# ---- icache_refill_engine ----
**icache_refill_engine: signal wires by layer**

The bar under the picture is 100 um long.
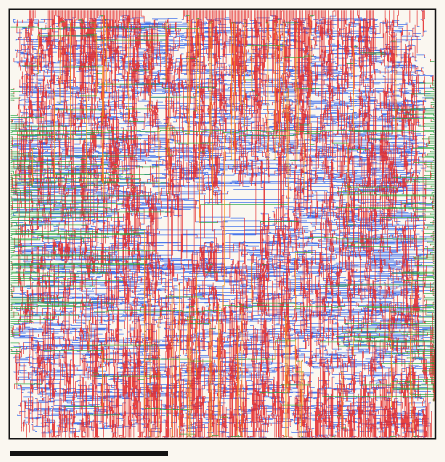

--- src/rtl/npu_defines.sv ---
// npu_defines: shared thread mask, refill FSM state and beat counter types for the icache refill engine
package npu_defines;
    localparam int THREAD_NUMB = 4;
    typedef logic [THREAD_NUMB-1:0] thread_mask_t;
    localparam int ICACHE_REFILL_BEAT_W = 64;
    localparam int ICACHE_REFILL_BEATS = 8;
    localparam int ICACHE_REFILL_LINE_W = ICACHE_REFILL_BEATS * ICACHE_REFILL_BEAT_W;
    typedef logic [$clog2(ICACHE_REFILL_BEATS)-1:0] icache_beat_cnt_t;
    typedef enum logic [1:0] {IDLE, REQ, WAIT_DATA, DELIVER} icache_refill_state_t;
endpackage

--- src/rtl/icache_refill_line_buffer.sv ---
// icache_refill_line_buffer: assembles memory beats into a line and publishes it when the last beat lands
module icache_refill_line_buffer #(
    parameter int LINE_W = 512,
    parameter int BEAT_W = 64
) (
    input  logic                                 clk,
    input  logic                                 reset,
    input  logic                                 wr_en,
    input  logic [$clog2(LINE_W/BEAT_W)-1:0]     wr_idx,
    input  logic [BEAT_W-1:0]                    wr_data,
    output logic [LINE_W-1:0]                    line_out
);
    localparam int BEATS = LINE_W / BEAT_W;
    localparam int IDX_W = $clog2(BEATS);

    logic [LINE_W-BEAT_W-1:0] asm_q;
    logic last;

    assign last = wr_en && (wr_idx == IDX_W'(BEATS - 1));

    // Early beats accumulate privately; the last beat publishes the full line so the output holds until the next refill completes
    always_ff @(posedge clk or posedge reset) begin
        if (reset) begin
            asm_q <= '0;
            line_out <= '0;
        end else begin
            if (wr_en && !last) asm_q[int'(wr_idx)*BEAT_W +: BEAT_W] <= wr_data;
            if (last) line_out <= {wr_data, asm_q};
        end
    end
endmodule

--- src/rtl/icache_refill_engine.sv ---
// icache_refill_engine: serves the head icache miss with a line read and delivers the refilled line (optional watchdog: ICACHE_REFILL_TIMEOUT_EN)
module icache_refill_engine
    import npu_defines::*;
#(
    parameter int ADDR_W = 32,
    parameter int LINE_W = ICACHE_REFILL_LINE_W,
    parameter int BEAT_W = ICACHE_REFILL_BEAT_W
`ifdef ICACHE_REFILL_TIMEOUT_EN
    , parameter int TIMEOUT_CYCLES = 1024
`endif
) (
    input  logic                   clk,
    input  logic                   reset,
    input  logic                   enable,
    input  logic                   pending_in,
    input  logic [ADDR_W-1:0]      address_in,
    input  logic [THREAD_NUMB-1:0] thread_oh_in,
    output logic                   dequeue_out,
    output logic                   mem_req_valid,
    input  logic                   mem_req_ready,
    output logic [ADDR_W-1:0]      mem_req_address,
    input  logic                   mem_rsp_valid,
    input  logic [BEAT_W-1:0]      mem_rsp_data,
    output logic                   refill_valid,
    output logic [ADDR_W-1:0]      refill_address,
    output logic [LINE_W-1:0]      refill_data,
    output logic [THREAD_NUMB-1:0] refill_thread_oh,
    output logic                   busy
`ifdef ICACHE_REFILL_TIMEOUT_EN
    , output logic                 refill_timeout_o
`endif
);
    localparam int BEATS = LINE_W / BEAT_W;
    localparam int CNT_W = $clog2(BEATS);

    icache_refill_state_t state, next_state;
    logic [ADDR_W-1:0] addr_q;
    logic [CNT_W-1:0] beat_cnt;
    logic full, capture, last, done, tmo_fire;

    // Beats are taken whenever WAIT_DATA is active, even while the FSM is held, because memory cannot stall
    assign capture = (state == WAIT_DATA) && mem_rsp_valid && !full;
    assign last = capture && (beat_cnt == CNT_W'(BEATS - 1));
    assign done = full || last;

    assign mem_req_valid = (state == REQ);
    assign mem_req_address = addr_q;
    assign refill_valid = (state == DELIVER);
    assign dequeue_out = (state == DELIVER);
    assign refill_thread_oh = (state == DELIVER) ? thread_oh_in : '0;
    assign busy = (state != IDLE);

`ifdef ICACHE_REFILL_TIMEOUT_EN
    logic [15:0] wd_cnt;
    assign tmo_fire = (state == WAIT_DATA) && !capture && !full && (wd_cnt >= 16'(TIMEOUT_CYCLES - 1));
    // Watchdog counts beat-less WAIT_DATA cycles and latches a sticky flag whenever it forces a re-issue
    always_ff @(posedge clk or posedge reset) begin
        if (reset) begin
            wd_cnt <= '0;
            refill_timeout_o <= 1'b0;
        end else begin
            wd_cnt <= (state != WAIT_DATA || capture) ? '0 : (wd_cnt != 16'hffff) ? wd_cnt + 16'd1 : wd_cnt;
            if (enable && tmo_fire) refill_timeout_o <= 1'b1;
        end
    end
`else
    assign tmo_fire = 1'b0;
`endif

    // Next-state: one miss at a time, DELIVER always lasts a single enabled cycle
    always_comb begin
        next_state = state;
        case (state)
            IDLE:      next_state = pending_in ? REQ : IDLE;
            REQ:       next_state = mem_req_ready ? WAIT_DATA : REQ;
            WAIT_DATA: next_state = done ? DELIVER : tmo_fire ? REQ : WAIT_DATA;
            default:   next_state = IDLE;
        endcase
    end

    // State, line-aligned address latch, delivered address and beat bookkeeping
    always_ff @(posedge clk or posedge reset) begin
        if (reset) begin
            state <= IDLE;
            addr_q <= '0;
            refill_address <= '0;
            beat_cnt <= '0;
            full <= 1'b0;
        end else begin
            if (enable) state <= next_state;
            if (enable && state == IDLE && pending_in) addr_q <= address_in & ~ADDR_W'(LINE_W / 8 - 1);
            if (enable && state == WAIT_DATA && done) refill_address <= addr_q;
            beat_cnt <= (enable && tmo_fire) ? '0 : capture ? beat_cnt + CNT_W'(1) : beat_cnt;
            full <= (state == WAIT_DATA) && (full || last) && !enable;
        end
    end

    icache_refill_line_buffer #(
        .LINE_W(LINE_W),
        .BEAT_W(BEAT_W)
    ) u_line_buffer (
        .clk(clk),
        .reset(reset),
        .wr_en(capture),
        .wr_idx(beat_cnt),
        .wr_data(mem_rsp_data),
        .line_out(refill_data)
    );
endmodule

--- config.mk ---
export PLATFORM = sky130hd
export DESIGN_NAME = icache_refill_engine
export DESIGN_NICKNAME = d
export VERILOG_FILES = /design/src/rtl/npu_defines.sv /design/src/rtl/icache_refill_line_buffer.sv /design/src/rtl/icache_refill_engine.sv
export SDC_FILE = /design/constraint.sdc
export NUM_CORES = 2
export LEC_CHECK = 0
export ABC_CLOCK_PERIOD_IN_PS = 75100
export CAP_MARGIN = 20
export CORE_AREA = 2 2 267 269
export DETAILED_ROUTE_END_ITERATION = 7
export DIE_AREA = 0 0 269 271
export GPL_TIMING_DRIVEN = 0
export PLACE_DENSITY_LB_ADDON = 0.08
export SLEW_MARGIN = 40
export SYNTH_ARGS = -nofsm -noshare
export SYNTH_HDL_FRONTEND = slang
export SYNTH_HIERARCHICAL = 1
export SYNTH_SLANG_ARGS = --single-unit
--- constraint.sdc ---
create_clock -name clk -period 75.1 [get_ports clk]
set_clock_uncertainty 0.2 [all_clocks]
set_input_delay 15.02 -clock clk [delete_from_list [all_inputs] [get_ports clk]]
set_output_delay 15.02 -clock clk [all_outputs]
set_load 0.005 [all_outputs]
# ---- core_launch_controller_flat ----
`src/rtl/core_launch_controller_if.sv`:
```
// Host-side bundle for core_launch_controller: program load stream,
// launch handshake, watchdog limit and run status.
interface core_launch_controller_if #(
    parameter int addr_width = 32,
    parameter int data_width = 32
);
    logic                  host_load_valid;
    logic [addr_width-1:0] host_load_addr;
    logic [data_width-1:0] host_load_data;
    logic                  host_load_ready;
    logic                  host_launch_req;
    logic [data_width-1:0] host_launch_pc;
    logic                  host_launch_ack;
    logic [31:0]           watchdog_limit;
    logic                  host_done;
    logic                  host_timeout;
    logic [31:0]           host_cycles;
    logic                  busy;

    modport master (
        output host_load_valid,
        output host_load_addr,
        output host_load_data,
        input  host_load_ready,
        output host_launch_req,
        output host_launch_pc,
        input  host_launch_ack,
        output watchdog_limit,
        input  host_done,
        input  host_timeout,
        input  host_cycles,
        input  busy
    );

    modport slave (
        input  host_load_valid,
        input  host_load_addr,
        input  host_load_data,
        output host_load_ready,
        input  host_launch_req,
        input  host_launch_pc,
        output host_launch_ack,
        input  watchdog_limit,
        output host_done,
        output host_timeout,
        output host_cycles,
        output busy
    );
endinterface

```
`src/rtl/core_launch_controller.sv`:
```
// Single-core launch controller: loads global memory, starts the core
// at a PC, waits for halt under a watchdog, reports the cycle count.
module core_launch_controller #(
    parameter int addr_width = 32,
    parameter int data_width = 32
) (
    input  logic                  clk,
    input  logic                  rst,
    core_launch_controller_if.slave host,
    output logic                  contr_mem_wr_en,
    output logic [addr_width-1:0] contr_mem_wr_addr,
    output logic [data_width-1:0] contr_mem_wr_data,
    output logic                  contr_core1_clr,
    output logic                  contr_core1_set_pc_req,
    output logic [data_width-1:0] contr_core1_set_pc_addr,
    output logic                  contr_core1_ena,
    input  logic                  contr_core1_halt
);

    typedef enum logic [2:0] {
        IDLE,
        CLEAR,
        SET_PC,
        RUN,
        ABORT
    } state_t;

    state_t state_q, state_d;

    logic [data_width-1:0] pc_q, pc_d;
    logic [31:0]           cnt_q, cnt_d;
    logic [31:0]           cnt_inc;
    logic [31:0]           cycles_q, cycles_d;
    logic                  ack_d, done_d, to_d;
    logic                  accept;
    logic                  wd_hit;

    logic                  ready_q;
    logic                  ack_q, done_q, to_q, busy_q;
    logic                  wr_en_q;
    logic [addr_width-1:0] wr_addr_q;
    logic [data_width-1:0] wr_data_q;
    logic                  clr_q, set_req_q, ena_q;

    // A load takes priority over a launch in the same IDLE cycle.
    assign accept  = (state_q == IDLE) & host.host_load_valid & ready_q;
    assign cnt_inc = (&cnt_q) ? cnt_q : cnt_q + 32'd1;
    assign wd_hit  = (host.watchdog_limit != 32'd0) &&
                     (cnt_inc >= host.watchdog_limit);

    always_comb begin
        state_d  = state_q;
        pc_d     = pc_q;
        cnt_d    = cnt_q;
        cycles_d = cycles_q;
        ack_d    = 1'b0;
        done_d   = 1'b0;
        to_d     = 1'b0;
        unique case (state_q)
            IDLE: begin
                if (!accept && host.host_launch_req) begin
                    pc_d    = host.host_launch_pc;
                    ack_d   = 1'b1;
                    state_d = CLEAR;
                end
            end
            CLEAR: begin
                cnt_d   = 32'd0;
                state_d = SET_PC;
            end
            SET_PC: state_d = RUN;
            RUN: begin
                cnt_d = cnt_inc;
                // Halt wins over a coincident watchdog expiry.
                if (contr_core1_halt) begin
                    done_d   = 1'b1;
                    cycles_d = cnt_inc;
                    state_d  = IDLE;
                end else if (wd_hit) begin
                    to_d     = 1'b1;
                    cycles_d = host.watchdog_limit;
                    state_d  = ABORT;
                end
            end
            ABORT:   state_d = IDLE;
            default: state_d = IDLE;
        endcase
    end

    always_ff @(posedge clk or negedge rst) begin
        if (!rst) begin
            state_q   <= IDLE;
            pc_q      <= '0;
            cnt_q     <= '0;
            cycles_q  <= '0;
            ready_q   <= 1'b0;
            ack_q     <= 1'b0;
            done_q    <= 1'b0;
            to_q      <= 1'b0;
            busy_q    <= 1'b0;
            wr_en_q   <= 1'b0;
            wr_addr_q <= '0;
            wr_data_q <= '0;
            clr_q     <= 1'b0;
            set_req_q <= 1'b0;
            ena_q     <= 1'b0;
        end else begin
            state_q   <= state_d;
            pc_q      <= pc_d;
            cnt_q     <= cnt_d;
            cycles_q  <= cycles_d;
            ready_q   <= (state_d == IDLE);
            ack_q     <= ack_d;
            done_q    <= done_d;
            to_q      <= to_d;
            busy_q    <= (state_d != IDLE);
            wr_en_q   <= accept;
            if (accept) begin
                wr_addr_q <= host.host_load_addr;
                wr_data_q <= host.host_load_data;
            end
            clr_q     <= (state_d == CLEAR) || (state_d == ABORT);
            set_req_q <= (state_d == SET_PC);
            ena_q     <= (state_d == RUN);
        end
    end

    assign host.host_load_ready     = ready_q;
    assign host.host_launch_ack     = ack_q;
    assign host.host_done           = done_q;
    assign host.host_timeout        = to_q;
    assign host.host_cycles         = cycles_q;
    assign host.busy                = busy_q;
    assign contr_mem_wr_en          = wr_en_q;
    assign contr_mem_wr_addr        = wr_addr_q;
    assign contr_mem_wr_data        = wr_data_q;
    assign contr_core1_clr          = clr_q;
    assign contr_core1_set_pc_req   = set_req_q;
    assign contr_core1_set_pc_addr  = pc_q;
    assign contr_core1_ena          = ena_q;

endmodule

```
`src/flat_wrapper.sv`:
```
// flat-port wrapper written by rule: the top's interface ports become plain ports
module core_launch_controller_flat 
#(
    parameter int addr_width = 32,
    parameter int data_width = 32
)
  (clk, rst, contr_mem_wr_en, contr_mem_wr_addr, contr_mem_wr_data, contr_core1_clr, contr_core1_set_pc_req, contr_core1_set_pc_addr, contr_core1_ena, contr_core1_halt, host_host_load_valid, host_host_load_addr, host_host_load_data, host_host_load_ready, host_host_launch_req, host_host_launch_pc, host_host_launch_ack, host_watchdog_limit, host_host_done, host_host_timeout, host_host_cycles, host_busy);
  core_launch_controller_if #(.addr_width(addr_width), .data_width(data_width)) host_i ();
  input  logic clk;
  input  logic rst;
  output logic contr_mem_wr_en;
  output logic [addr_width-1:0] contr_mem_wr_addr;
  output logic [data_width-1:0] contr_mem_wr_data;
  output logic contr_core1_clr;
  output logic contr_core1_set_pc_req;
  output logic [data_width-1:0] contr_core1_set_pc_addr;
  output logic contr_core1_ena;
  input  logic contr_core1_halt;
  input wire logic [$bits(host_i.host_load_valid)-1:0] host_host_load_valid;
  input wire logic [$bits(host_i.host_load_addr)-1:0] host_host_load_addr;
  input wire logic [$bits(host_i.host_load_data)-1:0] host_host_load_data;
  output wire logic [$bits(host_i.host_load_ready)-1:0] host_host_load_ready;
  input wire logic [$bits(host_i.host_launch_req)-1:0] host_host_launch_req;
  input wire logic [$bits(host_i.host_launch_pc)-1:0] host_host_launch_pc;
  output wire logic [$bits(host_i.host_launch_ack)-1:0] host_host_launch_ack;
  input wire logic [$bits(host_i.watchdog_limit)-1:0] host_watchdog_limit;
  output wire logic [$bits(host_i.host_done)-1:0] host_host_done;
  output wire logic [$bits(host_i.host_timeout)-1:0] host_host_timeout;
  output wire logic [$bits(host_i.host_cycles)-1:0] host_host_cycles;
  output wire logic [$bits(host_i.busy)-1:0] host_busy;
  assign host_i.host_load_valid = host_host_load_valid;
  assign host_i.host_load_addr = host_host_load_addr;
  assign host_i.host_load_data = host_host_load_data;
  assign host_host_load_ready = host_i.host_load_ready;
  assign host_i.host_launch_req = host_host_launch_req;
  assign host_i.host_launch_pc = host_host_launch_pc;
  assign host_host_launch_ack = host_i.host_launch_ack;
  assign host_i.watchdog_limit = host_watchdog_limit;
  assign host_host_done = host_i.host_done;
  assign host_host_timeout = host_i.host_timeout;
  assign host_host_cycles = host_i.host_cycles;
  assign host_busy = host_i.busy;
  core_launch_controller #(.addr_width(addr_width), .data_width(data_width)) u_core (.clk(clk), .rst(rst), .host(host_i), .contr_mem_wr_en(contr_mem_wr_en), .contr_mem_wr_addr(contr_mem_wr_addr), .contr_mem_wr_data(contr_mem_wr_data), .contr_core1_clr(contr_core1_clr), .contr_core1_set_pc_req(contr_core1_set_pc_req), .contr_core1_set_pc_addr(contr_core1_set_pc_addr), .contr_core1_ena(contr_core1_ena), .contr_core1_halt(contr_core1_halt));
endmodule
```
`config.mk`:
```
export PLATFORM = sky130hd
export DESIGN_NAME = core_launch_controller_flat
export DESIGN_NICKNAME = d
export VERILOG_FILES = /design/src/rtl/core_launch_controller_if.sv /design/src/rtl/core_launch_controller.sv /design/src/flat_wrapper.sv
export SDC_FILE = /design/constraint.sdc
export NUM_CORES = 1
export LEC_CHECK = 0
export ABC_CLOCK_PERIOD_IN_PS = 3900
export CAP_MARGIN = 10
export CORE_MARGIN = 4
export CORE_UTILIZATION = 43
export CTS_CLUSTER_SIZE = 14
export DETAILED_ROUTE_END_ITERATION = 10
export GPL_ROUTABILITY_DRIVEN = 0
export GPL_TIMING_DRIVEN = 0
export PLACE_DENSITY = 0.75
export SYNTH_ARGS = -nofsm -noshare
export SYNTH_HDL_FRONTEND = slang
export SYNTH_SLANG_ARGS = --single-unit
```
`constraint.sdc`:
```
create_clock -name clk -period 3.9 [get_ports clk]
set_input_delay 0.585 -clock clk [delete_from_list [all_inputs] [get_ports clk]]
set_output_delay 0.585 -clock clk [all_outputs]
set_load 0.01 [all_outputs]
```
**icache_refill_engine: signal wires on met3**

The bar under the picture is 100 um long.
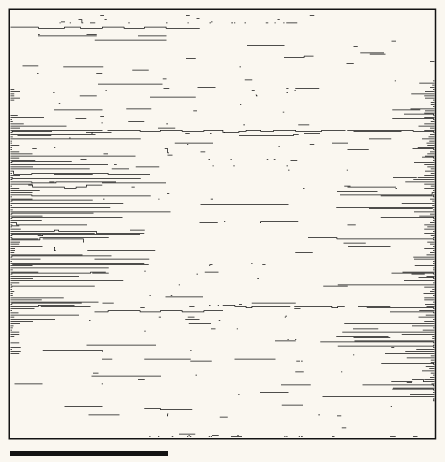
- main direction: horizontal
- nets with wire on the layer: 362
- share of all routed wire: 6.6%
M3 GR Usage: 8.01%
Via Count: 23141

## Picture notes: 'signal wires by layer' of icache_refill_engine
- orange: M4 (wire length 4480 um)
- green: M3 (wire length 7040 um)
- blue: M1 (wire length 42.2 mm)
- red: M2 (wire length 53.1 mm)

==> impl_metrics.yaml, icache_refill_engine <==
# flow metrics
setup_path:
  r2r_setup_slack_ps: 71600
  r2r_cells: 8
yosys:
  async_reset_ff_share_pct: 100
  avgSynthCellArea_um2: 16.2
  top_area_cell: "dfrtp_1"
  ys_area_um2: 39700
  synthCells: 2447
  ys_sh_mux_pct: 29.6
  ys_cells: 2447
  ys_sh_adder_pct: 0.189
floorplan:
  pin_count: 690
  die_y_um: 271
sta:
  worst_pin_slew_ps: 785
  hold_viol: 0
  whs_ps: 283
  max_freq_mhz: 31.9
  layout_setup_ws_ps: 43760
clock_tree:
  cts-hold-fix-buffers: 0
  ctsResizeCount: 0
  cts_setup_buffers: 0
  h-tree-depth: 3
cells_and_area:
  logic_gate_count: 1263
  clockBufferCount: 144
  area_growth_pct: 30.3
  layoutNonFillerInstCount: 4282
global_route:
  antenna_found_initial: 1
placement:
  place_worst_setup_slack_ps: 43760
run:
  warnings: 35
outcome:
  status: "complete, no violations"
power_and_ir_drop:
  p_int_mw: 1.23
## icache_refill_engine: sequential cells by signal, indices dropped and copies added (netlist names)
register / count
full: 1
u_line_buffer/asm_q: 448
state: 2
beat_cnt: 3
mem_req_address: 26
u_line_buffer/line_out: 512
refill_address: 26
## icache_refill_engine: critical path: stages
cell and delay, ps:
clkdlybuf4s50_1 470, and3_1 140, clkdlybuf4s50_1 490
## icache_refill_engine: metal layers
| layer | vias up | GRT usage (%) | share of wire, % |
|---|---|---|---|
| li1 | 10083 | - | - |
| met3 | 199 | 8.01 | 6.6 |
| met5 | - | 0 | 0 |
| met2 | 579 | 49.2 | 50 |
| met4 | 0 | 11.8 | 4.2 |
| met1 | 12280 | 37.2 | 40 |
## icache_refill_engine: worst max path at each step
stage	end	slack, ps	cells after the start
after floorplan	u_line_buffer/asm_q[0]$_DFFE_PP0P_	32880	1
after global placement	u_line_buffer/line_out[312]$_DFFE_PP0P_	24380	2
after detailed placement	refill_thread_oh[2]	43760	3
after CTS	refill_thread_oh[2]	43750	3
after global routing	refill_thread_oh[0]	43690	3
final	refill_thread_oh[2]	43760	3
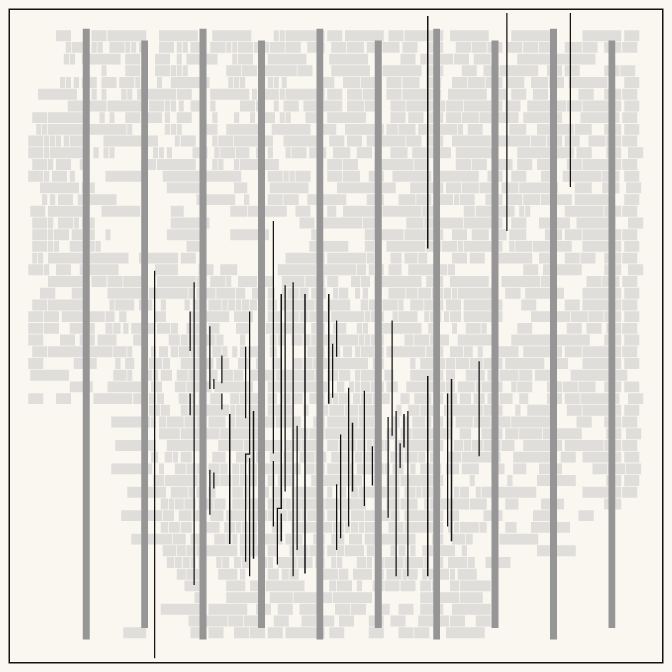
**Above:** core_launch_controller_flat (signal wires on met4).
Supply wires on this layer in gray.
- longest straight run: 89.8 um
- nets with wire on the layer: 41
drt total wl: 31300 um
Via Count: 8567

==> impl_metrics.yaml, core_launch_controller_flat <==
# flow metrics
outcome:
  status: "finished, violations left"
  violations: "negative setup slack"
cells_and_area:
  seq_area_um2: 4320
  seq_cells: 172
  largest_class: "combinational gates"
  clockBufferCount: 17
power_and_ir_drop:
  top_power_group: "combinational logic"
  ir_worst_vdd_mv: 0.369
  p_sw_mw: 2.74
  power_density_nw_per_um2: 596
global_route:
  antenna_found_initial: 0
  grt_usage_pct: 26.1
  grt_use_met1_pct: 33.7
  grt_pass1_wl_um: 45900
setup_path:
  r2r_setup_slack_ps: -340
  crit_arrival_ps: 4550
yosys:
  ys.flops: 172
  synth_top_cell_by_count: "dfrtp_1"
sta:
  layout_setup_ws_ps: -338
  rsz0062_at_grt: "yes"
  setup_viol: 36
  slew_viol_final: 0
  layout_min_cycle_time_ps: 4240
  post-route-period-util_pct: 109
placement:
  dp_hpwl_um: 22000
clock_tree:
  clock_sinks: 172
detailed_routing:
  top_layer_used: "met4"
==> core_launch_controller_flat: critical path, cell delays in order (launching register included) <==
cell	delay, ps
dfrtp_2	420
nand3_2	110
or4_4	570
a41o_4	290
buf_6	140
or3_4	350
xnor2_2	150
ha_1	320
nand4_1	230
buf_4	170
nor2_2	40
a32oi_2	250
a211oi_2	140
nor3_2	280
buf_6	220
buf_12	140
mux2_4	290
==> core_launch_controller_flat: through the flow <==
stage / cell area (um^2) / util, % / power (mW) / instances / setup TNS (ps)
6_report: 13300 / 66.0 / 7.95 / 1492 / -9760
4_1_cts: 13100 / 64.7 / 7.87 / 1483 / -5070
2_1_floorplan: 8880 / - / 4.13 / 873 / 0
3_5_place_dp: 11900 / 59.0 / 6.05 / 1413 / -27950
3_3_place_gp: 11900 / 58.9 / 5.97 / 1412 / -907110
5_1_grt: 13300 / 66.0 / 8.36 / 1492 / -13240
==> core_launch_controller_flat: what timing repair did <==
action	4_1_cts	5_1_grt
pin swaps	28	22
gates resized	59	50
buffers inserted	41	13
hold buffers	0	0
endpoints found under the setup margin	40	40
gates cloned	2	1

# ---- riscv_cache_flush_sequencer ----
## src/rtl/riscv_cache_flush_sequencer.sv

```systemverilog
// riscv_cache_flush_sequencer: walks every set/way, writes dirty lines back via the BIU, then invalidates the cache
// Ports: clk_i/rst_ni clock and async active-low reset; flush_req_i starts a flush from IDLE;
//   busy_o/done_o status; mem_idx_o/fill_way_o/mem_rreq_o/mem_flushing_o drive the tag/data memories;
//   way_dirty_i/evict_tag_i/evict_line_i report the selected way RD_LAT cycles later;
//   biu_req_o/biu_adr_o/biu_d_o/biu_ack_i carry one writeback at a time.
module riscv_cache_flush_sequencer #(
  parameter int XLEN     = 32,
  parameter int WAYS     = 2,
  parameter int IDX_BITS = 2,
  parameter int TAG_BITS = 26,
  parameter int BLK_BITS = 128,
  parameter int RD_LAT   = 2
) (
  input  logic                rst_ni,
  input  logic                clk_i,
  input  logic                flush_req_i,
  output logic                busy_o,
  output logic                done_o,
  output logic [IDX_BITS-1:0] mem_idx_o,
  output logic [WAYS-1:0]     fill_way_o,
  output logic                mem_rreq_o,
  output logic                mem_flushing_o,
  input  logic                way_dirty_i,
  input  logic [TAG_BITS-1:0] evict_tag_i,
  input  logic [BLK_BITS-1:0] evict_line_i,
  output logic                biu_req_o,
  output logic [XLEN-1:0]     biu_adr_o,
  output logic [BLK_BITS-1:0] biu_d_o,
  input  logic                biu_ack_i
);
  localparam int BOFFS = $clog2(BLK_BITS / 8);
  localparam int AW    = TAG_BITS + IDX_BITS + BOFFS;
  localparam int CW    = RD_LAT > 1 ? $clog2(RD_LAT) : 1;
  typedef enum logic [2:0] {IDLE, READ, CHECK, WB, NEXT, INVAL, DONE} state_t;
  state_t              state_q, state_d;
  logic [CW-1:0]       cnt_q;
  logic [IDX_BITS-1:0] idx_q;
  logic [WAYS-1:0]     way_q;
  logic [XLEN-1:0]     adr_q, adr_n;
  logic [BLK_BITS-1:0] line_q;
  logic [AW-1:0]       adr_full;
  logic                last_way, last_set;
  assign adr_full = {evict_tag_i, idx_q, {BOFFS{1'b0}}};
  // line address is truncated (or zero-extended) to the core address width
  if (AW >= XLEN) begin : g_trunc
    assign adr_n = adr_full[XLEN-1:0];
  end else begin : g_ext
    assign adr_n = {{(XLEN-AW){1'b0}}, adr_full};
  end
  assign last_way = way_q[WAYS-1];
  assign last_set = &idx_q;
  always_comb begin
    state_d = state_q;
    case (state_q)
      IDLE:    state_d = flush_req_i ? READ : IDLE;
      READ:    state_d = cnt_q == '0 ? CHECK : READ;
      CHECK:   state_d = way_dirty_i ? WB : NEXT;
      WB:      state_d = biu_ack_i ? NEXT : WB;
      NEXT:    state_d = last_way && last_set ? INVAL : READ;
      INVAL:   state_d = DONE;
      DONE:    state_d = IDLE;
      default: state_d = IDLE;
    endcase
  end
  always_ff @(posedge clk_i or negedge rst_ni) begin
    if (!rst_ni) state_q <= IDLE;
    else         state_q <= state_d;
  end
  always_ff @(posedge clk_i or negedge rst_ni) begin
    if (!rst_ni) begin
      cnt_q  <= '0;
      idx_q  <= '0;
      way_q  <= WAYS'(1);
      adr_q  <= '0;
      line_q <= '0;
    end else begin
      // read latency counter restarts on every entry into READ
      if (state_d == READ && state_q != READ) cnt_q <= CW'(RD_LAT - 1);
      else if (state_q == READ && cnt_q != '0) cnt_q <= cnt_q - 1'b1;
      if (state_q == IDLE && flush_req_i) begin
        idx_q <= '0;
        way_q <= WAYS'(1);
      end
      // one-hot rotate; wrapping out of the last way advances the set
      if (state_q == NEXT) begin
        way_q <= (way_q << 1) | WAYS'(last_way);
        idx_q <= idx_q + IDX_BITS'(last_way);
      end
      if (state_q == CHECK && way_dirty_i) begin
        adr_q  <= adr_n;
        line_q <= evict_line_i;
      end
    end
  end
  assign busy_o         = state_q != IDLE;
  assign mem_rreq_o     = state_q != IDLE;
  assign done_o         = state_q == DONE;
  assign mem_flushing_o = state_q == INVAL;
  assign biu_req_o      = state_q == WB;
  assign mem_idx_o      = idx_q;
  assign fill_way_o     = way_q;
  assign biu_adr_o      = adr_q;
  assign biu_d_o        = line_q;
endmodule
```

## config.mk

```make
export PLATFORM = sky130hd
export DESIGN_NAME = riscv_cache_flush_sequencer
export DESIGN_NICKNAME = d
export VERILOG_FILES = /design/src/rtl/riscv_cache_flush_sequencer.sv
export SDC_FILE = /design/constraint.sdc
export NUM_CORES = 1
export LEC_CHECK = 0
export CAP_MARGIN = 20
export CORE_UTILIZATION = 24
export CTS_BUF_LIST = sky130_fd_sc_hd__clkbuf_8
export DETAILED_ROUTE_END_ITERATION = 10
export GPL_TIMING_DRIVEN = 0
export PLACE_DENSITY = 0.55
export SLEW_MARGIN = 5
export SYNTH_ARGS = -nofsm -noshare
export SYNTH_HDL_FRONTEND = slang
export SYNTH_SLANG_ARGS = --single-unit
```

## constraint.sdc

```tcl
create_clock -name clk_i -period 2.1 [get_ports clk_i]
set_input_delay 0.42 -clock clk_i [delete_from_list [all_inputs] [get_ports clk_i]]
set_output_delay 0.42 -clock clk_i [all_outputs]
set_load 0.1 [all_outputs]
```

# ---- ut_ctrl_flat ----
--- config.mk ---
export PLATFORM = sky130hd
export DESIGN_NAME = ut_ctrl_flat
export DESIGN_NICKNAME = d
export VERILOG_FILES = /design/src/rtl/ut_ctrl_if.sv /design/src/rtl/ut_ctrl.sv /design/src/flat_wrapper.sv
export SDC_FILE = /design/constraint.sdc
export NUM_CORES = 1
export LEC_CHECK = 0
export ABC_CLOCK_PERIOD_IN_PS = 1950
export CORE_ASPECT_RATIO = 1.25
export CORE_MARGIN = 2
export CORE_UTILIZATION = 46
export DETAILED_ROUTE_END_ITERATION = 16
export PLACE_DENSITY = 0.81
export REMOVE_ABC_BUFFERS = 1
export SLEW_MARGIN = 20
export SYNTH_ARGS = -nofsm -noshare
export SYNTH_HDL_FRONTEND = slang
export SYNTH_SLANG_ARGS = --single-unit
--- constraint.sdc ---
create_clock -name clk -period 1.95 [get_ports clk]
set_clock_uncertainty 0.05 [all_clocks]
set_input_delay 0.39 -clock clk [delete_from_list [all_inputs] [get_ports clk]]
set_output_delay 0.39 -clock clk [all_outputs]
set_load 0.05 [all_outputs]
--- src/rtl/ut_ctrl_if.sv ---
// Handshake and datapath-control bundle between the ut_ctrl sequencer and its
// datapath/memory. "master" is the controller side, "slave" the datapath side.
interface ut_ctrl_if;
  logic        start;
  logic        halt_req;
  logic [31:0] instr;
  logic        ALU_carry;
  logic        mem_req;
  logic        mem_ack;
  logic [31:0] mem_rdata;
  logic [31:0] rd_data;
  logic        sel_alu_func;
  logic        ir_en;
  logic        immgen_bus_en;
  logic        ALU_bus_en;
  logic        a_en;
  logic        b_en;
  logic        pc_en;
  logic        pc_bus_en;
  logic        rf_wen;
  logic        rf_ren;
  logic        rf_bus_en;
  logic        rd_bus_en;
  logic [4:0]  rf_addr_sel;
  logic        busy;
  logic        trap;
  logic        carry_flag;
  logic [15:0] retired;

  modport master (
    input  start, halt_req, instr, ALU_carry, mem_ack, mem_rdata,
    output mem_req, rd_data, sel_alu_func, ir_en, immgen_bus_en, ALU_bus_en,
           a_en, b_en, pc_en, pc_bus_en, rf_wen, rf_ren, rf_bus_en, rd_bus_en,
           rf_addr_sel, busy, trap, carry_flag, retired
  );

  modport slave (
    output start, halt_req, instr, ALU_carry, mem_ack, mem_rdata,
    input  mem_req, rd_data, sel_alu_func, ir_en, immgen_bus_en, ALU_bus_en,
           a_en, b_en, pc_en, pc_bus_en, rf_wen, rf_ren, rf_bus_en, rd_bus_en,
           rf_addr_sel, busy, trap, carry_flag, retired
  );
endinterface

--- src/rtl/ut_ctrl.sv ---
// Micro-sequencer for a tiny ADD/SUB/ADDI core: fetch, decode, register
// operand moves, write-back and PC+4 through the shared datapath bus.
module ut_ctrl #(
  parameter int MEM_TO_MAX = 255
) (
  input  logic      clk,
  input  logic      rst,
  ut_ctrl_if.master bus
);

  localparam int CW = $clog2(MEM_TO_MAX + 2);

  typedef enum logic [3:0] {
    IDLE, FETCH, LOAD_IR, DECODE, RS1, OPB, WB, PC_A, PC_B, PC_W, TRAP
  } state_t;

  typedef enum logic [1:0] {
    OP_ADD, OP_SUB, OP_ADDI
  } op_t;

  state_t        state, state_nx;
  op_t           op_q, op_dec;
  logic          dec_ok;
  logic [CW-1:0] to_cnt;
  logic [31:0]   rdata_q;
  logic          halt_q;
  logic [4:0]    rs1_q, rs2_q, rd_q;
  logic [15:0]   retired_q;
  logic          carry_q;

  logic [6:0]    opcode, funct7;
  logic [2:0]    funct3;
  logic [4:0]    f_rs1, f_rs2, f_rd;

  logic          mem_req, sel_alu_func, ir_en, immgen_bus_en, alu_bus_en;
  logic          a_en, b_en, pc_en, pc_bus_en, rf_wen, rf_ren, rf_bus_en, rd_bus_en;
  logic [31:0]   rd_data;
  logic [4:0]    rf_addr_sel;
  logic          busy;

  assign opcode = bus.instr[6:0];
  assign f_rd   = bus.instr[11:7];
  assign funct3 = bus.instr[14:12];
  assign f_rs1  = bus.instr[19:15];
  assign f_rs2  = bus.instr[24:20];
  assign funct7 = bus.instr[31:25];

  // Only x0..x3 exist, so any register index with bits [4:2] set is illegal.
  always_comb begin
    dec_ok = 1'b0;
    op_dec = OP_ADD;
    if (funct3 == 3'b000) begin
      if (opcode == 7'b0110011) begin
        if (f_rs1[4:2] == 3'b000 && f_rs2[4:2] == 3'b000 && f_rd[4:2] == 3'b000) begin
          if (funct7 == 7'b0000000) begin
            dec_ok = 1'b1;
            op_dec = OP_ADD;
          end else if (funct7 == 7'b0100000) begin
            dec_ok = 1'b1;
            op_dec = OP_SUB;
          end
        end
      end else if (opcode == 7'b0010011) begin
        op_dec = OP_ADDI;
        if (f_rs1[4:2] == 3'b000 && f_rd[4:2] == 3'b000) begin
          dec_ok = 1'b1;
        end
      end
    end
  end

  always_ff @(posedge clk) begin
    if (!rst) begin
      state <= IDLE;
    end else begin
      state <= state_nx;
    end
  end

  always_ff @(posedge clk) begin
    if (!rst) begin
      to_cnt    <= '0;
      rdata_q   <= '0;
      halt_q    <= 1'b0;
      op_q      <= OP_ADD;
      rs1_q     <= '0;
      rs2_q     <= '0;
      rd_q      <= '0;
      retired_q <= '0;
      carry_q   <= 1'b0;
    end else begin
      to_cnt <= (state == FETCH && !bus.mem_ack) ? to_cnt + 1'b1 : '0;
      if (state == FETCH && bus.mem_ack) begin
        rdata_q <= bus.mem_rdata;
      end
      // Halt is remembered from any busy cycle and honoured at the next PC_W.
      if (state == IDLE) begin
        halt_q <= 1'b0;
      end else if (state != TRAP && bus.halt_req) begin
        halt_q <= 1'b1;
      end
      if (state == DECODE) begin
        op_q  <= op_dec;
        rs1_q <= f_rs1;
        rs2_q <= f_rs2;
        rd_q  <= f_rd;
      end
      if (state == WB) begin
        carry_q <= bus.ALU_carry;
      end
      if (state == PC_W) begin
        retired_q <= retired_q + 16'd1;
      end
    end
  end

  always_comb begin
    state_nx      = state;
    mem_req       = 1'b0;
    sel_alu_func  = 1'b0;
    ir_en         = 1'b0;
    immgen_bus_en = 1'b0;
    alu_bus_en    = 1'b0;
    a_en          = 1'b0;
    b_en          = 1'b0;
    pc_en         = 1'b0;
    pc_bus_en     = 1'b0;
    rf_wen        = 1'b0;
    rf_ren        = 1'b0;
    rf_bus_en     = 1'b0;
    rd_bus_en     = 1'b0;
    rd_data       = 32'd0;
    rf_addr_sel   = 5'd0;
    busy          = 1'b1;
    case (state)
      IDLE: begin
        busy = 1'b0;
        if (bus.start) state_nx = FETCH;
      end
      FETCH: begin
        pc_bus_en = 1'b1;
        mem_req   = 1'b1;
        if (bus.mem_ack) begin
          state_nx = LOAD_IR;
        end else if (to_cnt == CW'(MEM_TO_MAX)) begin
          state_nx = TRAP;
        end
      end
      LOAD_IR: begin
        rd_bus_en = 1'b1;
        ir_en     = 1'b1;
        rd_data   = rdata_q;
        state_nx  = DECODE;
      end
      DECODE: begin
        state_nx = dec_ok ? RS1 : TRAP;
      end
      RS1: begin
        rf_addr_sel = rs1_q;
        rf_ren      = 1'b1;
        rf_bus_en   = 1'b1;
        a_en        = 1'b1;
        state_nx    = OPB;
      end
      OPB: begin
        b_en = 1'b1;
        if (op_q == OP_ADDI) begin
          immgen_bus_en = 1'b1;
        end else begin
          rf_addr_sel = rs2_q;
          rf_ren      = 1'b1;
          rf_bus_en   = 1'b1;
        end
        state_nx = WB;
      end
      WB: begin
        alu_bus_en   = 1'b1;
        rf_addr_sel  = rd_q;
        sel_alu_func = (op_q == OP_SUB);
        rf_wen       = (rd_q != 5'd0);
        state_nx     = PC_A;
      end
      PC_A: begin
        pc_bus_en = 1'b1;
        a_en      = 1'b1;
        state_nx  = PC_B;
      end
      PC_B: begin
        rd_bus_en = 1'b1;
        b_en      = 1'b1;
        rd_data   = 32'd4;
        state_nx  = PC_W;
      end
      PC_W: begin
        alu_bus_en = 1'b1;
        pc_en      = 1'b1;
        state_nx   = (halt_q || bus.halt_req) ? IDLE : FETCH;
      end
      TRAP: begin
        busy = 1'b0;
      end
      default: begin
        busy     = 1'b0;
        state_nx = IDLE;
      end
    endcase
  end

  assign bus.mem_req       = mem_req;
  assign bus.rd_data       = rd_data;
  assign bus.sel_alu_func  = sel_alu_func;
  assign bus.ir_en         = ir_en;
  assign bus.immgen_bus_en = immgen_bus_en;
  assign bus.ALU_bus_en    = alu_bus_en;
  assign bus.a_en          = a_en;
  assign bus.b_en          = b_en;
  assign bus.pc_en         = pc_en;
  assign bus.pc_bus_en     = pc_bus_en;
  assign bus.rf_wen        = rf_wen;
  assign bus.rf_ren        = rf_ren;
  assign bus.rf_bus_en     = rf_bus_en;
  assign bus.rd_bus_en     = rd_bus_en;
  assign bus.rf_addr_sel   = rf_addr_sel;
  assign bus.busy          = busy;
  assign bus.trap          = (state == TRAP);
  assign bus.carry_flag    = carry_q;
  assign bus.retired       = retired_q;

endmodule
--- src/flat_wrapper.sv ---
// flat-port wrapper written by rule: the top's interface ports become plain ports
module ut_ctrl_flat 
#(
  parameter int MEM_TO_MAX = 255
)
  (clk, rst, bus_start, bus_halt_req, bus_instr, bus_ALU_carry, bus_mem_ack, bus_mem_rdata, bus_mem_req, bus_rd_data, bus_sel_alu_func, bus_ir_en, bus_immgen_bus_en, bus_ALU_bus_en, bus_a_en, bus_b_en, bus_pc_en, bus_pc_bus_en, bus_rf_wen, bus_rf_ren, bus_rf_bus_en, bus_rd_bus_en, bus_rf_addr_sel, bus_busy, bus_trap, bus_carry_flag, bus_retired);
  ut_ctrl_if bus_i ();
  input  logic clk;
  input  logic rst;
  input wire logic [$bits(bus_i.start)-1:0] bus_start;
  input wire logic [$bits(bus_i.halt_req)-1:0] bus_halt_req;
  input wire logic [$bits(bus_i.instr)-1:0] bus_instr;
  input wire logic [$bits(bus_i.ALU_carry)-1:0] bus_ALU_carry;
  input wire logic [$bits(bus_i.mem_ack)-1:0] bus_mem_ack;
  input wire logic [$bits(bus_i.mem_rdata)-1:0] bus_mem_rdata;
  output wire logic [$bits(bus_i.mem_req)-1:0] bus_mem_req;
  output wire logic [$bits(bus_i.rd_data)-1:0] bus_rd_data;
  output wire logic [$bits(bus_i.sel_alu_func)-1:0] bus_sel_alu_func;
  output wire logic [$bits(bus_i.ir_en)-1:0] bus_ir_en;
  output wire logic [$bits(bus_i.immgen_bus_en)-1:0] bus_immgen_bus_en;
  output wire logic [$bits(bus_i.ALU_bus_en)-1:0] bus_ALU_bus_en;
  output wire logic [$bits(bus_i.a_en)-1:0] bus_a_en;
  output wire logic [$bits(bus_i.b_en)-1:0] bus_b_en;
  output wire logic [$bits(bus_i.pc_en)-1:0] bus_pc_en;
  output wire logic [$bits(bus_i.pc_bus_en)-1:0] bus_pc_bus_en;
  output wire logic [$bits(bus_i.rf_wen)-1:0] bus_rf_wen;
  output wire logic [$bits(bus_i.rf_ren)-1:0] bus_rf_ren;
  output wire logic [$bits(bus_i.rf_bus_en)-1:0] bus_rf_bus_en;
  output wire logic [$bits(bus_i.rd_bus_en)-1:0] bus_rd_bus_en;
  output wire logic [$bits(bus_i.rf_addr_sel)-1:0] bus_rf_addr_sel;
  output wire logic [$bits(bus_i.busy)-1:0] bus_busy;
  output wire logic [$bits(bus_i.trap)-1:0] bus_trap;
  output wire logic [$bits(bus_i.carry_flag)-1:0] bus_carry_flag;
  output wire logic [$bits(bus_i.retired)-1:0] bus_retired;
  assign bus_i.start = bus_start;
  assign bus_i.halt_req = bus_halt_req;
  assign bus_i.instr = bus_instr;
  assign bus_i.ALU_carry = bus_ALU_carry;
  assign bus_i.mem_ack = bus_mem_ack;
  assign bus_i.mem_rdata = bus_mem_rdata;
  assign bus_mem_req = bus_i.mem_req;
  assign bus_rd_data = bus_i.rd_data;
  assign bus_sel_alu_func = bus_i.sel_alu_func;
  assign bus_ir_en = bus_i.ir_en;
  assign bus_immgen_bus_en = bus_i.immgen_bus_en;
  assign bus_ALU_bus_en = bus_i.ALU_bus_en;
  assign bus_a_en = bus_i.a_en;
  assign bus_b_en = bus_i.b_en;
  assign bus_pc_en = bus_i.pc_en;
  assign bus_pc_bus_en = bus_i.pc_bus_en;
  assign bus_rf_wen = bus_i.rf_wen;
  assign bus_rf_ren = bus_i.rf_ren;
  assign bus_rf_bus_en = bus_i.rf_bus_en;
  assign bus_rd_bus_en = bus_i.rd_bus_en;
  assign bus_rf_addr_sel = bus_i.rf_addr_sel;
  assign bus_busy = bus_i.busy;
  assign bus_trap = bus_i.trap;
  assign bus_carry_flag = bus_i.carry_flag;
  assign bus_retired = bus_i.retired;
  ut_ctrl #(.MEM_TO_MAX(MEM_TO_MAX)) u_core (.clk(clk), .rst(rst), .bus(bus_i));
endmodule

## Gallery

Placed standard cells.
shot_01.png
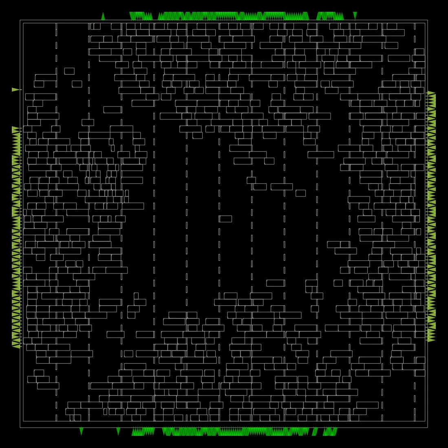
shot_02.png
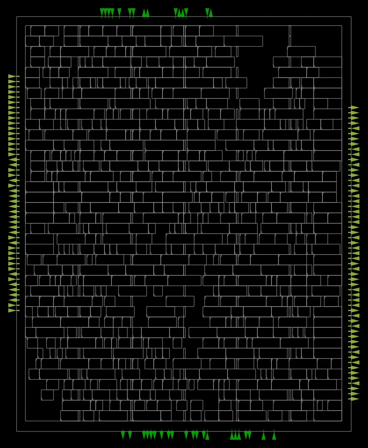
- most sequential cells: shot_01.png
riscv_cache_flush_sequencer -> shot_01.png
ut_ctrl_flat -> shot_02.png

**riscv_cache_flush_sequencer: cell sizes after repair**

The bar under the picture is 50 um long.
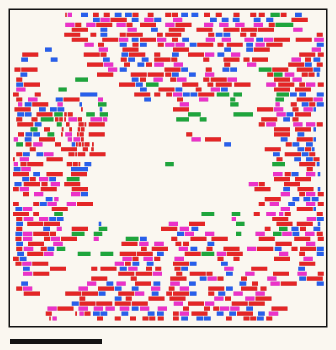
- blue: x2 (cells 182; most used clkdlybuf4s15_2)
- green: x6 and larger (cells 44; most used clkbuf_8)
- magenta: x3 and x4 (cells 160; most used mux2_4)
- red: x1 and smaller (cells 355; most used dfrtp_1)

==> impl_metrics.yaml, riscv_cache_flush_sequencer <==
# flow metrics
setup_path:
  setup.worst_path.end: "mem_idx_o[1]"
  cp-startpoint: "mem_idx_o[1]$_DFFE_PN0P_"
  r2r-start: "state_q[2]$_DFF_PN0_"
  crit_buf_inv: 1
clock_tree:
  root_buffer: "clkbuf_8"
  cts_setup_buffers: 0
  cts_tree: "yes"
run:
  warnings: 27
global_route:
  grt_overflow: 0
  grt_usage_pct: 12.8
  grt_pass1_vias: 4775
cells_and_area:
  final_cell_mix: "dfrtp_1 (162), clkdlybuf4s50_1 (157), clkdlybuf4s15_2 (150)"
  layout_top_cell: "dfrtp_1"
  num_antenna_cells: 0
yosys:
  topCellsByArea: "dfrtp_1 (58%), mux2_4 (30%), buf_12 (4.3%)"
  ys_cells: 381
  yosysWarnings: 0
  ys_area_um2: 6990
  synth_top_cell_by_count: "dfrtp_1"
sta:
  post-route-period-util_pct: 95.7
  rsz0062_at_grt: "no"
floorplan:
  die_y_um: 173
  pin_count: 328
hold_path:
  holdCritPathClass: "flip-flop to flip-flop"
outcome:
  status: "complete, no violations"
riscv_cache_flush_sequencer: cell type report:
class / count / area (um^2)
Timing Repair Buffer: 326 / 3430
Inverter: 4 / 15.0
Fill cell: 2677 / 17400
Multi-Input combinational cell: 192 / 2530
Clock buffer: 17 / 234
Clock inverter: 14 / 131
Buffer: 24 / 375
Tap cell: 384 / 480
Sequential cell: 164 / 4110
riscv_cache_flush_sequencer: kinds of logic (layout without fill, tap and decap cells):
logic type | after synthesis | after routing | share of synthesized area (%)
flops | 164 | 164 | 58.7
mux | 156 | 156 | 32.7
buf+inv | 28 | 385 | 5.44
simple gates | 18 | 18 | 1.59
compound gates | 13 | 13 | 1.34
fa+ha+maj | 1 | 1 | 0.179
other cells | 1 | 4 | 0.0537
riscv_cache_flush_sequencer: per-layer routing:
metal  track usage, %  vias up  routed length [um]
met2             21.1      171                9180
met1             15.8     2134                7930
li1                 -     2027                   -
met4             4.09        0                 234
met5                0        -                   0
met3             4.16       12                1190
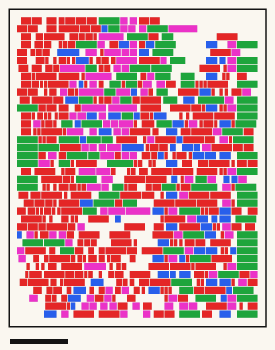
**Above:** ut_ctrl_flat (cell sizes after repair).
The bar under the picture is 20 um long.
- magenta: x3 and x4 (cells 116; most used buf_4)
- red: x1 and smaller (cells 388; most used nand2_1)
- blue: x2 (cells 71; most used a21boi_2)
- green: x6 and larger (cells 88; most used buf_12)
bufs w/o clock: 201
final worst slack: -300 ps

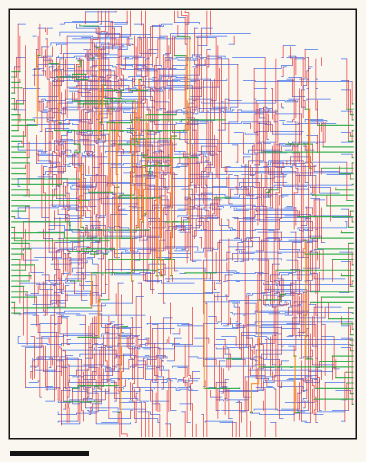
**Above:** ut_ctrl_flat (signal wires by layer).
The bar under the picture is 20 um long.
- blue: M1 (wire length 5140 um)
- green: M3 (wire length 920 um)
- orange: M4 (wire length 570 um)
- red: M2 (wire length 7320 um)
GRT Total Usage: 25.2%
Via Count: 4267
drt total wl: 14000 um
Avg WL per Cell: 18.3 um

==> impl_metrics.yaml, ut_ctrl_flat <==
# flow metrics
setup_path:
  crit_buf_inv: 4
  r2r_setup_slack_ps: -100
  cp-startpoint: "u_core.state[1]$_SDFFE_PN0P_"
  cp_common_cell: "buf_12"
yosys:
  ys.flops: 80
  yosys.area_share.xor_xnor_pct: 3.93
  synthCells: 472
floorplan:
  pin_count: 139
  die_y_um: 108
detailed_routing:
  drt-initial-drc-count: 182
  wl_met2_um: 7320
  first_pass_iters: 7
  drc_errors: 0
sta:
  rsz0062_at_grt: "yes"
  slew_viol_final: 0
  slew_headroom_pct: 62.5
  max_freq_mhz: 444
  hold_viol: 0
  setup_viol: 57
  layout_setup_ws_ps: -300
global_route:
  antenna_found_initial: 0
  grt_overflow: 0
  grt_max_degree: 40
  grt_use_met1_pct: 28.8
outcome:
  violations: "negative setup slack"
  status: "finished, violations left"
hold_path:
  hold_start: "rst"
cells_and_area:
  num_antenna_cells: 0
  layout-drive-gt1-share_pct: 41.5
clock_tree:
  cts_tree: "yes"
## ut_ctrl_flat: area by class of cell
| class | count | area (um^2) |
|---|---|---|
| clock buffers | 13 | 149 |
| clock inverters | 3 | 17.5 |
| fillers | 458 | 1480 |
| inverters | 11 | 48.8 |
| multi-input cells | 355 | 2610 |
| flip-flops and latches | 80 | 1620 |
| well taps | 100 | 125 |
| repair buffers | 201 | 2510 |
## ut_ctrl_flat: state kept, by name, summed over array words and instances (netlist names)
signal,cells
u_core.rdata_q,32
u_core.bus.retired,16
u_core.state,4
u_core.op_q,2
u_core.bus.carry_flag,1
u_core.rs1_q,5
u_core.rd_q,5
u_core.rs2_q,5
u_core.to_cnt,9
u_core.halt_q,1
## ut_ctrl_flat: worst register-to-register path, cell delays in order, from the launching register on
cell and delay [ps]:
dfxtp_4 360, buf_4 150, buf_6 120, or4b_4 520, buf_4 170, nor2_2 170
buf_4 170, nor3_1 60, nor3_2 200

# ---- shared_ram_arbiter ----
**src/rtl/shm_arb_pkg.sv**
```systemverilog
// Shared definitions for the inter-core shared-memory (mailbox) RAM arbiter.
package shm_arb_pkg;

  // Arbiter FSM states; encoding 2'd3 is unused and recovers to ARB_OPEN.
  typedef enum logic [1:0] {
    ARB_OPEN      = 2'd0,
    ARB_RT_LOCKED = 2'd1,
    ARB_GP_LOCKED = 2'd2
  } arb_state_t;

  // Which requester owns the response returned one cycle after a grant.
  typedef enum logic [1:0] {
    NONE = 2'd0,
    RT   = 2'd1,
    GP   = 2'd2
  } owner_t;

  // Read data returned for an out-of-range or misaligned access.
  localparam logic [31:0] SHM_ERR_PATTERN = 32'hDEAD_BEEF;

  // Default placement and sizing of the shared region.
  localparam logic [31:0] SHM_DEFAULT_BASE         = 32'h0003_0000;
  localparam int          SHM_DEFAULT_SIZE         = 32'sd4096;
  localparam int          SHM_DEFAULT_STARVE_LIMIT = 32'sd4;
  localparam int          SHM_DEFAULT_LOCK_MAX     = 32'sd16;

endpackage

```
**src/rtl/shm_addr_check.sv**
```systemverilog
// Bounds and alignment check of one requester byte address against the
// shared region, plus translation to a RAM word address.
module shm_addr_check
  import shm_arb_pkg::*;
#(
  parameter int                    ADDR_WIDTH = 32'sd32,
  parameter logic [ADDR_WIDTH-1:0] BASE       = ADDR_WIDTH'(SHM_DEFAULT_BASE),
  parameter int                    SIZE       = SHM_DEFAULT_SIZE,
  parameter int                    RAM_AW     = 32'sd10
)(
  input  logic [ADDR_WIDTH-1:0] addr,
  output logic                  valid,
  output logic [RAM_AW-1:0]     word_addr
);

  localparam logic [ADDR_WIDTH-1:0] LAST = BASE + ADDR_WIDTH'(SIZE - 32'sd1);

  logic [ADDR_WIDTH-1:0] offset_s;

  // Region window check, word alignment and byte-to-word translation.
  always_comb begin
    offset_s  = addr - BASE;
    valid     = (addr >= BASE) && (addr <= LAST) && (addr[1:0] == 2'b00);
    word_addr = RAM_AW'(offset_s >> 2'd2);
  end

endmodule

```
**src/rtl/shared_ram_arbiter.sv**
```systemverilog
// Single-port RAM arbiter for the RT-Core / GP-Core shared mailbox region.
// RT has fixed priority; GP is forced through after a bounded number of lost
// conflicts; either side can hold an atomic lock that times out.
module shared_ram_arbiter
  import shm_arb_pkg::*;
#(
  parameter int                    ADDR_WIDTH    = 32'sd32,
  parameter int                    DATA_WIDTH    = 32'sd32,
  parameter logic [ADDR_WIDTH-1:0] SHM_BASE_ADDR = ADDR_WIDTH'(SHM_DEFAULT_BASE),
  parameter int                    SHM_SIZE      = SHM_DEFAULT_SIZE,
  parameter int                    STARVE_LIMIT  = SHM_DEFAULT_STARVE_LIMIT,
  parameter int                    LOCK_MAX      = SHM_DEFAULT_LOCK_MAX,
  localparam int                   RAM_AW        = $clog2(SHM_SIZE / 32'sd4)
)(
  input  logic                  clk_gp_100mhz,
  input  logic                  rst_n,
  input  logic                  rt_req,
  input  logic                  rt_we,
  input  logic                  rt_lock,
  input  logic [ADDR_WIDTH-1:0] rt_addr,
  input  logic [DATA_WIDTH-1:0] rt_wdata,
  output logic                  rt_gnt,
  output logic                  rt_rvalid,
  output logic [DATA_WIDTH-1:0] rt_rdata,
  output logic                  rt_error,
  input  logic                  gp_req,
  input  logic                  gp_we,
  input  logic                  gp_lock,
  input  logic [ADDR_WIDTH-1:0] gp_addr,
  input  logic [DATA_WIDTH-1:0] gp_wdata,
  output logic                  gp_gnt,
  output logic                  gp_rvalid,
  output logic [DATA_WIDTH-1:0] gp_rdata,
  output logic                  gp_error,
  output logic                  ram_en,
  output logic                  ram_we,
  output logic [RAM_AW-1:0]     ram_addr,
  output logic [DATA_WIDTH-1:0] ram_wdata,
  input  logic [DATA_WIDTH-1:0] ram_rdata,
  output logic [31:0]           rt_grant_count,
  output logic [31:0]           gp_grant_count,
  output logic                  starve_override,
  output logic                  lock_timeout,
  output logic [1:0]            arb_state
);

  localparam int                WAIT_W     = $clog2(STARVE_LIMIT + 32'sd1);
  localparam int                LOCK_W     = $clog2(LOCK_MAX + 32'sd1);
  localparam logic [WAIT_W-1:0] STARVE_CNT = WAIT_W'(STARVE_LIMIT);
  localparam logic [LOCK_W-1:0] LOCK_LAST  = LOCK_W'(LOCK_MAX - 32'sd1);

  // Response payload: error pattern, echoed write data, or RAM read data.
  function automatic logic [DATA_WIDTH-1:0] resp_data(
    input logic                  err,
    input logic                  we,
    input logic [DATA_WIDTH-1:0] wdata,
    input logic [DATA_WIDTH-1:0] rdata
  );
    logic [DATA_WIDTH-1:0] res;
    if (err) begin
      res = DATA_WIDTH'(SHM_ERR_PATTERN);
    end else if (we) begin
      res = wdata;
    end else begin
      res = rdata;
    end
    return res;
  endfunction

  arb_state_t            state_q, state_d;
  logic [WAIT_W-1:0]     gp_wait_q, gp_wait_d;
  logic [LOCK_W-1:0]     lock_cnt_q, lock_cnt_d;
  logic [31:0]           rt_cnt_q, rt_cnt_d;
  logic [31:0]           gp_cnt_q, gp_cnt_d;
  owner_t                resp_owner_q, resp_owner_d;
  logic                  resp_err_q, resp_err_d;
  logic                  resp_we_q, resp_we_d;
  logic [DATA_WIDTH-1:0] resp_wdata_q, resp_wdata_d;

  logic                  rt_valid_s, gp_valid_s;
  logic [RAM_AW-1:0]     rt_waddr_s, gp_waddr_s;
  logic                  rt_win_s, gp_win_s;
  logic                  starve_s, timeout_s;
  logic [DATA_WIDTH-1:0] resp_data_s;

  shm_addr_check #(
    .ADDR_WIDTH (ADDR_WIDTH),
    .BASE       (SHM_BASE_ADDR),
    .SIZE       (SHM_SIZE),
    .RAM_AW     (RAM_AW)
  ) u_rt_check (
    .addr      (rt_addr),
    .valid     (rt_valid_s),
    .word_addr (rt_waddr_s)
  );

  shm_addr_check #(
    .ADDR_WIDTH (ADDR_WIDTH),
    .BASE       (SHM_BASE_ADDR),
    .SIZE       (SHM_SIZE),
    .RAM_AW     (RAM_AW)
  ) u_gp_check (
    .addr      (gp_addr),
    .valid     (gp_valid_s),
    .word_addr (gp_waddr_s)
  );

  // Arbitration decision and next FSM state; nothing is granted under reset.
  always_comb begin
    rt_win_s  = 1'b0;
    gp_win_s  = 1'b0;
    starve_s  = 1'b0;
    timeout_s = 1'b0;
    state_d   = ARB_OPEN;
    if (rst_n) begin
      case (state_q)
        ARB_OPEN: begin
          if (rt_req && gp_req) begin
            if (gp_wait_q == STARVE_CNT) begin
              gp_win_s = 1'b1;
              starve_s = 1'b1;
            end else begin
              rt_win_s = 1'b1;
            end
          end else if (rt_req) begin
            rt_win_s = 1'b1;
          end else if (gp_req) begin
            gp_win_s = 1'b1;
          end else begin
            rt_win_s = 1'b0;
          end
          if (rt_win_s && rt_lock) begin
            state_d = ARB_RT_LOCKED;
          end else if (gp_win_s && gp_lock) begin
            state_d = ARB_GP_LOCKED;
          end else begin
            state_d = ARB_OPEN;
          end
        end
        ARB_RT_LOCKED: begin
          rt_win_s = rt_req;
          if (lock_cnt_q == LOCK_LAST) begin
            timeout_s = 1'b1;
            state_d   = ARB_OPEN;
          end else if (rt_win_s && !rt_lock) begin
            state_d = ARB_OPEN;
          end else begin
            state_d = ARB_RT_LOCKED;
          end
        end
        ARB_GP_LOCKED: begin
          gp_win_s = gp_req;
          if (lock_cnt_q == LOCK_LAST) begin
            timeout_s = 1'b1;
            state_d   = ARB_OPEN;
          end else if (gp_win_s && !gp_lock) begin
            state_d = ARB_OPEN;
          end else begin
            state_d = ARB_GP_LOCKED;
          end
        end
        default: begin
          state_d = ARB_OPEN;
        end
      endcase
    end else begin
      state_d = ARB_OPEN;
    end
  end

  // Grants, debug pulses and the RAM strobe; invalid accesses never reach RAM.
  always_comb begin
    rt_gnt          = rt_win_s;
    gp_gnt          = gp_win_s;
    starve_override = starve_s;
    lock_timeout    = timeout_s;
    ram_en          = 1'b0;
    ram_we          = 1'b0;
    ram_addr        = '0;
    ram_wdata       = '0;
    if (rt_win_s && rt_valid_s) begin
      ram_en    = 1'b1;
      ram_we    = rt_we;
      ram_addr  = rt_waddr_s;
      ram_wdata = rt_wdata;
    end else if (gp_win_s && gp_valid_s) begin
      ram_en    = 1'b1;
      ram_we    = gp_we;
      ram_addr  = gp_waddr_s;
      ram_wdata = gp_wdata;
    end else begin
      ram_en = 1'b0;
    end
  end

  // Next values of the starvation/lock counters, grant counters and response tag.
  always_comb begin
    gp_wait_d    = gp_wait_q;
    lock_cnt_d   = '0;
    rt_cnt_d     = rt_cnt_q + 32'(rt_win_s);
    gp_cnt_d     = gp_cnt_q + 32'(gp_win_s);
    resp_owner_d = NONE;
    resp_err_d   = 1'b0;
    resp_we_d    = 1'b0;
    resp_wdata_d = '0;

    if (gp_win_s) begin
      gp_wait_d = '0;
    end else if (state_q == ARB_RT_LOCKED) begin
      gp_wait_d = gp_wait_q;
    end else if (gp_req && (gp_wait_q != STARVE_CNT)) begin
      gp_wait_d = gp_wait_q + WAIT_W'(1'b1);
    end else begin
      gp_wait_d = gp_wait_q;
    end

    if (((state_q == ARB_RT_LOCKED) || (state_q == ARB_GP_LOCKED)) &&
        (state_d != ARB_OPEN)) begin
      lock_cnt_d = lock_cnt_q + LOCK_W'(1'b1);
    end else begin
      lock_cnt_d = '0;
    end

    if (rt_win_s) begin
      resp_owner_d = RT;
      resp_err_d   = !rt_valid_s;
      resp_we_d    = rt_we;
      resp_wdata_d = rt_wdata;
    end else if (gp_win_s) begin
      resp_owner_d = GP;
      resp_err_d   = !gp_valid_s;
      resp_we_d    = gp_we;
      resp_wdata_d = gp_wdata;
    end else begin
      resp_owner_d = NONE;
    end
  end

  // State, counters and response tag registers; reset drops any pending response.
  always_ff @(posedge clk_gp_100mhz or negedge rst_n) begin
    if (!rst_n) begin
      state_q      <= ARB_OPEN;
      gp_wait_q    <= '0;
      lock_cnt_q   <= '0;
      rt_cnt_q     <= 32'd0;
      gp_cnt_q     <= 32'd0;
      resp_owner_q <= NONE;
      resp_err_q   <= 1'b0;
      resp_we_q    <= 1'b0;
      resp_wdata_q <= '0;
    end else begin
      state_q      <= state_d;
      gp_wait_q    <= gp_wait_d;
      lock_cnt_q   <= lock_cnt_d;
      rt_cnt_q     <= rt_cnt_d;
      gp_cnt_q     <= gp_cnt_d;
      resp_owner_q <= resp_owner_d;
      resp_err_q   <= resp_err_d;
      resp_we_q    <= resp_we_d;
      resp_wdata_q <= resp_wdata_d;
    end
  end

  // Response steering: only the tagged owner sees rvalid and data.
  always_comb begin
    resp_data_s    = resp_data(resp_err_q, resp_we_q, resp_wdata_q, ram_rdata);
    rt_rvalid      = (resp_owner_q == RT);
    gp_rvalid      = (resp_owner_q == GP);
    rt_rdata       = rt_rvalid ? resp_data_s : '0;
    gp_rdata       = gp_rvalid ? resp_data_s : '0;
    rt_error       = rt_rvalid & resp_err_q;
    gp_error       = gp_rvalid & resp_err_q;
    rt_grant_count = rt_cnt_q;
    gp_grant_count = gp_cnt_q;
    arb_state      = state_q;
  end

endmodule

```
**config.mk**
```make
export PLATFORM = sky130hd
export DESIGN_NAME = shared_ram_arbiter
export DESIGN_NICKNAME = d
export VERILOG_FILES = /design/src/rtl/shm_arb_pkg.sv /design/src/rtl/shm_addr_check.sv /design/src/rtl/shared_ram_arbiter.sv
export SDC_FILE = /design/constraint.sdc
export NUM_CORES = 1
export LEC_CHECK = 0
export CAP_MARGIN = 20
export CORE_AREA = 2 2 135 137
export CTS_CLUSTER_SIZE = 12
export DETAILED_ROUTE_END_ITERATION = 10
export DIE_AREA = 0 0 137 139
export PLACE_DENSITY = 0.76
export RECOVER_POWER = 25
export SYNTH_ARGS = -nofsm -noshare
export SYNTH_HDL_FRONTEND = slang
export SYNTH_HIERARCHICAL = 1
export SYNTH_SLANG_ARGS = --single-unit
```
**constraint.sdc**
```tcl
create_clock -name clk_gp_100mhz -period 7 [get_ports clk_gp_100mhz]
set_input_delay 1.05 -clock clk_gp_100mhz [delete_from_list [all_inputs] [get_ports clk_gp_100mhz]]
set_output_delay 1.05 -clock clk_gp_100mhz [all_outputs]
set_load 0.03 [all_outputs]
```
# ---- op_burst_decoder ----
[src/rtl/op_burst_decoder.sv]
// Handshaked opcode decoder that replays write/source controls for op_len+1 beats.
// Define OP_BURST_ERR_CNT_EN to add the saturating 8-bit err_cnt output.
module op_burst_decoder #(
   parameter int OP_W  = 4,
   parameter int SRC_W = 2,
   parameter int LEN_W = 3
) (
   input  logic             clk,
   input  logic             rst_n,
   input  logic             in_valid,
   output logic             in_ready,
   input  logic [OP_W-1:0]  op_code,
   input  logic [LEN_W-1:0] op_len,
   output logic             out_valid,
   input  logic             out_ready,
   output logic             write,
   output logic [SRC_W-1:0] source,
   output logic             last,
   output logic             err_illegal,
   input  logic             err_clr
`ifdef OP_BURST_ERR_CNT_EN
   ,
   output logic [7:0]       err_cnt
`endif
);

   typedef enum logic {
      IDLE,
      BURST
   } state_t;

   state_t             state_q, state_d;
   logic [LEN_W-1:0]   cnt_q, cnt_d;
   logic               write_q, write_d;
   logic [SRC_W-1:0]   source_q, source_d;
   logic               err_q, err_d;

   logic               legal;
   logic               dec_write;
   logic [SRC_W-1:0]   dec_source;
   logic               beat_hs;
   logic               accept;
   logic               illegal_acc;

   // Any nonzero bit above the 4-bit opcode field makes the command illegal.
   always_comb begin
      legal      = 1'b0;
      dec_write  = 1'b0;
      dec_source = '0;
      if ((op_code >> 4) == '0) begin
         case (op_code[3:0])
            4'b0001: begin
               legal      = 1'b1;
               dec_write  = 1'b1;
               dec_source = '0;
            end
            4'b0010: begin
               legal      = 1'b1;
               dec_write  = 1'b1;
               dec_source = SRC_W'(2'd2);
            end
            4'b1011: begin
               legal      = 1'b1;
               dec_write  = 1'b0;
               dec_source = SRC_W'(2'd3);
            end
            default: begin
               legal      = 1'b0;
               dec_write  = 1'b0;
               dec_source = '0;
            end
         endcase
      end
   end

   always_comb begin
      state_d     = state_q;
      cnt_d       = cnt_q;
      write_d     = write_q;
      source_d    = source_q;
      err_d       = err_q;
      out_valid   = (state_q == BURST);
      last        = out_valid && (cnt_q == '0);
      beat_hs     = out_valid && out_ready;
      in_ready    = (state_q == IDLE) || (beat_hs && last);
      accept      = in_valid && in_ready;
      illegal_acc = accept && !legal;

      if (beat_hs) begin
         if (last) begin
            state_d = IDLE;
         end else begin
            cnt_d = cnt_q - LEN_W'(1);
         end
      end
      // A command taken on the final beat chains straight into the next burst.
      if (accept && legal) begin
         state_d  = BURST;
         cnt_d    = op_len;
         write_d  = dec_write;
         source_d = dec_source;
      end
      if (err_clr) begin
         err_d = 1'b0;
      end
      if (illegal_acc) begin
         err_d = 1'b1;
      end
   end

   always_ff @(posedge clk or negedge rst_n) begin
      if (!rst_n) begin
         state_q  <= IDLE;
         cnt_q    <= '0;
         write_q  <= 1'b0;
         source_q <= '0;
         err_q    <= 1'b0;
      end else begin
         state_q  <= state_d;
         cnt_q    <= cnt_d;
         write_q  <= write_d;
         source_q <= source_d;
         err_q    <= err_d;
      end
   end

   assign write       = write_q;
   assign source      = source_q;
   assign err_illegal = err_q;

`ifdef OP_BURST_ERR_CNT_EN
   logic [7:0] err_cnt_q, err_cnt_d;

   always_comb begin
      err_cnt_d = err_cnt_q;
      if (err_clr) begin
         err_cnt_d = 8'd0;
      end
      if (illegal_acc) begin
         err_cnt_d = (err_clr) ? 8'd1 :
                     (err_cnt_q == 8'hFF) ? 8'hFF : err_cnt_q + 8'd1;
      end
   end

   always_ff @(posedge clk or negedge rst_n) begin
      if (!rst_n) begin
         err_cnt_q <= 8'd0;
      end else begin
         err_cnt_q <= err_cnt_d;
      end
   end

   assign err_cnt = err_cnt_q;
`endif

endmodule
[config.mk]
export PLATFORM = sky130hd
export DESIGN_NAME = op_burst_decoder
export DESIGN_NICKNAME = d
export VERILOG_FILES = /design/src/rtl/op_burst_decoder.sv
export SDC_FILE = /design/constraint.sdc
export NUM_CORES = 1
export LEC_CHECK = 0
export CAP_MARGIN = 30
export CORE_UTILIZATION = 24
export CTS_CLUSTER_DIAMETER = 50
export DETAILED_ROUTE_END_ITERATION = 12
export GPL_TIMING_DRIVEN = 1
export HOLD_SLACK_MARGIN = 0.03
export SLEW_MARGIN = 10
export SYNTH_ARGS = -nofsm -noshare
export SYNTH_HDL_FRONTEND = slang
export SYNTH_SLANG_ARGS = --single-unit
export TNS_END_PERCENT = 30
[constraint.sdc]
create_clock -name clk -period 1.9 [get_ports clk]
set_clock_uncertainty 0.05 [all_clocks]
set_input_delay 0.19 -clock clk [delete_from_list [all_inputs] [get_ports clk]]
set_output_delay 0.19 -clock clk [all_outputs]
set_load 0.005 [all_outputs]
# ---- uart_rx_flat ----
$ cat src/rtl/uart_rx_if.sv
// Bus bundle for the UART receiver: serial line and per-frame configuration in,
// received word and one-cycle status pulses out.
interface uart_rx_if #(parameter int DWIDTH = 8);
   logic              rx_in;
   logic [5:0]        prescale;
   logic              parity_en;
   logic              parity_type;
   logic [DWIDTH-1:0] p_data;
   logic              data_valid;
   logic              parity_error;
   logic              stop_error;

   modport master (output rx_in, prescale, parity_en, parity_type,
                   input  p_data, data_valid, parity_error, stop_error);
   modport slave  (input  rx_in, prescale, parity_en, parity_type,
                   output p_data, data_valid, parity_error, stop_error);
endinterface

$ cat src/rtl/uart_rx.sv
// Oversampling UART receiver: 2-flop synchronizer, 3-sample majority vote per bit,
// optional even/odd parity, one stop bit, one-cycle result/status pulses.
module uart_rx #(parameter int DWIDTH = 8) (
   input  logic     clk,
   input  logic     rst,
   uart_rx_if.slave bus
);
   localparam int BW = (DWIDTH > 1) ? $clog2(DWIDTH) : 1;
   localparam logic [BW-1:0] LAST_BIT = BW'(DWIDTH - 1);

   typedef enum logic [2:0] {IDLE, START, DATA, PARITY, STOP} state_t;

   state_t            r_state;
   logic              r_sync1, r_sync2, r_rxPrev;
   logic [5:0]        r_cnt, r_pres;
   logic              r_parEn, r_parType, r_parErr;
   logic              r_s0, r_s1;
   logic [BW-1:0]     r_bitCnt;
   logic [DWIDTH-1:0] r_shift, r_pData;
   logic              r_dataValid, r_parityError, r_stopError;

   logic              w_rxS, w_fall, w_maj;
   logic              w_sampA, w_sampB, w_decide, w_wrap;
   logic [5:0]        w_half;
   logic [DWIDTH:0]   w_shiftNext;

   assign w_rxS       = r_sync2;
   assign w_fall      = r_rxPrev & ~w_rxS;
   assign w_half      = {1'b0, r_pres[5:1]};
   assign w_sampA     = (r_cnt == w_half - 6'd1);
   assign w_sampB     = (r_cnt == w_half);
   assign w_decide    = (r_cnt == w_half + 6'd1);
   assign w_wrap      = (r_cnt == r_pres - 6'd1);
   assign w_maj       = (r_s0 & r_s1) | (r_s0 & w_rxS) | (r_s1 & w_rxS);
   assign w_shiftNext = {w_maj, r_shift};

   assign bus.p_data       = r_pData;
   assign bus.data_valid   = r_dataValid;
   assign bus.parity_error = r_parityError;
   assign bus.stop_error   = r_stopError;

   // r_rxPrev gives the falling-edge detector, so a line stuck low never re-triggers
   always_ff @(posedge clk or negedge rst) begin
      if (!rst) begin
         r_sync1  <= 1'b1;
         r_sync2  <= 1'b1;
         r_rxPrev <= 1'b1;
      end else begin
         r_sync1  <= bus.rx_in;
         r_sync2  <= r_sync1;
         r_rxPrev <= r_sync2;
      end
   end

   always_ff @(posedge clk or negedge rst) begin
      if (!rst) begin
         r_state       <= IDLE;
         r_cnt         <= 6'd0;
         r_pres        <= 6'd0;
         r_parEn       <= 1'b0;
         r_parType     <= 1'b0;
         r_parErr      <= 1'b0;
         r_s0          <= 1'b0;
         r_s1          <= 1'b0;
         r_bitCnt      <= '0;
         r_shift       <= '0;
         r_pData       <= '0;
         r_dataValid   <= 1'b0;
         r_parityError <= 1'b0;
         r_stopError   <= 1'b0;
      end else begin
         r_dataValid   <= 1'b0;
         r_parityError <= 1'b0;
         r_stopError   <= 1'b0;
         if (r_state != IDLE) begin
            r_cnt <= w_wrap ? 6'd0 : r_cnt + 6'd1;
            if (w_sampA) r_s0 <= w_rxS;
            if (w_sampB) r_s1 <= w_rxS;
         end
         case (r_state)
            IDLE: begin
               if (w_fall) begin
                  r_state   <= START;
                  r_cnt     <= 6'd0;
                  r_pres    <= bus.prescale;
                  r_parEn   <= bus.parity_en;
                  r_parType <= bus.parity_type;
                  r_parErr  <= 1'b0;
                  r_bitCnt  <= '0;
               end
            end
            START: begin
               // A start bit that votes high was only a glitch
               if (w_decide && w_maj) begin
                  r_state <= IDLE;
                  r_cnt   <= 6'd0;
               end else if (w_wrap) begin
                  r_state <= DATA;
               end
            end
            DATA: begin
               if (w_decide) r_shift <= w_shiftNext[DWIDTH:1];
               if (w_wrap) begin
                  if (r_bitCnt == LAST_BIT) r_state <= r_parEn ? PARITY : STOP;
                  else                      r_bitCnt <= r_bitCnt + 1'b1;
               end
            end
            PARITY: begin
               if (w_decide) r_parErr <= (w_maj != ((^r_shift) ^ r_parType));
               if (w_wrap)   r_state  <= STOP;
            end
            STOP: begin
               // Leave mid-stop-bit so a back-to-back start edge is not missed
               if (w_decide) begin
                  r_state       <= IDLE;
                  r_cnt         <= 6'd0;
                  r_stopError   <= ~w_maj;
                  r_parityError <= r_parErr;
                  if (w_maj && !r_parErr) begin
                     r_pData     <= r_shift;
                     r_dataValid <= 1'b1;
                  end
               end
            end
            default: r_state <= IDLE;
         endcase
      end
   end
endmodule
$ cat src/flat_wrapper.sv
// flat-port wrapper written by rule: the top's interface ports become plain ports
module uart_rx_flat 
#(parameter int DWIDTH = 8)
  (clk, rst, bus_rx_in, bus_prescale, bus_parity_en, bus_parity_type, bus_p_data, bus_data_valid, bus_parity_error, bus_stop_error);
  uart_rx_if #(.DWIDTH(DWIDTH)) bus_i ();
  input  logic clk;
  input  logic rst;
  input wire logic [$bits(bus_i.rx_in)-1:0] bus_rx_in;
  input wire logic [$bits(bus_i.prescale)-1:0] bus_prescale;
  input wire logic [$bits(bus_i.parity_en)-1:0] bus_parity_en;
  input wire logic [$bits(bus_i.parity_type)-1:0] bus_parity_type;
  output wire logic [$bits(bus_i.p_data)-1:0] bus_p_data;
  output wire logic [$bits(bus_i.data_valid)-1:0] bus_data_valid;
  output wire logic [$bits(bus_i.parity_error)-1:0] bus_parity_error;
  output wire logic [$bits(bus_i.stop_error)-1:0] bus_stop_error;
  assign bus_i.rx_in = bus_rx_in;
  assign bus_i.prescale = bus_prescale;
  assign bus_i.parity_en = bus_parity_en;
  assign bus_i.parity_type = bus_parity_type;
  assign bus_p_data = bus_i.p_data;
  assign bus_data_valid = bus_i.data_valid;
  assign bus_parity_error = bus_i.parity_error;
  assign bus_stop_error = bus_i.stop_error;
  uart_rx #(.DWIDTH(DWIDTH)) u_core (.clk(clk), .rst(rst), .bus(bus_i));
endmodule
$ cat config.mk
export PLATFORM = sky130hd
export DESIGN_NAME = uart_rx_flat
export DESIGN_NICKNAME = d
export VERILOG_FILES = /design/src/rtl/uart_rx_if.sv /design/src/rtl/uart_rx.sv /design/src/flat_wrapper.sv
export SDC_FILE = /design/constraint.sdc
export NUM_CORES = 1
export LEC_CHECK = 0
export ABC_AREA = 1
export CAP_MARGIN = 30
export CORE_UTILIZATION = 52
export DETAILED_ROUTE_END_ITERATION = 12
export GPL_TIMING_DRIVEN = 0
export PLACE_DENSITY_LB_ADDON = 0.12
export RECOVER_POWER = 25
export SLEW_MARGIN = 20
export SYNTH_ARGS = -nofsm -noshare
export SYNTH_HDL_FRONTEND = slang
export SYNTH_SLANG_ARGS = --single-unit
$ cat constraint.sdc
create_clock -name clk -period 1.97 [get_ports clk]
set_clock_uncertainty 0.2 [all_clocks]
set_input_delay 0.2955 -clock clk [delete_from_list [all_inputs] [get_ports clk]]
set_output_delay 0.2955 -clock clk [all_outputs]
set_load 0.02 [all_outputs]
# ---- mptw_stage_flush_agent ----
File: config.mk
export PLATFORM = sky130hd
export DESIGN_NAME = mptw_stage_flush_agent
export DESIGN_NICKNAME = d
export VERILOG_FILES = /design/src/rtl/mpt_pkg.sv /design/src/rtl/mptw_stage_flush_agent.sv
export SDC_FILE = /design/constraint.sdc
export NUM_CORES = 1
export LEC_CHECK = 0
export CAP_MARGIN = 5
export CORE_ASPECT_RATIO = 1.5
export CORE_MARGIN = 1
export CORE_UTILIZATION = 55
export CTS_CLUSTER_SIZE = 14
export DETAILED_ROUTE_END_ITERATION = 10
export GPL_TIMING_DRIVEN = 0
export PLACE_DENSITY = 0.88
export SLEW_MARGIN = 40
export SYNTH_ARGS = -nofsm -noshare
export SYNTH_HDL_FRONTEND = slang
export SYNTH_SLANG_ARGS = --single-unit
File: constraint.sdc
create_clock -name clk_i -period 4 [get_ports clk_i]
set_input_delay 0.8 -clock clk_i [delete_from_list [all_inputs] [get_ports clk_i]]
set_output_delay 0.8 -clock clk_i [all_outputs]
set_load 0.05 [all_outputs]
File: src/rtl/mpt_pkg.sv
// Shared types for the MPT walker flush interface: control/status encodings and agent states.
// Status COMPLETED is all-ones so the controller can AND-reduce status bits across stages.
package mpt_pkg;

  typedef enum logic [1:0] {
    MPT_FLUSH_NONE    = 2'b00,
    MPT_FLUSH_SPEC    = 2'b01,
    MPT_FLUSH_ALL     = 2'b10,
    MPT_FLUSH_ALL_ALT = 2'b11
  } mptw_flush_ctrl_e;

  typedef enum logic [1:0] {
    MPT_FLUSHED_NONE      = 2'b00,
    MPT_FLUSHED_PENDING   = 2'b01,
    MPT_FLUSHED_COMPLETED = 2'b11
  } mptw_flush_status_e;

  typedef enum logic [1:0] {
    S_RUN   = 2'b00,
    S_DRAIN = 2'b01,
    S_DONE  = 2'b10
  } mptw_agent_state_e;

  // Status is a pure function of the state being entered, which makes it registered.
  function automatic mptw_flush_status_e status_of(mptw_agent_state_e s);
    case (s)
      S_DRAIN: status_of = MPT_FLUSHED_PENDING;
      S_DONE:  status_of = MPT_FLUSHED_COMPLETED;
      default: status_of = MPT_FLUSHED_NONE;
    endcase
  endfunction

endpackage

File: src/rtl/mptw_stage_flush_agent.sv
// Stage flush responder with a tagged in-flight FIFO; registered, no fall-through (1 cycle).
// Any nonzero flush command drops both ready and valid, so a flush always beats a transfer.
module mptw_stage_flush_agent
  import mpt_pkg::*;
#(
  parameter int DATA_WIDTH = 64,
  parameter int DEPTH      = 4
) (
  input  logic                     clk_i,
  input  logic                     rst_i,
  input  logic [1:0]               flush_ctrl_i,
  output logic [1:0]               flush_status_o,
  input  logic                     in_valid_i,
  output logic                     in_ready_o,
  input  logic [DATA_WIDTH-1:0]    in_data_i,
  input  logic                     in_spec_i,
  output logic                     out_valid_o,
  input  logic                     out_ready_i,
  output logic [DATA_WIDTH-1:0]    out_data_o,
  output logic                     out_spec_o,
  output logic                     busy_o,
  output logic [$clog2(DEPTH):0]   count_o
);

  localparam int PW = $clog2(DEPTH);
  localparam int CW = PW + 1;

  mptw_agent_state_e  state_q, state_d;
  mptw_flush_status_e status_q;
  logic [PW-1:0]      head_q, head_d, tail_q, tail_d, tail_m1;
  logic [CW-1:0]      count_q, count_d;

  logic [DATA_WIDTH-1:0] data_mem [DEPTH];
  logic [DEPTH-1:0]      spec_mem;

  logic ctrl_none, ctrl_spec, ctrl_all;
  logic not_empty, not_full, push, pop;

  // 2'b11 folds into ALL by looking only at the upper bit.
  assign ctrl_none = (flush_ctrl_i == MPT_FLUSH_NONE);
  assign ctrl_spec = (flush_ctrl_i == MPT_FLUSH_SPEC);
  assign ctrl_all  = flush_ctrl_i[1];

  assign not_empty = (count_q != '0);
  assign not_full  = (count_q < CW'(DEPTH));
  assign tail_m1   = tail_q - PW'(1);

  assign in_ready_o  = (state_q == S_RUN) && ctrl_none && not_full;
  assign out_valid_o = (state_q == S_RUN) && ctrl_none && not_empty;
  assign push        = in_valid_i && in_ready_o;
  assign pop         = out_valid_o && out_ready_i;

  assign out_data_o     = not_empty ? data_mem[head_q] : '0;
  assign out_spec_o     = not_empty ? spec_mem[head_q] : 1'b0;
  assign count_o        = count_q;
  assign busy_o         = not_empty || (state_q != S_RUN);
  assign flush_status_o = status_q;

  always_comb begin
    state_d = state_q;
    head_d  = head_q;
    tail_d  = tail_q;
    count_d = count_q;
    case (state_q)
      S_RUN: begin
        if (ctrl_all) begin
          head_d  = '0;
          tail_d  = '0;
          count_d = '0;
          state_d = S_DONE;
        end else if (ctrl_spec) begin
          state_d = S_DRAIN;
        end else begin
          if (push) tail_d = tail_q + PW'(1);
          if (pop)  head_d = head_q + PW'(1);
          count_d = count_q + CW'(push) - CW'(pop);
        end
      end
      S_DRAIN: begin
        // Peel spec entries off the young end only; the first non-spec entry ends the drain.
        if (ctrl_all) begin
          head_d  = '0;
          tail_d  = '0;
          count_d = '0;
          state_d = S_DONE;
        end else if (not_empty && spec_mem[tail_m1]) begin
          tail_d  = tail_m1;
          count_d = count_q - CW'(1);
        end else begin
          state_d = S_DONE;
        end
      end
      S_DONE: begin
        if (ctrl_all) begin
          head_d  = '0;
          tail_d  = '0;
          count_d = '0;
        end else if (ctrl_none) begin
          state_d = S_RUN;
        end
      end
      default: state_d = S_RUN;
    endcase
  end

  always_ff @(posedge clk_i) begin
    if (rst_i) begin
      state_q  <= S_RUN;
      status_q <= MPT_FLUSHED_NONE;
      head_q   <= '0;
      tail_q   <= '0;
      count_q  <= '0;
    end else begin
      state_q  <= state_d;
      status_q <= status_of(state_d);
      head_q   <= head_d;
      tail_q   <= tail_d;
      count_q  <= count_d;
    end
  end

  always_ff @(posedge clk_i) begin
    if (push && !rst_i) begin
      data_mem[tail_q] <= in_data_i;
      spec_mem[tail_q] <= in_spec_i;
    end
  end

endmodule
**shared_ram_arbiter: signal wires on met3**

The bar under the picture is 50 um long.
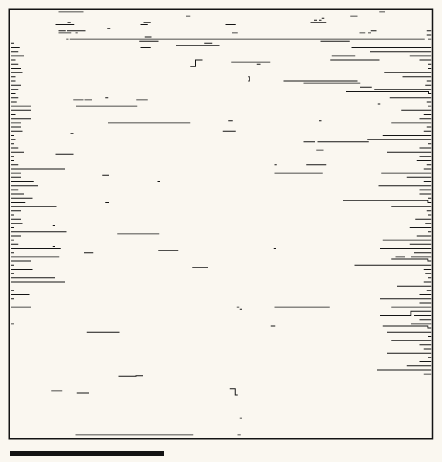
- wire length on this layer: 1410 um
- share of all routed wire: 5.8%
- main direction: horizontal
M3 GR Usage: 5.48%
drt total wl: 24300 um
Via Count: 6571

==> impl_metrics.yaml, shared_ram_arbiter <==
# flow metrics
power_and_ir_drop:
  p_int_mw: 1.24
  combPwrFrac_pct: 30.9
  seqPwrFrac_pct: 40.6
  top_power_group: "registers"
sta:
  setup_viol: 0
  layout_min_cycle_time_ps: 5080
  slew_viol_final: 73
  max_freq_mhz: 197
yosys:
  topCellsByArea: "dfrtp_1 (41%), mux2_2 (7.1%), nor2_1 (6.8%)"
global_route:
  antenna_found_initial: 0
  grt_max_degree: 73
floorplan:
  dieArea_um2: 19000
  pin_count: 350
detailed_routing:
  drc_errors: 0
outcome:
  status: "finished, violations left"
  violations: "max-capacitance violations, max-slew violations"
cells_and_area:
  final_cell_mix: "clkdlybuf4s50_1 (347), nor2_1 (123), dfrtp_1 (109)"
setup_path:
  startpoint_type: "input pin"
  r2r-start: "arb_state[1]$_DFF_PN0_"
  r2r_cells: 10
  cp-startpoint: "rt_req"
  worstPathCellList: "dlygate4sd3_1 > a21bo_1 > a21oi_4 > buf_4 > nor2_1 > mux2_2 > clkdlybuf4s50_1"
clock_tree:
  h-tree-depth: 3
  cts_max_path_buffers: 2
  ctsResizeCount: 0
placement:
  place_worst_setup_slack_ps: 1590
run:
  drv_cap: 1
## shared_ram_arbiter: sequential cells by signal (all words and copies together) (netlist names)
name	count
gp_grant_count	32
resp_wdata_q	32
rt_grant_count	32
lock_cnt_q	5
gp_wait_q	3
arb_state	2
resp_owner_q	2
resp_err_q	1
resp_we_q	1
## shared_ram_arbiter: metal layers
layer | up-vias | wire [um] | GRT usage, %
met2 | 249 | 11700 | 40.8
li1 | 3164 | - | -
met1 | 3097 | 10400 | 32.2
met5 | - | 0 | 0
met4 | 0 | 843 | 9.88
met3 | 61 | 1410 | 5.48
## shared_ram_arbiter: final cells by class
type                            instances  area (um^2)
Clock inverter                          7         91.3
Inverter                               17         63.8
Multi-Input combinational cell        541         3650
Sequential cell                       110         2750
Antenna cell                            1         2.50
Fill cell                            1524         7010
Clock buffer                            9          225
Timing Repair Buffer                  359         3570
Tap cell                              229          287
## shared_ram_arbiter: metrics by stage
| step | std cells | instance area (um^2) |
|---|---|---|
| 2_1_floorplan | 732 | 6770 |
| 4_1_cts | 1271 | 10600 |
| 3_5_place_dp | 1255 | 10300 |
| 6_report | 1273 | 10700 |
| 3_3_place_gp | 1255 | 10300 |
| 5_1_grt | 1272 | 10600 |
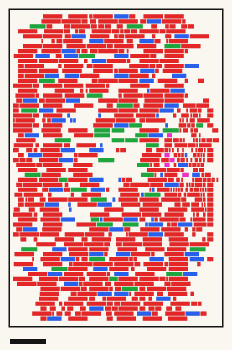
**Above:** mptw_stage_flush_agent (cell sizes after repair).
The bar under the picture is 20 um long.
- green: x6 and larger (cells 37; most used clkbuf_16)
- blue: x2 (cells 86; most used mux4_2)
- magenta: x3 and x4 (cells 5; most used and2_4)
- red: x1 and smaller (cells 603; most used edfxtp_1)

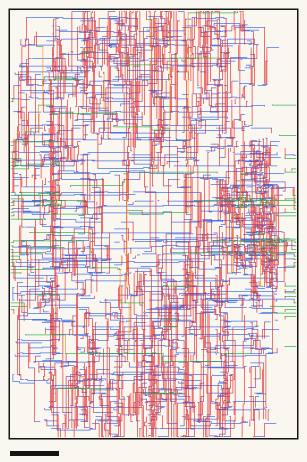
**Above:** mptw_stage_flush_agent (signal wires by layer).
The bar under the picture is 20 um long.
- red: M2 (wire length 11800 um)
- orange: M4 (wire length 385 um)
- blue: M1 (wire length 7970 um)
- green: M3 (wire length 1070 um)

==> impl_metrics.yaml, mptw_stage_flush_agent <==
# flow metrics
outcome:
  status: "complete, no violations"
yosys:
  fp_nets: 625
  netlist_area_um2: 10800
  ys_types: 38
  ys_cells: 540
clock_tree:
  cts_max_path_buffers: 3
cells_and_area:
  area_growth_pct: 24.6
  post-route-util_pct: 70.1
power_and_ir_drop:
  ir_worst_vdd_mv: 0.378
  power_density_nw_per_um2: 428
  p_clk_mw: 2.11
  top_power_group: "registers"
detailed_routing:
  drt-initial-drc-count: 397
  viasPerCell: 5.67
global_route:
  globalRouteMet3Util_pct: 3.29
  grt-busiest-layer: "met2"
sta:
  layout_setup_ws_ps: 145
## mptw_stage_flush_agent: worst reg2reg max path: cells and delay by family (launching register included)
| kind | cells | cell delay (ps) |
|---|---|---|
| xor+xnor | 2 | 300 |
| compound gates | 2 | 270 |
| buf+inv | 3 | 470 |
| simple gates | 3 | 660 |
| flops | 1 | 350 |
| fa+ha+maj | 4 | 1010 |
## mptw_stage_flush_agent: cell usage in the layout (no fill, tap or decap), drive strengths merged, types with 2 or more instances in the layout
cell type,Yosys,layout
ha,13,13
edfxtp,260,260
nor3,6,6
clkinv,0,4
nor2,13,13
nor2b,67,67
and2,5,5
dlymetal6s2s,0,3
mux4,65,65
xnor2,2,2
nand2,8,8
o22ai,3,3
dfxtp,13,13
nand2b,2,2
clkdlybuf4s50,0,139
buf,9,17
or3,3,3
clkbuf,19,56
a21oi,7,7
mux2i,4,4
nand3,2,2
a31oi,4,4
o21ai,5,5
inv,15,15
a22o,2,2
## mptw_stage_flush_agent: area by class of cell
type                       instances  area [um^2]
buffer                            28          135
clock buffer                      37          701
clock inverter                     4         16.3
tap                              256          320
timing repair buffer             150         1590
inverter                          15         56.3
multi-input combinational        224         2550
fill                            1170         5720
sequential                       273         8070
antenna                            1         2.50
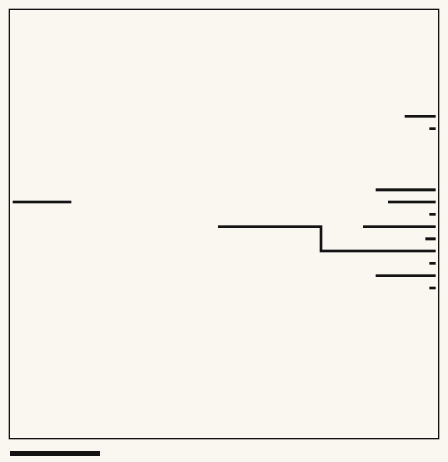
**Above:** op_burst_decoder (signal wires on met3).
The bar under the picture is 10 um long.
- share of all routed wire: 5.4%
- wire length on this layer: 64.0 um
drt total wl: 1190 um
Via Count: 456
M3 GR Usage: 2.26%

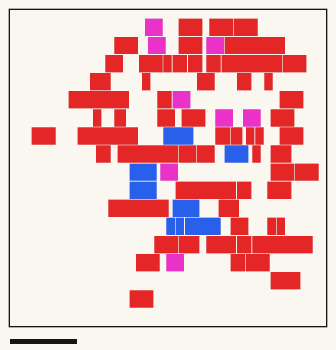
**Above:** op_burst_decoder (cell sizes after repair).
The bar under the picture is 10 um long.
- red: x1 and smaller (cells 60; most used clkdlybuf4s50_1)
- blue: x2 (cells 8; most used mux2_2)
- magenta: x3 and x4 (cells 8; most used buf_4)

==> impl_metrics.yaml, op_burst_decoder <==
# flow metrics
setup_path:
  cpMaxStageDelayCell: "or4b_1"
  worstPathCellList: "clkdlybuf4s50_1 > or4b_1 > o31ai_2 > and2b_1 > mux2_2"
  worstReg2RegEnd: "cnt_q[1]$_DFFE_PN0P_"
  crit_buf_inv: 1
  r2r_setup_slack_ps: 160
yosys:
  synthCells: 50
  top_area_share_pct: 40.3
  topCellsByArea: "dfrtp_1 (40%), mux2_2 (6.8%), ha_1 (5.0%)"
  fp_nets: 64
  ys_area_um2: 497
floorplan:
  die_x_um: 47.5
power_and_ir_drop:
  p_int_uw: 568
  ir_worst_vdd_mv: 0.386
  combPwrFrac_pct: 49.2
  clkPwrFrac_pct: 15.9
cells_and_area:
  largest_reg_flops: 3
  layout-drive-gt1-share_pct: 21.1
  num_antenna_cells: 0
  regMostFlops: "cnt_q"
outcome:
  status: "complete, no violations"
global_route:
  grt_overflow: 0
  grt_pass1_wl_um: 1770
detailed_routing:
  drc_errors: 0
[op_burst_decoder: layout make-up]
cell class | instances | area (um^2)
repair buffers | 23 | 219
clock buffers | 3 | 22.5
multi-input cells | 36 | 277
fillers | 223 | 1190
well taps | 27 | 33.8
flip-flops and latches | 8 | 200
inverters | 6 | 22.5
[op_burst_decoder: per-stage QoR]
stage	setup slack (ps)	area [um^2]	instances	hold WS, ps	TNS (ps)
floorplan	238	497	50	-156	0
global placement	-81.9	748	100	451	-245
detailed placement	-113	748	100	451	-332
CTS	59.8	772	103	166	0
global route	70.5	774	103	195	0
finish	160	774	103	167	0
[op_burst_decoder: routing by layer]
layer	vias up	track usage (%)	part of all wire, %
li1	228	-	-
met1	216	13.7	44
met2	12	19.7	51
met3	0	2.26	5.3
met4	0	6.86	0
met5	-	0	0
[op_burst_decoder: cells by family after synthesis]
logic type                 after synthesis  synth area share [%]
DFF                                      8                  40.3
and+or+nand+nor                         16                  19.4
xor gates and xnor gates                 2                  3.53
muxes                                    4                  8.82
adders and majority gates                2                  5.04
buffers and inverters                    6                  4.53
AOI/OAI and AO/OA                       12                  18.4
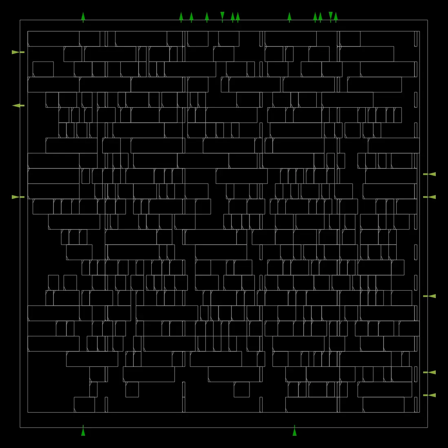
**Above:** uart_rx_flat (placed standard cells).
fraction of area in registers: 34.3%
# Taps: 67
Cell Rows: 25
flop count: 45

==> impl_metrics.yaml, uart_rx_flat <==
# flow metrics
cells_and_area:
  clockBufferCount: 5
  num_antenna_cells: 0
  seq_area_um2: 1130
  post-route-util_pct: 69.4
setup_path:
  cp_common_cell: "nand2_2"
sta:
  max_freq_mhz: 479
  slew_headroom_pct: 42.9
  setup_viol: 24
  layout_setup_ws_ps: -118
outcome:
  violations: "negative setup slack"
  status: "finished, violations left"
global_route:
  grt_use_met1_pct: 30.7
  grt_max_degree: 32
power_and_ir_drop:
  combPwrFrac_pct: 55.1
  top_power_group: "combinational logic"
floorplan:
  die_y_um: 72.7
yosys:
  top_area_share_pct: 40.4
run:
  warnings: 31
placement:
  placed_cell_area_um2: 2930
## uart_rx_flat: layout by cell type, fill, tap and decap left out, drive strengths merged, types with 2 or more instances in the layout
| cell | n |
|---|---|
| ha | 7 |
| nand2 | 95 |
| dfstp | 3 |
| nor2 | 25 |
| clkbuf | 7 |
| nand4 | 5 |
| inv | 46 |
| clkinv | 2 |
| buf | 25 |
| nand3 | 14 |
| o21ai | 34 |
| nor3 | 8 |
| xor2 | 15 |
| xnor2 | 11 |
| clkdlybuf4s50 | 19 |
| dlygate4sd3 | 2 |
| a21oi | 5 |
| dfrtp | 42 |
## uart_rx_flat: cells in the mapped netlist (all sizes together)
| master | number |
|---|---|
| ha | 7 |
| a211oi | 1 |
| nor2 | 25 |
| dfstp | 3 |
| clkinv | 1 |
| a21oi | 5 |
| o21ai | 34 |
| dfrtp | 42 |
| nand3 | 14 |
| nand4 | 5 |
| buf | 6 |
| or2 | 1 |
| xor2 | 15 |
| nor3 | 8 |
| xnor2 | 11 |
| nand3b | 1 |
| nand2 | 95 |
| inv | 45 |
## uart_rx_flat: per-layer routing
layer  routed length, um  share of wire, %
met1                2590                47
met5                   0                 0
met2                2740                50
met4                  19              0.35
met3                 139               2.5


==> gallery <==
Placed standard cells.
panel A
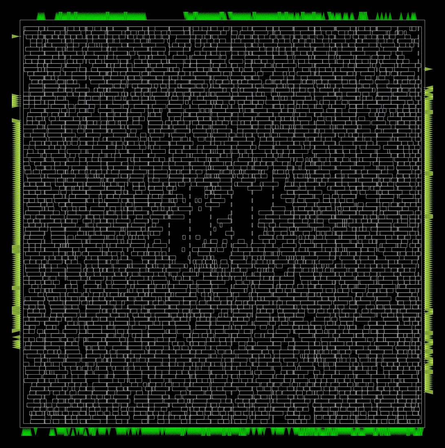
panel B
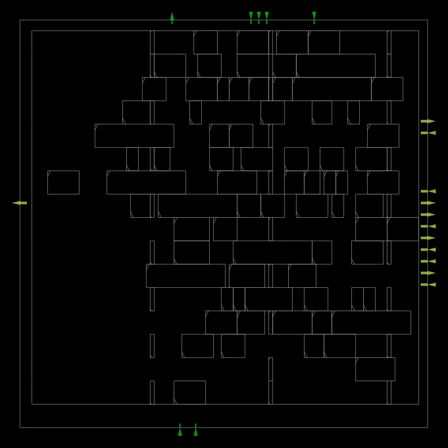
panel C
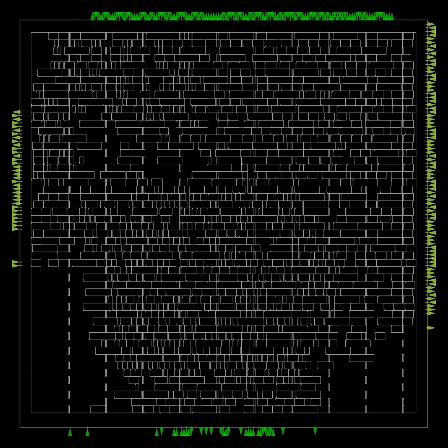
panel D
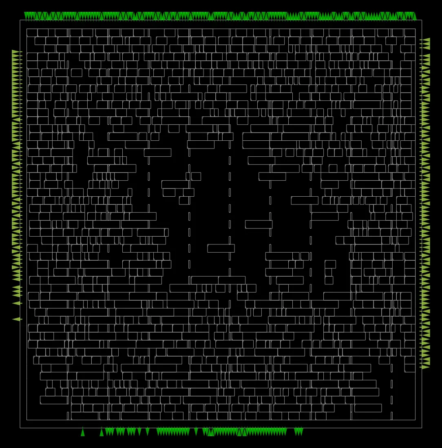
panel E
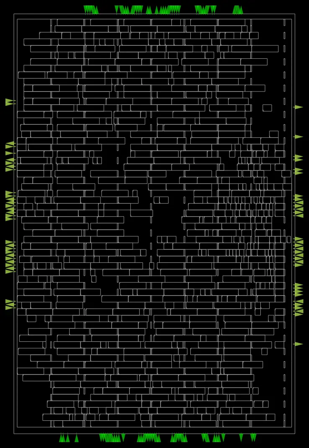
panel B -> op_burst_decoder
panel A -> icache_refill_engine
panel D -> shared_ram_arbiter
panel E -> mptw_stage_flush_agent
panel C -> core_launch_controller_flat
Of these, most cells: panel A
Of these, lowest utilization: panel B


==> screenshots <==
Signal wires on met3.
Plate I
The bar under the picture is 50 um long.
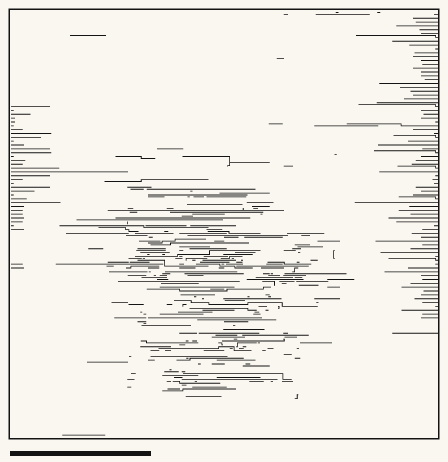
Plate II
The bar under the picture is 50 um long.
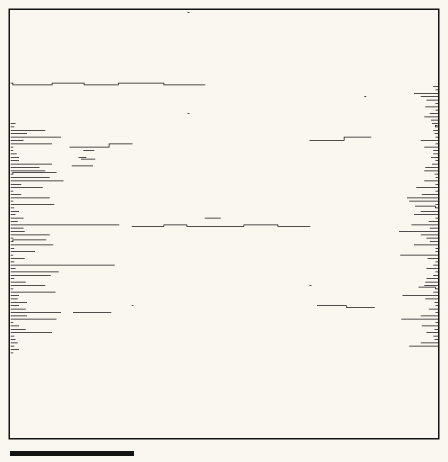
Plate III
The bar under the picture is 20 um long.
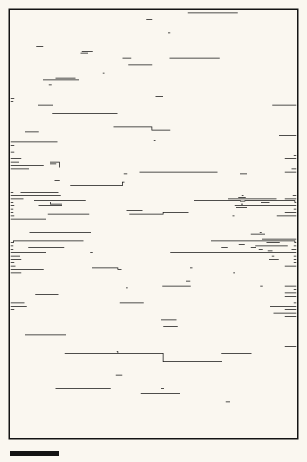
Plate IV
The bar under the picture is 20 um long.
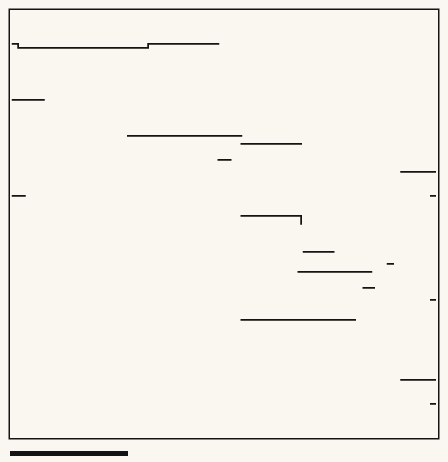
Plate V
The bar under the picture is 20 um long.
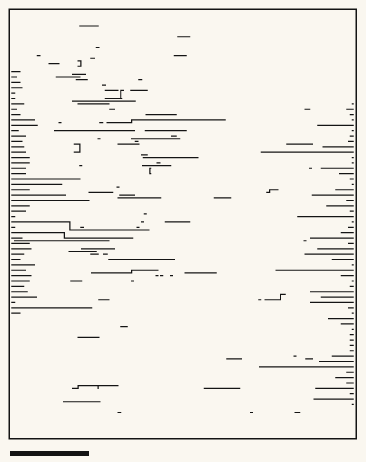
For core_launch_controller_flat, see Plate I.
For mptw_stage_flush_agent, see Plate III.
For riscv_cache_flush_sequencer, see Plate II.
For ut_ctrl_flat, see Plate V.
For uart_rx_flat, see Plate IV.

No activity file was given, so power comes from the tool's default toggle rates.
